######## design 1 ########
### src/rtl/mouse_decoder.sv
// Serial mouse packet decoder: 11-bit odd-parity frames, 3-byte packets.
// Keeps a clamped X position and the left button state.
module mouse_decoder #(
  parameter logic [15:0] X_MAX   = 16'd639,
  parameter logic [15:0] TIMEOUT = 16'd1000
) (
  input  logic        clock,
  input  logic        reset_,
  input  logic        serial_valid,
  input  logic        serial_data,
  output logic [15:0] mouse_x,
  output logic        mouse_pressed_,
  output logic        packet_strobe,
  output logic        frame_error
);

  typedef enum logic [1:0] {
    IDLE,
    DATA,
    PARITY,
    STOP
  } state_t;

  state_t      state;
  state_t      state_nx;
  logic [2:0]  bit_cnt;
  logic [7:0]  shift_q;
  logic        par_q;
  logic [1:0]  byte_idx;
  logic [7:0]  status_q;
  logic [7:0]  xbyte_q;
  logic [15:0] tcnt;
  logic [15:0] tcnt_nx;
  logic        active;
  logic        timeout;
  logic        stop_seen;
  logic        frame_bad;
  logic        commit;
  logic [17:0] delta;
  logic [17:0] sum;
  logic [15:0] x_new;

  always_ff @(posedge clock or negedge reset_) begin
    if (!reset_) state <= IDLE;
    else         state <= state_nx;
  end

  always_comb begin
    state_nx = state;
    if (timeout) begin
      state_nx = IDLE;
    end else if (serial_valid) begin
      unique case (state)
        IDLE:    if (!serial_data) state_nx = DATA;
        DATA:    if (bit_cnt == 3'd7) state_nx = PARITY;
        PARITY:  state_nx = STOP;
        STOP:    state_nx = IDLE;
        default: state_nx = IDLE;
      endcase
    end
  end

  // par_q accumulates data ^ parity; odd parity means it ends at 1
  always_comb begin
    active    = (state != IDLE) || (byte_idx != 2'd0);
    tcnt_nx   = tcnt + 16'd1;
    timeout   = !serial_valid && active && (tcnt_nx >= TIMEOUT);
    stop_seen = serial_valid && (state == STOP);
    frame_bad = stop_seen && (!par_q || !serial_data ||
                ((byte_idx == 2'd0) && !shift_q[3]));
    commit    = stop_seen && !frame_bad && (byte_idx == 2'd2);
  end

  always_comb begin
    delta = {{10{status_q[4]}}, xbyte_q};
    sum   = {2'b00, mouse_x} + delta;
    x_new = sum[15:0];
    unique case (1'b1)
      sum[17]:
        x_new = '0;
      !sum[17] && (sum[16:0] > {1'b0, X_MAX}):
        x_new = X_MAX;
      default:
        x_new = sum[15:0];
    endcase
  end

  always_ff @(posedge clock or negedge reset_) begin
    if (!reset_) begin
      bit_cnt  <= '0;
      shift_q  <= '0;
      par_q    <= 1'b0;
      byte_idx <= '0;
      status_q <= '0;
      xbyte_q  <= '0;
      tcnt     <= '0;
    end else begin
      if (serial_valid || timeout) tcnt <= '0;
      else if (active)             tcnt <= tcnt_nx;
      if (timeout) begin
        byte_idx <= '0;
      end else if (serial_valid) begin
        unique case (state)
          IDLE: begin
            bit_cnt <= '0;
            par_q   <= 1'b0;
          end
          DATA: begin
            shift_q <= {serial_data, shift_q[7:1]};
            par_q   <= par_q ^ serial_data;
            bit_cnt <= bit_cnt + 3'd1;
          end
          PARITY: par_q <= par_q ^ serial_data;
          STOP: begin
            if (frame_bad) begin
              byte_idx <= '0;
            end else begin
              case (byte_idx)
                2'd0: begin
                  status_q <= shift_q;
                  byte_idx <= 2'd1;
                end
                2'd1: begin
                  xbyte_q  <= shift_q;
                  byte_idx <= 2'd2;
                end
                default: byte_idx <= '0;
              endcase
            end
          end
          default: bit_cnt <= '0;
        endcase
      end
    end
  end

  // overflow packets still report the button
  always_ff @(posedge clock or negedge reset_) begin
    if (!reset_) begin
      mouse_x        <= '0;
      mouse_pressed_ <= 1'b1;
      packet_strobe  <= 1'b0;
      frame_error    <= 1'b0;
    end else begin
      packet_strobe <= commit;
      frame_error   <= frame_bad || timeout;
      if (commit) begin
        mouse_pressed_ <= ~status_q[0];
        if (!status_q[6]) mouse_x <= x_new;
      end
    end
  end

endmodule

### config.mk
export PLATFORM = sky130hd
export DESIGN_NAME = mouse_decoder
export DESIGN_NICKNAME = d
export VERILOG_FILES = /design/src/rtl/mouse_decoder.sv
export SDC_FILE = /design/constraint.sdc
export NUM_CORES = 1
export LEC_CHECK = 0
export ABC_CLOCK_PERIOD_IN_PS = 3600
export CORE_ASPECT_RATIO = 1.25
export CORE_MARGIN = 2
export CORE_UTILIZATION = 31
export CTS_CLUSTER_SIZE = 12
export DETAILED_ROUTE_END_ITERATION = 8
export SKIP_CTS_REPAIR_TIMING = 1
export SLEW_MARGIN = 25
export SYNTH_ARGS = -nofsm -noshare
export SYNTH_HDL_FRONTEND = slang
export SYNTH_SLANG_ARGS = --single-unit
### constraint.sdc
create_clock -name clock -period 3.6 [get_ports clock]
set_clock_uncertainty 0.2 [all_clocks]
set_input_delay 0.72 -clock clock [delete_from_list [all_inputs] [get_ports clock]]
set_output_delay 0.72 -clock clock [all_outputs]
set_load 0.02 [all_outputs]
######## design 2 ########
`config.mk`:
```
export PLATFORM = sky130hd
export DESIGN_NAME = ulpi_reg_arbiter_flat
export DESIGN_NICKNAME = d
export VERILOG_FILES = /design/src/rtl/ulpi_reg_arbiter_if.sv /design/src/rtl/ulpi_reg_arbiter.sv /design/src/flat_wrapper.sv
export SDC_FILE = /design/constraint.sdc
export NUM_CORES = 1
export LEC_CHECK = 0
export ABC_AREA = 1
export CORE_MARGIN = 5
export CORE_UTILIZATION = 31
export CTS_CLUSTER_DIAMETER = 80
export DETAILED_ROUTE_END_ITERATION = 10
export HOLD_SLACK_MARGIN = 0.15
export PLACE_DENSITY = 0.67
export SLEW_MARGIN = 20
export SYNTH_ARGS = -nofsm -noshare
export SYNTH_HDL_FRONTEND = slang
export SYNTH_SLANG_ARGS = --single-unit
```
`constraint.sdc`:
```
create_clock -name CLK_60M -period 2.3 [get_ports CLK_60M]
set_input_delay 0.575 -clock CLK_60M [delete_from_list [all_inputs] [get_ports CLK_60M]]
set_output_delay 0.575 -clock CLK_60M [all_outputs]
set_load 0.005 [all_outputs]
```
`src/rtl/ulpi_reg_arbiter_if.sv`:
```
// ULPI wrapper register-access port: the arbiter drives it as master,
// the ULPI wrapper answers as slave.
interface ulpi_reg_arbiter_if;
    logic       ULPI_READY;
    logic       ULPI_REG_EN;
    logic       ULPI_REG_RW;
    logic [5:0] ULPI_REG_ADDR;
    logic [7:0] ULPI_REG_DATA_I;
    logic [7:0] ULPI_REG_DATA_O;
    logic       ULPI_REG_DONE;
    logic       ULPI_REG_FAIL;

    modport master (
        input  ULPI_READY,
        input  ULPI_REG_DATA_O,
        input  ULPI_REG_DONE,
        input  ULPI_REG_FAIL,
        output ULPI_REG_EN,
        output ULPI_REG_RW,
        output ULPI_REG_ADDR,
        output ULPI_REG_DATA_I
    );

    modport slave (
        output ULPI_READY,
        output ULPI_REG_DATA_O,
        output ULPI_REG_DONE,
        output ULPI_REG_FAIL,
        input  ULPI_REG_EN,
        input  ULPI_REG_RW,
        input  ULPI_REG_ADDR,
        input  ULPI_REG_DATA_I
    );
endinterface

```
`src/rtl/ulpi_reg_arbiter.sv`:
```
// Round-robin arbiter sharing the ULPI register-access port between N_REQ
// requesters, with FAIL/timeout retry and per-requester done/error pulses.
module ulpi_reg_arbiter #(
    parameter int unsigned N_REQ       = 3,
    parameter int unsigned MAX_RETRY   = 3,
    parameter int unsigned TIMEOUT_CYC = 1023
) (
    input  logic                 CLK_60M,
    input  logic                 NRST_A_USB,
    input  logic [N_REQ-1:0]     REQ_EN,
    input  logic [N_REQ-1:0]     REQ_RW,
    input  logic [6*N_REQ-1:0]   REQ_ADDR,
    input  logic [8*N_REQ-1:0]   REQ_WDATA,
    output logic [N_REQ-1:0]     REQ_DONE,
    output logic [N_REQ-1:0]     REQ_ERR,
    output logic [7:0]           REQ_RDATA,
    output logic [N_REQ-1:0]     GRANT,
    output logic                 BUSY,
    ulpi_reg_arbiter_if.master   ulpi
);

    localparam int unsigned IDX_W = (N_REQ > 1) ? $clog2(N_REQ) : 1;
    localparam int unsigned SUM_W = IDX_W + 1;
    localparam int unsigned RTY_W = 3;
    localparam int unsigned TMO_W = 16;

    typedef enum logic [1:0] {
        ST_IDLE  = 2'd0,
        ST_ISSUE = 2'd1,
        ST_WAIT  = 2'd2,
        ST_RESP  = 2'd3
    } state_t;

    state_t             state;
    logic [IDX_W-1:0]   last_grant;
    logic [RTY_W-1:0]   retry_cnt;
    logic [TMO_W-1:0]   timeout_cnt;
    logic               txn_rw;
    logic [5:0]         txn_addr;
    logic [7:0]         txn_wdata;

    logic               sel_valid;
    logic [IDX_W-1:0]   sel_idx;
    logic               drive_bus;
    logic               attempt_failed;

    // (base + off) mod N_REQ for base < N_REQ and off <= N_REQ
    function automatic logic [IDX_W-1:0] wrap_idx(input logic [IDX_W-1:0] base, input int off);
        logic [SUM_W-1:0] s;
        s = SUM_W'(base) + SUM_W'(off);
        if (s >= SUM_W'(N_REQ)) begin
            s = s - SUM_W'(N_REQ);
        end
        return IDX_W'(s);
    endfunction

    // Highest offset first, so the nearest requester after last_grant wins
    always_comb begin
        sel_valid = 1'b0;
        sel_idx   = '0;
        for (int k = int'(N_REQ); k >= 1; k--) begin
            if (REQ_EN[wrap_idx(last_grant, k)]) begin
                sel_valid = 1'b1;
                sel_idx   = wrap_idx(last_grant, k);
            end
        end
    end

    assign attempt_failed = ulpi.ULPI_REG_FAIL || (timeout_cnt == TMO_W'(TIMEOUT_CYC - 1));

    always_ff @(posedge CLK_60M or negedge NRST_A_USB) begin
        if (!NRST_A_USB) begin
            state       <= ST_IDLE;
            last_grant  <= IDX_W'(N_REQ - 1);
            retry_cnt   <= '0;
            timeout_cnt <= '0;
            txn_rw      <= 1'b0;
            txn_addr    <= '0;
            txn_wdata   <= '0;
            GRANT       <= '0;
            REQ_DONE    <= '0;
            REQ_ERR     <= '0;
            REQ_RDATA   <= '0;
        end else begin
            REQ_DONE <= '0;
            REQ_ERR  <= '0;
            case (state)
                ST_IDLE: begin
                    if (sel_valid) begin
                        txn_rw     <= REQ_RW[sel_idx];
                        txn_addr   <= REQ_ADDR[6*sel_idx +: 6];
                        txn_wdata  <= REQ_WDATA[8*sel_idx +: 8];
                        GRANT      <= N_REQ'(1) << sel_idx;
                        last_grant <= sel_idx;
                        retry_cnt  <= '0;
                        state      <= ST_ISSUE;
                    end
                end
                ST_ISSUE: begin
                    if (ulpi.ULPI_READY) begin
                        timeout_cnt <= '0;
                        state       <= ST_WAIT;
                    end
                end
                ST_WAIT: begin
                    timeout_cnt <= timeout_cnt + TMO_W'(1);
                    // DONE takes precedence over FAIL and over the timeout
                    if (ulpi.ULPI_REG_DONE) begin
                        if (!txn_rw) begin
                            REQ_RDATA <= ulpi.ULPI_REG_DATA_O;
                        end
                        REQ_DONE <= GRANT;
                        state    <= ST_RESP;
                    end else if (attempt_failed) begin
                        if (retry_cnt < RTY_W'(MAX_RETRY)) begin
                            retry_cnt <= retry_cnt + RTY_W'(1);
                            state     <= ST_ISSUE;
                        end else begin
                            REQ_ERR <= GRANT;
                            state   <= ST_RESP;
                        end
                    end
                end
                ST_RESP: begin
                    GRANT <= '0;
                    state <= ST_IDLE;
                end
                default: begin
                    state <= ST_IDLE;
                end
            endcase
        end
    end

    // Bus fields are only presented while an access is in flight
    assign drive_bus            = (state == ST_ISSUE) || (state == ST_WAIT);
    assign BUSY                 = (state != ST_IDLE);
    assign ulpi.ULPI_REG_EN     = (state == ST_ISSUE) && ulpi.ULPI_READY;
    assign ulpi.ULPI_REG_RW     = drive_bus & txn_rw;
    assign ulpi.ULPI_REG_ADDR   = drive_bus ? txn_addr  : 6'd0;
    assign ulpi.ULPI_REG_DATA_I = drive_bus ? txn_wdata : 8'd0;

endmodule
```
`src/flat_wrapper.sv`:
```
// flat-port wrapper written by rule: the top's interface ports become plain ports
module ulpi_reg_arbiter_flat 
#(
    parameter int unsigned N_REQ       = 3,
    parameter int unsigned MAX_RETRY   = 3,
    parameter int unsigned TIMEOUT_CYC = 1023
)
  (CLK_60M, NRST_A_USB, REQ_EN, REQ_RW, REQ_ADDR, REQ_WDATA, REQ_DONE, REQ_ERR, REQ_RDATA, GRANT, BUSY, ulpi_ULPI_READY, ulpi_ULPI_REG_DATA_O, ulpi_ULPI_REG_DONE, ulpi_ULPI_REG_FAIL, ulpi_ULPI_REG_EN, ulpi_ULPI_REG_RW, ulpi_ULPI_REG_ADDR, ulpi_ULPI_REG_DATA_I);
  ulpi_reg_arbiter_if ulpi_i ();
  input  logic CLK_60M;
  input  logic NRST_A_USB;
  input  logic [N_REQ-1:0] REQ_EN;
  input  logic [N_REQ-1:0] REQ_RW;
  input  logic [6*N_REQ-1:0] REQ_ADDR;
  input  logic [8*N_REQ-1:0] REQ_WDATA;
  output logic [N_REQ-1:0] REQ_DONE;
  output logic [N_REQ-1:0] REQ_ERR;
  output logic [7:0] REQ_RDATA;
  output logic [N_REQ-1:0] GRANT;
  output logic BUSY;
  input wire logic [$bits(ulpi_i.ULPI_READY)-1:0] ulpi_ULPI_READY;
  input wire logic [$bits(ulpi_i.ULPI_REG_DATA_O)-1:0] ulpi_ULPI_REG_DATA_O;
  input wire logic [$bits(ulpi_i.ULPI_REG_DONE)-1:0] ulpi_ULPI_REG_DONE;
  input wire logic [$bits(ulpi_i.ULPI_REG_FAIL)-1:0] ulpi_ULPI_REG_FAIL;
  output wire logic [$bits(ulpi_i.ULPI_REG_EN)-1:0] ulpi_ULPI_REG_EN;
  output wire logic [$bits(ulpi_i.ULPI_REG_RW)-1:0] ulpi_ULPI_REG_RW;
  output wire logic [$bits(ulpi_i.ULPI_REG_ADDR)-1:0] ulpi_ULPI_REG_ADDR;
  output wire logic [$bits(ulpi_i.ULPI_REG_DATA_I)-1:0] ulpi_ULPI_REG_DATA_I;
  assign ulpi_i.ULPI_READY = ulpi_ULPI_READY;
  assign ulpi_i.ULPI_REG_DATA_O = ulpi_ULPI_REG_DATA_O;
  assign ulpi_i.ULPI_REG_DONE = ulpi_ULPI_REG_DONE;
  assign ulpi_i.ULPI_REG_FAIL = ulpi_ULPI_REG_FAIL;
  assign ulpi_ULPI_REG_EN = ulpi_i.ULPI_REG_EN;
  assign ulpi_ULPI_REG_RW = ulpi_i.ULPI_REG_RW;
  assign ulpi_ULPI_REG_ADDR = ulpi_i.ULPI_REG_ADDR;
  assign ulpi_ULPI_REG_DATA_I = ulpi_i.ULPI_REG_DATA_I;
  ulpi_reg_arbiter #(.N_REQ(N_REQ), .MAX_RETRY(MAX_RETRY), .TIMEOUT_CYC(TIMEOUT_CYC)) u_core (.CLK_60M(CLK_60M), .NRST_A_USB(NRST_A_USB), .REQ_EN(REQ_EN), .REQ_RW(REQ_RW), .REQ_ADDR(REQ_ADDR), .REQ_WDATA(REQ_WDATA), .REQ_DONE(REQ_DONE), .REQ_ERR(REQ_ERR), .REQ_RDATA(REQ_RDATA), .GRANT(GRANT), .BUSY(BUSY), .ulpi(ulpi_i));
endmodule
```
Figure 1. M2 wires (design 1).
Bar = 20 um.
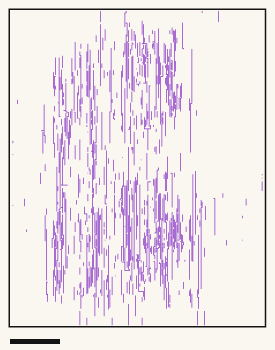
The layer carries 3860 um of wire. The wires run mostly vertical.

==> run summary, design 1 <==
fresh numbers from the pnr run: asr flop ratio synth=100.0%, # H-tree levels=3, drc violations=0, tool warning count=31, clk root buf=clkbuf_16, Comb group=0.593 mW, CORE AREA=11620 um^2, CP Capture Point=mouse_x[0], pin count of the biggest net entering global routing=46, mux contribution to synthesized area=under 10%, sequential share of power=36.9%, Floorplan Nets=390, crit path capture type=flip-flop, CP Cell Sequence=ha_1 -> inv_1 -> fa_1 -> nor2b_2 -> o2111ai_2 -> a211o_1 -> a21boi_0 -> o22ai_1 -> nor4_2 -> a41oi_2 -> a221o_1, Bufs and invs on worst path=1, Non-clock buffers=29, R2R Setup Slk=between 0.2 and 0.25 ns, Hold Vio Cnt, Final=0, HP Class=in -> async, total grt overflow=0, final worst slack=about 0.23 ns, status=completed, Syn Inst Count=roughly 360, Power Dens Cells=about 550 nW/um^2, slowest CP cell=fa_1, most frequent logic cell in the layout=dfrtp_1, largest stage delay on the critical path=0.41 ns, mean area per synthesized cell=10.27 um^2, XOR Share, Synth=approximately 3%, ant diodes=0, cts bufs inserted=9, maxcap violations=0, fillers=1160, Seq/total area=around a third, Seq. cell area=1553 um^2, distinct cell type count after synthesis=64, first-pass iteration count of the detailed router=4, DR iter-0 viols=between 100 and 150, Mapped Area=3686 um^2, MI comb cells=273, Worst Tran Pin Value=0.6271 ns
design 1: flip-flops by register name (all words and copies together), names as in the netlist:
signal	cells
mouse_pressed_	1
bit_cnt	3
status_q	3
xbyte_q	8
state	2
par_q	1
frame_error	1
mouse_x	16
byte_idx	2
packet_strobe	1
tcnt	16
shift_q	8
design 1: synthesized netlist by cell type (all sizes together), types with 4 or more instances:
cell	count	share of area, %
nand2	26	2.6
nand2b	5	1.1
a21o	8	1.6
mux2	19	5.8
clkbuf	10	1.0
nor3	6	0.81
nand3	11	1.5
or3	4	0.68
dfrtp	61	41
o21ai	19	2.6
o211ai	5	1.0
ha	26	8.8
a221o	7	1.9
nand4	6	1.0
mux2i	4	1.1
inv	12	1.2
a21oi	21	2.9
and2	8	1.4
xor2	6	1.4
xnor2	7	1.7
nor2	18	1.9
a211oi	4	0.81
and3	11	1.9
design 1: per-layer routing:
| layer | up-vias | wire [um] | track usage [%] |
|---|---|---|---|
| li1 | 1393 | - | - |
| met4 | 0 | 309 | 7.313 |
| met3 | 28 | 261 | 3.885 |
| met2 | 54 | 3857 | 22.14 |
| met5 | - | 0 | 0 |
| met1 | 1376 | 3722 | 17.66 |
Figure 2. M2 wires (design 2).
Bar = 20 um.
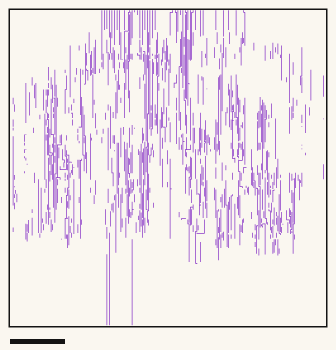
The layer carries 4390 um of wire. The wires run mostly vertical. The longest straight run is 33.5 um.

==> run summary, design 2 <==
fresh numbers from the pnr run: status=completed, Fin Clk Skew=0.01232 ns, die area=around 13000 um^2, maximum clock frequency=0.4580 GHz, M2 GR Usage=24.72%, crit path from=u_core.state[0], # H-tree levels=2, Hold WS=between 0.2 and 0.25 ns, CP Capture Point=BUSY, vias in the first global route=3379, Crit Reg-Reg Endpoint=u_core.retry_cnt[1], WP depth=4, non-clk buf share=23.92%, Largest cell class=combinational gates, distinct cell type count after synthesis=36, Post-synth top cells=nand2_1 (115), inv_1 (81), nand3_1 (65), Non-clock buffers=117, final wirelength=8.883 mm, Slew Viols, Final=0, flop count=55, drc violations=0, mux contribution to synthesized area=under 10%, cts bufs inserted=5, mean area per synthesized cell=7.513 um^2, fin util=43.66%, grt peak-use layer=met2, tool warning count=34, area delta synth->final=38.46%
-- design 2: state kept, by name (all words and copies together) (netlist names) --
signal and flops:
u_core.GRANT 3, u_core.REQ_RDATA 8, u_core.timeout_cnt 16, u_core.REQ_DONE 3, u_core.txn_addr 6, u_core.state 2
u_core.REQ_ERR 3, u_core.txn_wdata 8, u_core.last_grant 2, u_core.txn_rw 1, u_core.retry_cnt 3
-- design 2: through the flow --
step	instance area [um^2]	instances
5_1_grt	4712	705
3_5_place_dp	4547	689
3_3_place_gp	4547	689
2_1_floorplan	3403	453
6_report	4712	705
4_1_cts	4664	700
-- design 2: routing by layer --
metal  share of wire (%)  vias up
met3                 6.3       10
met1                  43     1434
met5                   0        -
met4                 1.6        0
met2                  49       80
li1                    -     1642
-- design 2: what timing repair did --
| item | in CTS | in global routing |
|---|---|---|
| gates cloned | 0 | 0 |
| endpoints found under the setup margin | 17 | 30 |
| pin swaps | 0 | 1 |
| setup buffers | 3 | 5 |
| gates resized | 20 | 16 |
-- design 2: power by group --
group / internal, mW / switching (mW) / total, mW
clock network: 0.220 / 0.333 / 0.553
logic: 1.73 / 2.21 / 3.94
registers: 1.27 / 0.158 / 1.43
total: 3.22 / 2.70 / 5.92

######## design 3 ########
$ cat src/rtl/regfile_dump_pkg.sv
// Shared constants and state type for the register-file dump block.
// Also used by the register file model that feeds it.
package regfile_pkg;

    localparam int unsigned DATA_W  = 64;
    localparam int unsigned NREG    = 32;
    localparam int unsigned ADDR_W  = 5;
    localparam int unsigned XZR_IDX = 31;

    typedef enum logic [1:0] {
        ST_IDLE,
        ST_READ,
        ST_SEND_LO,
        ST_SEND_HI
    } dump_state_t;

endpackage

$ cat src/rtl/regfile_dump_if.sv
// Valid/ready stream carrying dumped register words with their index.
// The last flag marks the final register of a dump.
interface regfile_dump_if #(
    parameter int unsigned DATA_W = 64
) ();
    import regfile_pkg::*;

    logic [DATA_W-1:0] dout;
    logic [ADDR_W-1:0] dout_idx;
    logic              dout_last;
    logic              dout_valid;
    logic              dout_ready;

    modport master (
        output dout,
        output dout_idx,
        output dout_last,
        output dout_valid,
        input  dout_ready
    );

    modport slave (
        input  dout,
        input  dout_idx,
        input  dout_last,
        input  dout_valid,
        output dout_ready
    );

endinterface

$ cat src/rtl/regfile_dump.sv
// Streams NREG registers out two at a time: one read cycle fetches a pair,
// then the low and high words are sent as separate valid/ready beats.
module regfile_dump
    import regfile_pkg::*;
#(
    parameter int unsigned DATA_W = regfile_pkg::DATA_W,
    parameter int unsigned NREG   = regfile_pkg::NREG
) (
    input  logic              clk,
    input  logic              reset_n,
    input  logic              start,
    output logic              busy,
    output logic              done,
    output logic [ADDR_W-1:0] ra1,
    output logic [ADDR_W-1:0] ra2,
    input  logic [DATA_W-1:0] rd1,
    input  logic [DATA_W-1:0] rd2,
    regfile_dump_if.master    strm
);

    localparam int unsigned K_W = ADDR_W - 1;
    localparam logic [K_W-1:0] K_LAST = K_W'(NREG / 2 - 1);

    dump_state_t       state_q, state_d;
    logic [K_W-1:0]    k_q, k_d;
    logic [DATA_W-1:0] lo_q, hi_q;
    logic [ADDR_W-1:0] ra1_q, ra2_q;
    logic              done_q;
    logic              last_pair;
    logic              xfer;

    assign last_pair = (k_q == K_LAST);
    assign xfer      = ((state_q == ST_SEND_LO) || (state_q == ST_SEND_HI)) && strm.dout_ready;

    always_ff @(posedge clk or negedge reset_n) begin
        if (!reset_n) begin
            state_q <= ST_IDLE;
        end else begin
            state_q <= state_d;
        end
    end

    // A start coinciding with the done pulse is dropped, so IDLE waits out done_q.
    always_comb begin
        state_d = state_q;
        k_d     = k_q;
        unique case (state_q)
            ST_IDLE: begin
                if (start && !done_q) begin
                    state_d = ST_READ;
                    k_d     = '0;
                end
            end
            ST_READ: state_d = ST_SEND_LO;
            ST_SEND_LO: begin
                if (xfer) state_d = ST_SEND_HI;
            end
            ST_SEND_HI: begin
                if (xfer) begin
                    if (last_pair) begin
                        state_d = ST_IDLE;
                    end else begin
                        state_d = ST_READ;
                        k_d     = k_q + 1'b1;
                    end
                end
            end
            default: state_d = ST_IDLE;
        endcase
    end

    always_comb begin
        busy            = 1'b1;
        strm.dout_valid = 1'b0;
        strm.dout       = '0;
        strm.dout_idx   = '0;
        strm.dout_last  = 1'b0;
        unique case (state_q)
            ST_IDLE: busy = 1'b0;
            ST_READ: ;
            ST_SEND_LO: begin
                strm.dout_valid = 1'b1;
                strm.dout       = lo_q;
                strm.dout_idx   = {k_q, 1'b0};
            end
            ST_SEND_HI: begin
                strm.dout_valid = 1'b1;
                strm.dout       = hi_q;
                strm.dout_idx   = {k_q, 1'b1};
                strm.dout_last  = last_pair;
            end
            default: busy = 1'b0;
        endcase
    end

    // Read addresses are registered on entry to READ and then simply held.
    always_ff @(posedge clk or negedge reset_n) begin
        if (!reset_n) begin
            k_q    <= '0;
            ra1_q  <= '0;
            ra2_q  <= '0;
            lo_q   <= '0;
            hi_q   <= '0;
            done_q <= 1'b0;
        end else begin
            k_q    <= k_d;
            done_q <= (state_q == ST_SEND_HI) && xfer && last_pair;
            if (state_d == ST_READ) begin
                ra1_q <= {k_d, 1'b0};
                ra2_q <= {k_d, 1'b1};
            end
            if (state_q == ST_READ) begin
                lo_q <= rd1;
                hi_q <= rd2;
            end
        end
    end

    assign ra1  = ra1_q;
    assign ra2  = ra2_q;
    assign done = done_q;

endmodule

$ cat src/flat_wrapper.sv
// flat-port wrapper written by rule: the top's interface ports become plain ports
module regfile_dump_flat import regfile_pkg::*;
#(
    parameter int unsigned DATA_W = regfile_pkg::DATA_W,
    parameter int unsigned NREG   = regfile_pkg::NREG
)
  (clk, reset_n, start, busy, done, ra1, ra2, rd1, rd2, strm_dout, strm_dout_idx, strm_dout_last, strm_dout_valid, strm_dout_ready);
  regfile_dump_if #(.DATA_W(DATA_W)) strm_i ();
  input  logic clk;
  input  logic reset_n;
  input  logic start;
  output logic busy;
  output logic done;
  output logic [ADDR_W-1:0] ra1;
  output logic [ADDR_W-1:0] ra2;
  input  logic [DATA_W-1:0] rd1;
  input  logic [DATA_W-1:0] rd2;
  output wire logic [$bits(strm_i.dout)-1:0] strm_dout;
  output wire logic [$bits(strm_i.dout_idx)-1:0] strm_dout_idx;
  output wire logic [$bits(strm_i.dout_last)-1:0] strm_dout_last;
  output wire logic [$bits(strm_i.dout_valid)-1:0] strm_dout_valid;
  input wire logic [$bits(strm_i.dout_ready)-1:0] strm_dout_ready;
  assign strm_dout = strm_i.dout;
  assign strm_dout_idx = strm_i.dout_idx;
  assign strm_dout_last = strm_i.dout_last;
  assign strm_dout_valid = strm_i.dout_valid;
  assign strm_i.dout_ready = strm_dout_ready;
  regfile_dump #(.DATA_W(DATA_W), .NREG(NREG)) u_core (.clk(clk), .reset_n(reset_n), .start(start), .busy(busy), .done(done), .ra1(ra1), .ra2(ra2), .rd1(rd1), .rd2(rd2), .strm(strm_i));
endmodule
$ cat config.mk
export PLATFORM = sky130hd
export DESIGN_NAME = regfile_dump_flat
export DESIGN_NICKNAME = d
export VERILOG_FILES = /design/src/rtl/regfile_dump_pkg.sv /design/src/rtl/regfile_dump_if.sv /design/src/rtl/regfile_dump.sv /design/src/flat_wrapper.sv
export SDC_FILE = /design/constraint.sdc
export NUM_CORES = 1
export LEC_CHECK = 0
export CORE_MARGIN = 5
export CORE_UTILIZATION = 41
export CTS_BUF_LIST = sky130_fd_sc_hd__clkbuf_16
export DETAILED_ROUTE_END_ITERATION = 8
export HOLD_SLACK_MARGIN = 0.05
export PLACE_DENSITY_LB_ADDON = 0.08
export SETUP_SLACK_MARGIN = 0.3
export SLEW_MARGIN = 30
export SYNTH_ARGS = -nofsm -noshare
export SYNTH_HDL_FRONTEND = slang
export SYNTH_SLANG_ARGS = --single-unit
$ cat constraint.sdc
create_clock -name clk -period 2.02 [get_ports clk]
set_clock_uncertainty 0.1 [all_clocks]
set_input_delay 0.505 -clock clk [delete_from_list [all_inputs] [get_ports clk]]
set_output_delay 0.505 -clock clk [all_outputs]
set_load 0.05 [all_outputs]
######## design 4 ########
### src/rtl/wave_synth.sv
// -----------------------------------------------------------------------------
// wave_synth -- phase-accumulator waveform generator.
//
// A free-running phase accumulator (acc) advances by inc_active every enabled
// clock. The top 8 bits of acc form the phase p, which is shaped into saw,
// square, triangle or pulse and registered onto sample.
//
// Increment writes land in a shadow register and are committed only at a
// phase-safe moment (accumulator wrap, an idle cycle, or a phase clear) so
// the running waveform never jumps mid-period.
//
// Ports:
//   clk          clock, all state on rising edge
//   rst          asynchronous active-high reset
//   en           advance the accumulator this cycle
//   sync_clr     synchronous phase clear (priority over advance)
//   cfg_wr       one-cycle configuration write strobe
//   cfg_addr     0=inc[7:0] 1=inc[15:8] 2=mode[1:0] 3=duty
//   cfg_data     configuration write data
//   sample       registered waveform sample
//   wrap         one-cycle pulse on accumulator overflow
//   inc_pending  shadow increment waiting to be committed
// -----------------------------------------------------------------------------
module wave_synth #(
    parameter int          ACC_W   = 16,
    parameter logic [15:0] DEF_INC = 16'h0100
) (
    input  logic       clk,
    input  logic       rst,
    input  logic       en,
    input  logic       sync_clr,
    input  logic       cfg_wr,
    input  logic [1:0] cfg_addr,
    input  logic [7:0] cfg_data,
    output logic [7:0] sample,
    output logic       wrap,
    output logic       inc_pending
);

    localparam logic [1:0] MODE_SAW   = 2'd0;
    localparam logic [1:0] MODE_SQR   = 2'd1;
    localparam logic [1:0] MODE_TRI   = 2'd2;
    localparam logic [1:0] MODE_PULSE = 2'd3;

    logic [ACC_W-1:0] acc_q, acc_d;
    logic [15:0]      inc_act_q, inc_act_d;
    logic [15:0]      inc_sh_q, inc_sh_d;
    logic             pend_q, pend_d;
    logic [1:0]       mode_q, mode_d;
    logic [7:0]       duty_q, duty_d;
    logic [7:0]       sample_q, sample_d;
    logic             wrap_q, wrap_d;

    logic [ACC_W-1:0] inc_ext;
    logic [ACC_W:0]   sum;
    logic             carry;
    logic [7:0]       phase;
    logic [7:0]       wave;
    logic             wr_inc;
    logic             commit;

    // The increment register is 16 bits; fit it to the accumulator width.
    assign inc_ext = ACC_W'(inc_act_q);
    assign sum     = {1'b0, acc_q} + {1'b0, inc_ext};
    assign carry   = sum[ACC_W];
    assign phase   = acc_q[ACC_W-1 -: 8];

    always_comb begin
        wave = 8'h00;
        case (mode_q)
            MODE_SAW:   wave = phase;
            MODE_SQR:   wave = {8{phase[7]}};
            MODE_TRI:   wave = phase[7] ? ~{phase[6:0], 1'b0} : {phase[6:0], 1'b0};
            MODE_PULSE: wave = (phase < duty_q) ? 8'hFF : 8'h00;
            default:    wave = 8'h00;
        endcase
    end

    assign wr_inc = cfg_wr && !cfg_addr[1];
    // Commit points are phase-safe: the wrap edge, any idle edge, or a clear.
    // Carry is only meaningful with en=1, but !en already covers the idle case.
    assign commit = pend_q && (sync_clr || !en || carry);

    always_comb begin
        acc_d     = acc_q;
        inc_act_d = inc_act_q;
        inc_sh_d  = inc_sh_q;
        pend_d    = pend_q;
        mode_d    = mode_q;
        duty_d    = duty_q;
        sample_d  = sample_q;
        wrap_d    = 1'b0;

        if (sync_clr) begin
            acc_d = '0;
        end else if (en) begin
            acc_d  = sum[ACC_W-1:0];
            wrap_d = carry;
        end

        // Sample tracks the pre-edge accumulator, giving one cycle of lag.
        if (en) begin
            sample_d = wave;
        end

        // The committed value is the shadow as it stood before this edge, so a
        // coincident write is kept in the shadow and stays pending.
        if (commit) begin
            inc_act_d = inc_sh_q;
            pend_d    = 1'b0;
        end

        if (cfg_wr) begin
            case (cfg_addr)
                2'd0:    inc_sh_d[7:0]  = cfg_data;
                2'd1:    inc_sh_d[15:8] = cfg_data;
                2'd2:    mode_d         = cfg_data[1:0];
                default: duty_d         = cfg_data;
            endcase
        end
        if (wr_inc) begin
            pend_d = 1'b1;
        end
    end

    always_ff @(posedge clk or posedge rst) begin
        if (rst) begin
            acc_q     <= '0;
            inc_act_q <= DEF_INC;
            inc_sh_q  <= DEF_INC;
            pend_q    <= 1'b0;
            mode_q    <= MODE_SAW;
            duty_q    <= 8'h80;
            sample_q  <= 8'h00;
            wrap_q    <= 1'b0;
        end else begin
            acc_q     <= acc_d;
            inc_act_q <= inc_act_d;
            inc_sh_q  <= inc_sh_d;
            pend_q    <= pend_d;
            mode_q    <= mode_d;
            duty_q    <= duty_d;
            sample_q  <= sample_d;
            wrap_q    <= wrap_d;
        end
    end

    assign sample      = sample_q;
    assign wrap        = wrap_q;
    assign inc_pending = pend_q;

endmodule

### config.mk
export PLATFORM = sky130hd
export DESIGN_NAME = wave_synth
export DESIGN_NICKNAME = d
export VERILOG_FILES = /design/src/rtl/wave_synth.sv
export SDC_FILE = /design/constraint.sdc
export NUM_CORES = 1
export LEC_CHECK = 0
export CORE_MARGIN = 4
export CORE_UTILIZATION = 60
export CTS_CLUSTER_SIZE = 16
export DETAILED_ROUTE_END_ITERATION = 8
export GPL_ROUTABILITY_DRIVEN = 0
export GPL_TIMING_DRIVEN = 0
export PLACE_DENSITY = 0.77
export SYNTH_ARGS = -nofsm -noshare
export SYNTH_HDL_FRONTEND = slang
export SYNTH_SLANG_ARGS = --single-unit
export TNS_END_PERCENT = 30
### constraint.sdc
create_clock -name clk -period 5.55 [get_ports clk]
set_clock_uncertainty 0.2 [all_clocks]
set_input_delay 1.11 -clock clk [delete_from_list [all_inputs] [get_ports clk]]
set_output_delay 1.11 -clock clk [all_outputs]
set_load 0.1 [all_outputs]
######## design 5 ########
### src/rtl/alu_pkg.sv
// Shared definitions for the 32-bit ALU and its requester front end.
// Function codes, datapath width and the legal-code check.
package alu_pkg;

  localparam int unsigned ALU_W = 32;

  typedef enum logic [2:0] {
    OpAnd  = 3'b000,
    OpOr   = 3'b001,
    OpAdd  = 3'b010,
    OpAndn = 3'b100,
    OpOrn  = 3'b101,
    OpSub  = 3'b110,
    OpSlt  = 3'b111
  } alu_op_t;

  // 3'b011 is the only unassigned code.
  function automatic logic is_legal_op(input logic [2:0] f);
    return f != 3'b011;
  endfunction

endpackage

### src/rtl/alu.sv
// 32-bit ALU. Bit 2 of f inverts b and adds a carry-in; bits 1:0 select the result.
// The unassigned code produces 0 so nothing downstream ever sees x.
module alu
  import alu_pkg::*;
(
  input  logic [ALU_W-1:0] a,
  input  logic [ALU_W-1:0] b,
  input  logic [2:0]       f,
  output logic [ALU_W-1:0] y,
  output logic             zero
);

  logic [ALU_W-1:0] bb;
  logic [ALU_W-1:0] sum;

  assign bb  = f[2] ? ~b : b;
  assign sum = a + bb + {{(ALU_W-1){1'b0}}, f[2]};

  always_comb begin
    y = '0;
    case (f)
      OpAnd, OpAndn: y = a & bb;
      OpOr, OpOrn:   y = a | bb;
      OpAdd, OpSub:  y = sum;
      OpSlt:         y = {{(ALU_W-1){1'b0}}, sum[ALU_W-1]};
      default:       y = '0;
    endcase
  end

  assign zero = (y == '0);

endmodule

### src/rtl/rr_arbiter.sv
// Round-robin arbiter: grants the first request at or after an internal pointer,
// then moves the pointer one past the winner.
module rr_arbiter #(
  parameter int unsigned N = 2
) (
  input  logic         clk,
  input  logic         reset,
  input  logic [N-1:0] req,
  output logic [N-1:0] grant
);

  localparam int unsigned PW = (N > 1) ? $clog2(N) : 1;

  logic [PW-1:0] ptr_q, ptr_d;
  logic [PW-1:0] gidx;
  logic          found;
  int unsigned   idx;

  always_comb begin
    grant = '0;
    gidx  = '0;
    found = 1'b0;
    idx   = 0;
    for (int unsigned k = 0; k < N; k++) begin
      idx = (32'(ptr_q) + k) % N;
      if (!found && req[idx]) begin
        grant[idx] = 1'b1;
        gidx       = idx[PW-1:0];
        found      = 1'b1;
      end
    end
  end

  always_comb begin
    ptr_d = ptr_q;
    if (found) begin
      ptr_d = (gidx == PW'(N - 1)) ? '0 : gidx + 1'b1;
    end
  end

  always_ff @(posedge clk or posedge reset) begin
    if (reset) begin
      ptr_q <= '0;
    end else begin
      ptr_q <= ptr_d;
    end
  end

endmodule

### src/rtl/alu_arbiter.sv
// Shares one ALU among NREQ requesters: round-robin grant, combinational execute,
// and a one-entry response slot per requester.
module alu_arbiter
  import alu_pkg::*;
#(
  parameter int unsigned NREQ = 2,
  parameter int unsigned W    = 32
) (
  input  logic                     clk,
  input  logic                     reset,
  input  logic [NREQ-1:0]          req_valid,
  output logic [NREQ-1:0]          req_ready,
  input  logic [NREQ-1:0][W-1:0]   req_a,
  input  logic [NREQ-1:0][W-1:0]   req_b,
  input  logic [NREQ-1:0][2:0]     req_f,
  output logic [NREQ-1:0]          rsp_valid,
  input  logic [NREQ-1:0]          rsp_ready,
  output logic [NREQ-1:0][W-1:0]   rsp_y,
  output logic [NREQ-1:0]          rsp_zero,
  output logic [NREQ-1:0]          rsp_err
);

  if (W != ALU_W) begin : g_bad_width
    $error("alu_arbiter: W must equal ALU_W (32)");
  end
  if (NREQ < 2 || NREQ > 8) begin : g_bad_nreq
    $error("alu_arbiter: NREQ must be in 2..8");
  end

  logic [NREQ-1:0]        eligible;
  logic [NREQ-1:0]        grant;
  logic [W-1:0]           alu_a, alu_b, alu_y;
  logic [2:0]             alu_f;
  logic                   alu_zero;
  logic                   legal;
  logic [W-1:0]           cap_y;
  logic                   cap_zero;

  logic [NREQ-1:0]        rsp_valid_q;
  logic [NREQ-1:0][W-1:0] rsp_y_q;
  logic [NREQ-1:0]        rsp_zero_q;
  logic [NREQ-1:0]        rsp_err_q;

  // A full slot may still accept if it is being drained this cycle.
  assign eligible = req_valid & (~rsp_valid_q | rsp_ready);

  rr_arbiter #(
    .N(NREQ)
  ) u_arb (
    .clk  (clk),
    .reset(reset),
    .req  (eligible),
    .grant(grant)
  );

  assign req_ready = grant & {NREQ{~reset}};

  always_comb begin
    alu_a = '0;
    alu_b = '0;
    alu_f = '0;
    for (int i = 0; i < NREQ; i++) begin
      if (req_ready[i]) begin
        alu_a = req_a[i];
        alu_b = req_b[i];
        alu_f = req_f[i];
      end
    end
  end

  alu u_alu (
    .a   (alu_a),
    .b   (alu_b),
    .f   (alu_f),
    .y   (alu_y),
    .zero(alu_zero)
  );

  assign legal    = is_legal_op(alu_f);
  assign cap_y    = legal ? alu_y : '0;
  assign cap_zero = legal ? alu_zero : 1'b1;

  always_ff @(posedge clk or posedge reset) begin
    if (reset) begin
      rsp_valid_q <= '0;
      rsp_y_q     <= '0;
      rsp_zero_q  <= '0;
      rsp_err_q   <= '0;
    end else begin
      for (int i = 0; i < NREQ; i++) begin
        if (req_ready[i]) begin
          rsp_valid_q[i] <= 1'b1;
          rsp_y_q[i]     <= cap_y;
          rsp_zero_q[i]  <= cap_zero;
          rsp_err_q[i]   <= ~legal;
        end else if (rsp_ready[i]) begin
          rsp_valid_q[i] <= 1'b0;
        end
      end
    end
  end

  assign rsp_valid = rsp_valid_q;
  assign rsp_y     = rsp_y_q;
  assign rsp_zero  = rsp_zero_q;
  assign rsp_err   = rsp_err_q;

endmodule

### config.mk
export PLATFORM = sky130hd
export DESIGN_NAME = alu_arbiter
export DESIGN_NICKNAME = d
export VERILOG_FILES = /design/src/rtl/alu_pkg.sv /design/src/rtl/alu.sv /design/src/rtl/rr_arbiter.sv /design/src/rtl/alu_arbiter.sv
export SDC_FILE = /design/constraint.sdc
export NUM_CORES = 1
export LEC_CHECK = 0
export CORE_ASPECT_RATIO = 1.75
export CORE_MARGIN = 5
export CORE_UTILIZATION = 59
export DETAILED_ROUTE_END_ITERATION = 8
export DONT_BUFFER_PORTS = 1
export MAX_ROUTING_LAYER = met4
export PLACE_DENSITY_LB_ADDON = 0.2
export REMOVE_ABC_BUFFERS = 1
export SLEW_MARGIN = 10
export SYNTH_ARGS = -nofsm -noshare
export SYNTH_HDL_FRONTEND = slang
export SYNTH_SLANG_ARGS = --single-unit
### constraint.sdc
create_clock -name clk -period 4.9 [get_ports clk]
set_input_delay 0.49 -clock clk [delete_from_list [all_inputs] [get_ports clk]]
set_output_delay 0.49 -clock clk [all_outputs]
set_load 0.005 [all_outputs]
######## design 6 ########
File: config.mk
export PLATFORM = sky130hd
export DESIGN_NAME = vga_timing_gen
export DESIGN_NICKNAME = d
export VERILOG_FILES = /design/src/rtl/vga_timing_pkg.sv /design/src/rtl/vga_timing_gen_counter.sv /design/src/rtl/vga_timing_gen.sv
export SDC_FILE = /design/constraint.sdc
export NUM_CORES = 1
export LEC_CHECK = 0
export CORE_MARGIN = 4
export CORE_UTILIZATION = 55
export CTS_CLUSTER_SIZE = 24
export DETAILED_ROUTE_END_ITERATION = 6
export PLACE_DENSITY = 0.8
export SLEW_MARGIN = 20
export SYNTH_ARGS = -nofsm -noshare
export SYNTH_HDL_FRONTEND = slang
export SYNTH_SLANG_ARGS = --single-unit
export TNS_END_PERCENT = 5
File: constraint.sdc
create_clock -name clk -period 5.15 [get_ports clk]
set_clock_uncertainty 0.2 [all_clocks]
set_input_delay 0.515 -clock clk [delete_from_list [all_inputs] [get_ports clk]]
set_output_delay 0.515 -clock clk [all_outputs]
set_load 0.03 [all_outputs]
File: src/rtl/vga_timing_pkg.sv
// vga_timing_pkg: VESA mode constants, clog2 helper and timing legality check shared by the VGA timing blocks
package vga_timing_pkg;
  typedef struct packed {
    int h_active;
    int h_fp;
    int h_sync;
    int h_bp;
    int v_active;
    int v_fp;
    int v_sync;
    int v_bp;
    bit hs_pol;
    bit vs_pol;
  } mode_t;
  localparam mode_t MODE_640X480_60 = '{640, 16, 96, 48, 480, 10, 2, 33, 1'b0, 1'b0};
  localparam mode_t MODE_800X600_60 = '{800, 40, 128, 88, 600, 1, 4, 23, 1'b1, 1'b1};
  function automatic int clog2(input int v);
    int r;
    r = 0;
    for (int t = v - 1; t > 0; t = t >>> 1) r++;
    return r;
  endfunction
  function automatic bit mode_ok(input int cw, input int ha, input int hfp, input int hsy, input int hbp,
                                 input int va, input int vfp, input int vsy, input int vbp);
    return ha >= 1 && hfp >= 1 && hsy >= 1 && hbp >= 1 && va >= 1 && vfp >= 1 && vsy >= 1 && vbp >= 1 &&
           clog2(ha + hfp + hsy + hbp) <= cw && clog2(va + vfp + vsy + vbp) <= cw;
  endfunction
endpackage

File: src/rtl/vga_timing_gen_counter.sv
// vga_axis_counter: wrapping axis counter 0..TERM; ports clk, rst (sync active-low), en -> q, wrap (q at TERM)
module vga_axis_counter #(
  parameter int W = 10,
  parameter logic [W-1:0] TERM = '1
) (
  input  logic         clk,
  input  logic         rst,
  input  logic         en,
  output logic [W-1:0] q,
  output logic         wrap
);
  assign wrap = q == TERM;
  always_ff @(posedge clk)
    if (!rst) q <= '0;
    else if (en) q <= wrap ? '0 : q + 1'b1;
endmodule

File: src/rtl/vga_timing_gen.sv
// vga_timing_gen: parametrised VGA sync/active/coordinate generator; in clk, rst (sync active-low), ce -> out hs, vs, active_video_area, x, y, line_start, frame_start, vblank
module vga_timing_gen
  import vga_timing_pkg::*;
#(
  parameter int CW       = 10,
  parameter int H_ACTIVE = MODE_640X480_60.h_active,
  parameter int H_FP     = MODE_640X480_60.h_fp,
  parameter int H_SYNC   = MODE_640X480_60.h_sync,
  parameter int H_BP     = MODE_640X480_60.h_bp,
  parameter int V_ACTIVE = MODE_640X480_60.v_active,
  parameter int V_FP     = MODE_640X480_60.v_fp,
  parameter int V_SYNC   = MODE_640X480_60.v_sync,
  parameter int V_BP     = MODE_640X480_60.v_bp,
  parameter bit HS_POL   = MODE_640X480_60.hs_pol,
  parameter bit VS_POL   = MODE_640X480_60.vs_pol
) (
  input  logic          clk,
  input  logic          rst,
  input  logic          ce,
  output logic          hs,
  output logic          vs,
  output logic          active_video_area,
  output logic [CW-1:0] x,
  output logic [CW-1:0] y,
  output logic          line_start,
  output logic          frame_start,
  output logic          vblank
);
  localparam int H_TOTAL = H_ACTIVE + H_FP + H_SYNC + H_BP;
  localparam int V_TOTAL = V_ACTIVE + V_FP + V_SYNC + V_BP;
  if (!mode_ok(CW, H_ACTIVE, H_FP, H_SYNC, H_BP, V_ACTIVE, V_FP, V_SYNC, V_BP)) begin : g_bad_mode
    $error("vga_timing_gen: illegal timing mode for CW=%0d", CW);
  end
  localparam logic [CW-1:0] H_LAST = CW'(H_TOTAL - 1);
  localparam logic [CW-1:0] V_LAST = CW'(V_TOTAL - 1);
  localparam logic [CW-1:0] HA     = CW'(H_ACTIVE);
  localparam logic [CW-1:0] HS0    = CW'(H_ACTIVE + H_FP);
  localparam logic [CW-1:0] HS1    = CW'(H_ACTIVE + H_FP + H_SYNC);
  localparam logic [CW-1:0] VA     = CW'(V_ACTIVE);
  localparam logic [CW-1:0] VS0    = CW'(V_ACTIVE + V_FP);
  localparam logic [CW-1:0] VS1    = CW'(V_ACTIVE + V_FP + V_SYNC);
  logic [CW-1:0] hc, vc;
  logic h_wrap, unused_v_wrap;
  logic in_h, in_v, in_hs, in_vs, at_h0;
  vga_axis_counter #(.W(CW), .TERM(H_LAST)) u_h (
    .clk (clk),
    .rst (rst),
    .en  (ce),
    .q   (hc),
    .wrap(h_wrap)
  );
  vga_axis_counter #(.W(CW), .TERM(V_LAST)) u_v (
    .clk (clk),
    .rst (rst),
    .en  (h_wrap & ce),
    .q   (vc),
    .wrap(unused_v_wrap)
  );
  always_comb begin
    in_h  = hc < HA;
    in_v  = vc < VA;
    in_hs = hc >= HS0 && hc < HS1;
    in_vs = vc >= VS0 && vc < VS1;
    at_h0 = hc == '0;
  end
  always_ff @(posedge clk)
    if (!rst) begin
      hs                <= ~HS_POL;
      vs                <= ~VS_POL;
      active_video_area <= 1'b0;
      x                 <= '0;
      y                 <= '0;
      line_start        <= 1'b0;
      frame_start       <= 1'b0;
      vblank            <= 1'b0;
    end else begin
      line_start  <= ce && at_h0;
      frame_start <= ce && at_h0 && vc == '0;
      if (ce) begin
        hs                <= in_hs ? HS_POL : ~HS_POL;
        vs                <= in_vs ? VS_POL : ~VS_POL;
        active_video_area <= in_h && in_v;
        x                 <= in_h && in_v ? hc : '0;
        y                 <= in_h && in_v ? vc : '0;
        vblank            <= !in_v;
      end
    end
endmodule


==> screenshots <==
Routing congestion map.
(a)
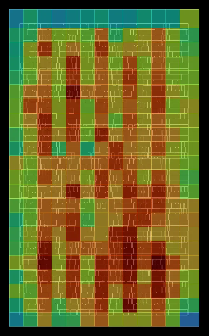
(b)
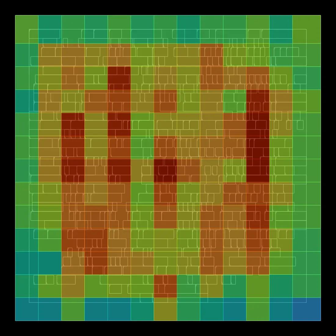
(c)
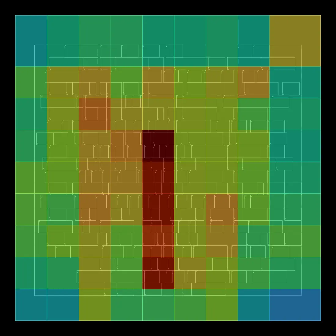
(d)
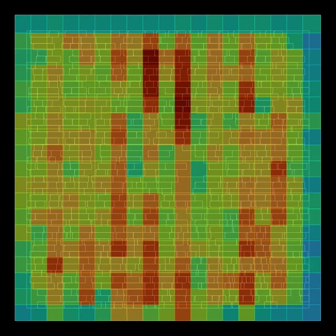
| from | picture |
|---|---|
| design 6 | (c) |
| design 5 | (a) |
| design 4 | (b) |
| design 3 | (d) |

Figure 3. The metal 3 layer (design 4).
Cells faint in the background.
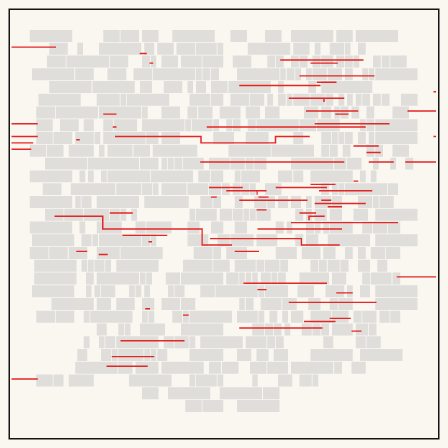
The layer holds 6.0% of the routed length. The longest straight run is 33.6 um. The wires run mostly horizontal.

==> run summary, design 4 <==
fresh numbers from the pnr run: status=completed, dpl hpwl=7.181 mm, Design Power=2.669 mW, first-pass GRT wire length=about 17 mm, Worst Setup Path Type=reg -> out, Yosys Instances=approximately 420, Comb group=1.37 mW, area delta synth->final=13.13%, multi-input combinational area share=49.00%, R2R depth=7, Seq. cell area=1705 um^2, clk root buf=clkbuf_8, Hold Vio Cnt, Final=0, crit path capture type=primary output, PortBufs=22, Largest cell class=combinational gates, Sw Share=45.86%, crit share post-route=58.67%, die width=91.22 um, Syn Inst Count=418, # H-tree levels=3, Die H=91.22 um, Leak=2.055 nW, peak supply drop=0.2709 mV, initial antenna violation count=0, distinct cell type count after synthesis=59, Via Count=between 3000 and 4000, yosys stat chip area=4155 um^2, final worst slack=approximately 2.3 ns, Final TNS setup=0 ns, hold path depth=1, ao+oa area frac=22.61%, Placed Area=4478 um^2, CP required=4.24 ns, maxcap violations=0, Clk pin slew, worst setup/hold paths=0.09 ns, startpoint types=flip-flop, Gate power share=51.2%, slowest CP cell=clkdlybuf4s50_1, Clock buf/inv share=between 4 and 5%, die area=8321 um^2, inverter count=11, Mapped Area=4155 um^2
[design 4: cells in the mapped netlist (all sizes together) (7+ instances only)]
library cell   n  area (um^2)
nor3           9        50.05
inv           11        41.29
mux2          26        292.8
nand3          7        35.03
ha            23        287.8
a21oi         35        175.2
o221ai        17        211.5
o21ai         20        103.9
nor2          21        78.83
clkbuf        16        61.30
nand2         51        191.4
a21o          10        76.32
dfrtp         65         1627
nand2b        26        162.7
xnor2          8        70.07
[design 4: cells by family (layout without fill, tap and decap cells)]
| kind of cell | after synthesis | in the layout |
|---|---|---|
| compound gates | 124 | 124 |
| xor+xnor | 10 | 10 |
| fa+ha+maj | 24 | 24 |
| buf+inv | 32 | 70 |
| flops | 68 | 68 |
| mux | 30 | 30 |
| simple gates | 130 | 130 |
[design 4: metal layers]
layer  part of all wire [%]  up-vias  GRT usage (%)
met4                    3.1        0          11.18
met5                      0        -              0
met2                     47      117          39.73
met1                     44     1636          35.41
met3                    6.0       24          4.640
li1                       -     1606              -
[design 4: flip-flops by register name (all words and copies together), names as in the netlist]
signal / flops
inc_pending: 1
duty_q: 8
inc_act_q: 16
wrap: 1
acc_q: 16
inc_sh_q: 16
sample: 8
mode_q: 2
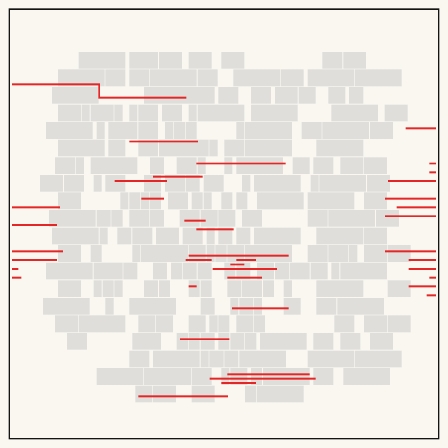
Figure 4: design 6, the metal 3 layer.
Cells faint in the background.
The layer holds 7.0% of the routed length. The longest straight run is 16.1 um. The layer carries 267 um of wire. The wires run mostly horizontal.

Figure 5. Metal 1 (design 6).
Bar = 20 um. Supply wires on this layer in grey.
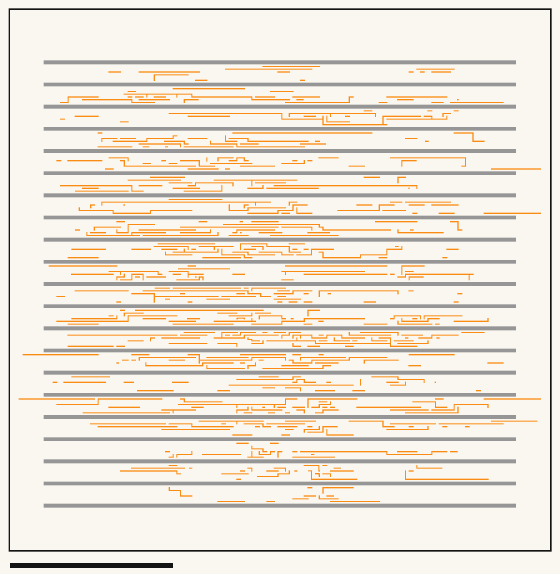
The wires run mostly horizontal. The layer holds 46% of the routed length.

==> run summary, design 6 <==
fresh numbers from the pnr run: placer's final routability congestion estimate=roughly 0.91, met1 usage=24.71%, CORE AREA=~3200 um^2, total grt overflow=0, hold path startpoint=x[8], Hold WS=0.2630 ns, kind of cell adding the most delay to the critical path=simple AND/OR/NAND/NOR gates, CP Capture Point=u_v.q[6], tool warning count=28, Design Power=0.6151 mW, Sw Share=22.32%, pin count of the biggest net entering global routing=20, Gate power share=under 10%, largest area contributor in the netlist=dfxtp_1, FP Core Util=about three fifths, PortBufs=28, most frequent logic cell in the layout=dfxtp_1, non-filler cells, final=261, HP Class=reg -> reg, EDFF count, synth=0, yosys stat chip area=1867 um^2, hold path depth=2, Crit Reg-Reg Endpoint=u_v.q[6], Floorplan Nets=slightly above 200, Slew Viols, Final=0, crit path capture type=flip-flop, status=completed
design 6: cells by family (layout without fill, tap and decap cells):
| group | count (synthesis) | after routing | share of synthesized area (%) |
|---|---|---|---|
| flops | 46 | 46 | 49.33 |
| fa+ha+maj | 4 | 4 | 2.681 |
| buf+inv | 23 | 45 | 4.825 |
| compound gates | 40 | 40 | 15.82 |
| xor+xnor | 9 | 9 | 4.222 |
| simple gates | 71 | 71 | 22.05 |
| mux | 2 | 2 | 1.072 |
design 6: final cells by class:
cell class                      count  area (um^2)
Clock buffer                        6        41.29
Clock inverter                      2        37.54
Fill cell                         269        924.6
Inverter                            8        30.03
Multi-Input combinational cell    126        855.8
Sequential cell                    46        920.9
Tap cell                           44        55.05
Timing Repair Buffer               29        287.8
design 6: Yosys cell counts, drive strengths merged (2+ instances only):
library cell,number
ha,4
o41ai,2
nand4,5
nor3,4
and4,4
mux2i,2
a21oi,5
xnor2,4
or3,5
nand2,11
nor2,12
o31ai,3
inv,8
buf,4
o21ai,7
nor4,3
dfxtp,46
clkbuf,11
nand4b,2
nand3,9
xor2,5
and3,4
a22o,18
or4,3
or2,2
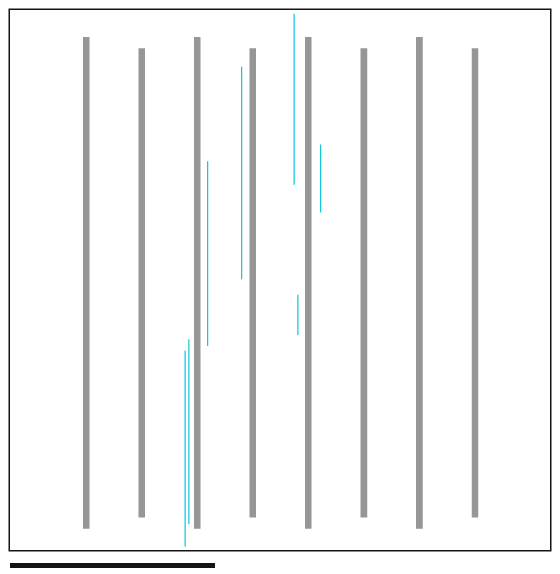
Figure 6: design 3, metal 4.
Bar = 50 um. Supply wires on this layer in grey.
The layer holds 1.3% of the routed length. The wires run mostly vertical. 5 nets have wire on it. The layer carries 256 um of wire. The longest straight run is 51.7 um.

Figure 7. The metal 3 layer (design 3).
Cells faint in the background.
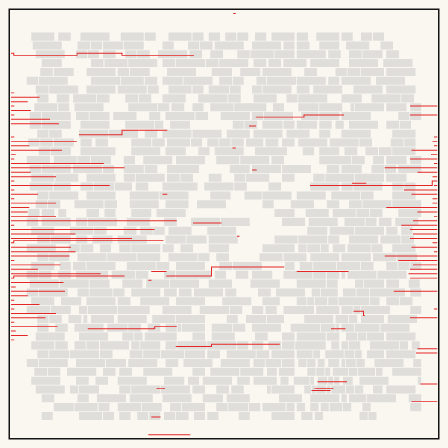
The wires run mostly horizontal. The layer holds 6.7% of the routed length. The longest straight run is 50.8 um.

==> run summary, design 3 <==
fresh numbers from the pnr run: Clock buf/inv share=5.488%, mean area per synthesized cell=14.42 um^2, CP required=1.41 ns, DR iter-0 viols=roughly 250, final wirelength=19.15 mm, Gate power share=56.3%, Crit Reg-Reg Endpoint=u_core.ra2[1], XOR Share, Synth=0%, maxcap violations=0, Setup Viol. Count Final=just under 80, CP Capture Point=strm_dout[51], vias per cell=between 5 and 6, DRT met1 WL=7.670 mm, violated checks=negative setup slack, Switch Pwr=7.005 mW, largest area contributor in the netlist=dfrtp_1, crit share post-route=117.0%, status=finished, violations left, yosys stat chip area=just over 6000 um^2, pin count of the biggest net entering global routing=47, first-pass GRT wire length=28.81 mm, final worst slack=-0.3439 ns, asr flop ratio synth=100.0%, Power Dens Cells=1713 nW/um^2, non-clk buf share=about 34%, RSZ-0062 raised after global routing=yes, initial antenna violation count=0, flop count=between 100 and 150, Late-Pin Clk Latency=roughly 0.42 ns, FP Core Util=roughly two fifths, Sw Share=36.01%, Rows=44
design 3: critical path: stages (launching register included):
cell     delay [ns]
dfrtp_2        0.46
ha_4           0.22
buf_12         0.19
a22o_4         0.29
buf_12         0.14
design 3: sequential cells by signal (all words and copies together), names as in the netlist:
| name | count |
|---|---|
| u_core.ra2 | 5 |
| u_core.k_q | 4 |
| u_core.lo_q | 64 |
| u_core.hi_q | 64 |
| u_core.done | 1 |
| u_core.state_q | 2 |
design 3: timing repair:
item,CTS,global route
setup buffers,16,12
pin swaps,5,4
gates resized,25,26
endpoints found under the hold margin,42,0
hold buffers,1,0
cloned,5,11
endpoints found under the setup margin,183,185
design 3: layer usage:
layer	GRT usage (%)	up-vias
li1	-	2106
met1	25.74	2360
met2	34.59	135
met3	8.206	15
met4	5.486	0
met5	0	-
design 3: power by group through the flow:
stage	Clock, mW	Combinational, mW	Sequential (mW)
final	3.28	10.9	5.22
after floorplan	0	5.98	5.02
after global routing	3.47	11.5	5.40
after detailed placement	0	9.31	5.25
after CTS	3.34	10.2	5.21
after global placement	0	9.15	5.13
Figure 8. Metal 4 (design 5).
Bar = 20 um. Supply wires on this layer in grey.
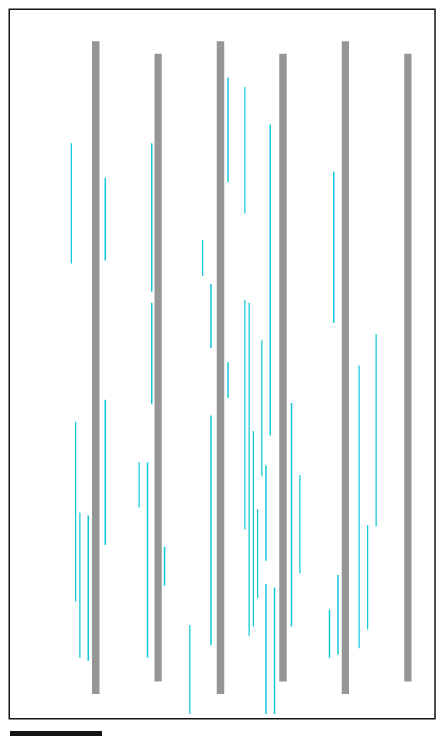
31 nets have wire on it. The wires run mostly vertical. The longest straight run is 72.1 um. The layer carries 1050 um of wire.

==> run summary, design 5 <==
fresh numbers from the pnr run: status=completed, CP arrival=between 4 and 5 ns, Tmin final=4.628 ns, io pins=212, Combinational Area=4830 um^2, # H-tree levels=3, MI comb cells=706, Mapped Area=between 6000 and 7000 um^2, simple share=around 17%, Crit Reg-Reg Endpoint=rsp_zero[1], initial antenna violation count=0, ao+oa area frac=30.50%, area share of the largest cell type after synthesis=between 20% and 30%, final worst slack=0.2716 ns, asr flop ratio synth=100.0%, FP Core Util=around three fifths, ratio of cells with drive above 1 in the final layout=between 10% and 20%, distinct cell type count after synthesis=70, Slew Viols, Final=0, R2R Setup Slk=0.27 ns, Clk pin slew, worst setup/hold paths=around 0.060 ns, Worst Setup Path Type=reg -> reg, CP Cell Sequence=nor2b_4 -> a311oi_4 -> nand2_1 -> clkinv_4 -> a22oi_2 -> xnor2_1 -> inv_1 -> fa_1 -> nand2b_1 -> a21oi_2 -> nor2_1 -> xor2_1 -> o32ai_1 -> or4b_1 -> nor4_2 -> nand4_1 -> nor4_2 -> nand4_1 -> a21oi_1, first-pass GRT wire length=roughly 35 mm, R2R depth=19, Clock buf/inv share=3.938%, RSZ-0062 raised after global routing=no, pin count of the biggest net entering global routing=54
design 5: worst max path at each step:
stage	start	to	cells past startpoint
2_1_floorplan	reset	rsp_zero[0]	18
3_3_place_gp	rsp_ready[1]	rsp_zero[1]	21
3_5_place_dp	rsp_ready[1]	rsp_zero[1]	21
4_1_cts	rsp_valid[0]	rsp_zero[1]	21
5_1_grt	rsp_valid[0]	rsp_zero[1]	19
6_report	rsp_valid[0]	rsp_zero[1]	19
design 5: power by group:
group | total, mW | internal, mW | switching (mW)
sequential | 0.866 | 0.732 | 0.134
combinational | 1.20 | 0.474 | 0.729
clock | 0.651 | 0.409 | 0.242
design 5: sequential cells by signal (all words and copies together) (netlist names), named ones only:
signal,count
rsp_zero,2
rsp_y,64
rsp_err,2
rsp_valid,2
design 5: repair_timing:
item	CTS	global route
setup buffers	0	0
pin swaps	0	5
endpoints found under the hold margin	11	0
gates resized	1	37
hold buffers	1	0
gates cloned	0	1
endpoints found under the setup margin	2	5
design 5: worst reg2reg max path: cells and delay by family, from the launching register on:
family	cells	cell delay, ns
DFF	1	0.42
and+or+nand+nor	9	1.97
buffers and inverters	2	0.28
xor gates and xnor gates	2	0.42
adders and majority gates	1	0.45
AOI/OAI and AO/OA	5	1.04


==> screenshots <==
Metal 1.
Plate I
Bar = 20 um. Supply wires on this layer in grey.
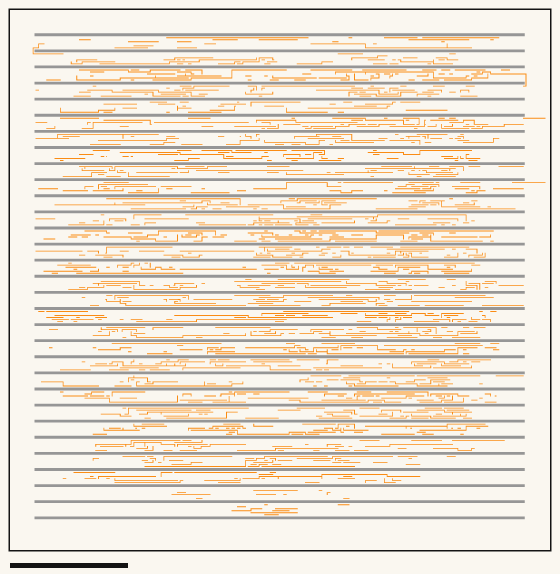
Plate II
Bar = 20 um. Supply wires on this layer in grey.
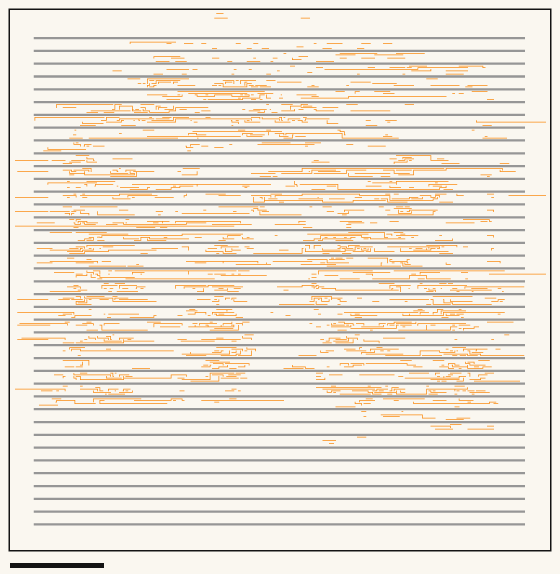
Plate III
Bar = 20 um. Supply wires on this layer in grey.
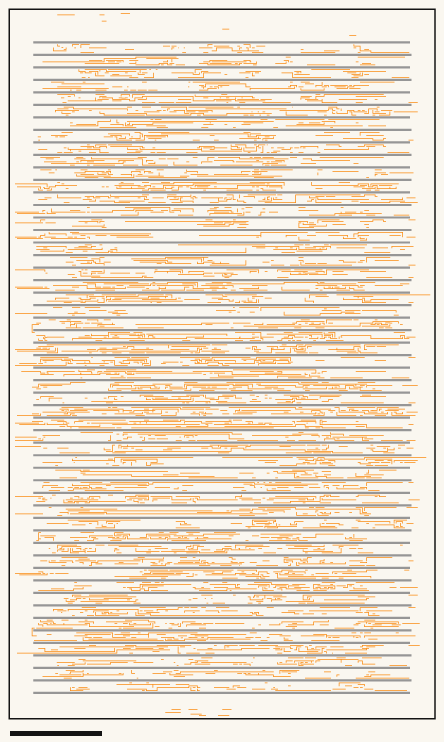
Plate IV
Bar = 20 um. Supply wires on this layer in grey.
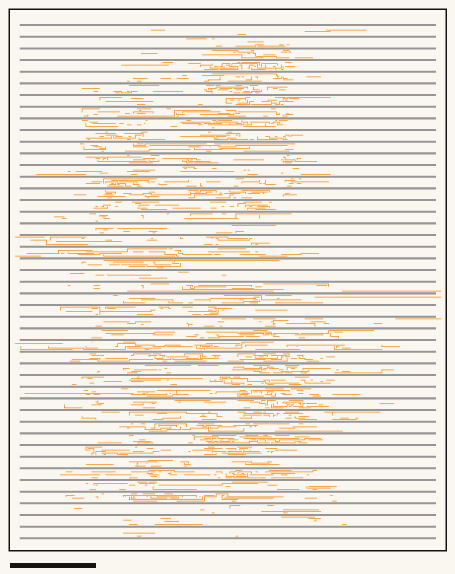
Plate V
Bar = 50 um. Supply wires on this layer in grey.
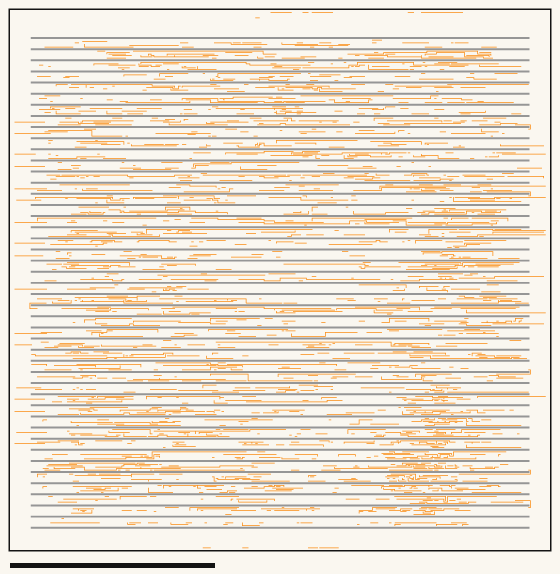
Plate V comes from design 3.
Plate IV comes from design 1.
Plate III comes from design 5.
Plate II comes from design 2.
Plate I comes from design 4.


==> gallery <==
M2 wires.
image #1
Bar = 20 um.
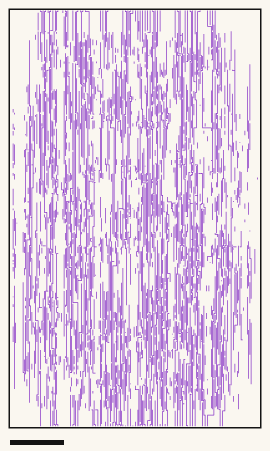
image #2
Bar = 50 um.
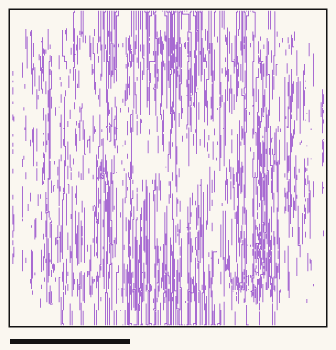
image #3
Bar = 20 um.
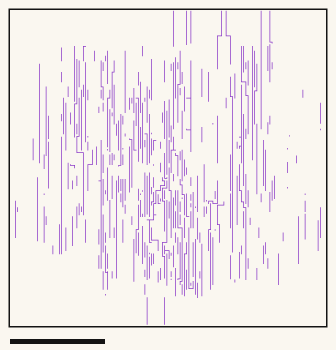
image #4
Bar = 20 um.
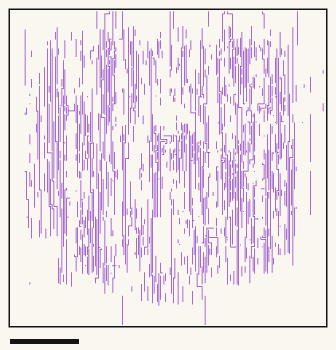
- design 4 = image #4
- design 3 = image #2
- design 6 = image #3
- design 5 = image #1
The one with the smallest die is image #3.
The one with the largest die is image #2.

Key to image #3:
The layer holds 45% of the routed length. 185 nets have wire on it. The wires run mostly vertical. The longest straight run is 32.6 um. The layer carries 1730 um of wire.

Power is estimated from default activity; no workload was simulated.
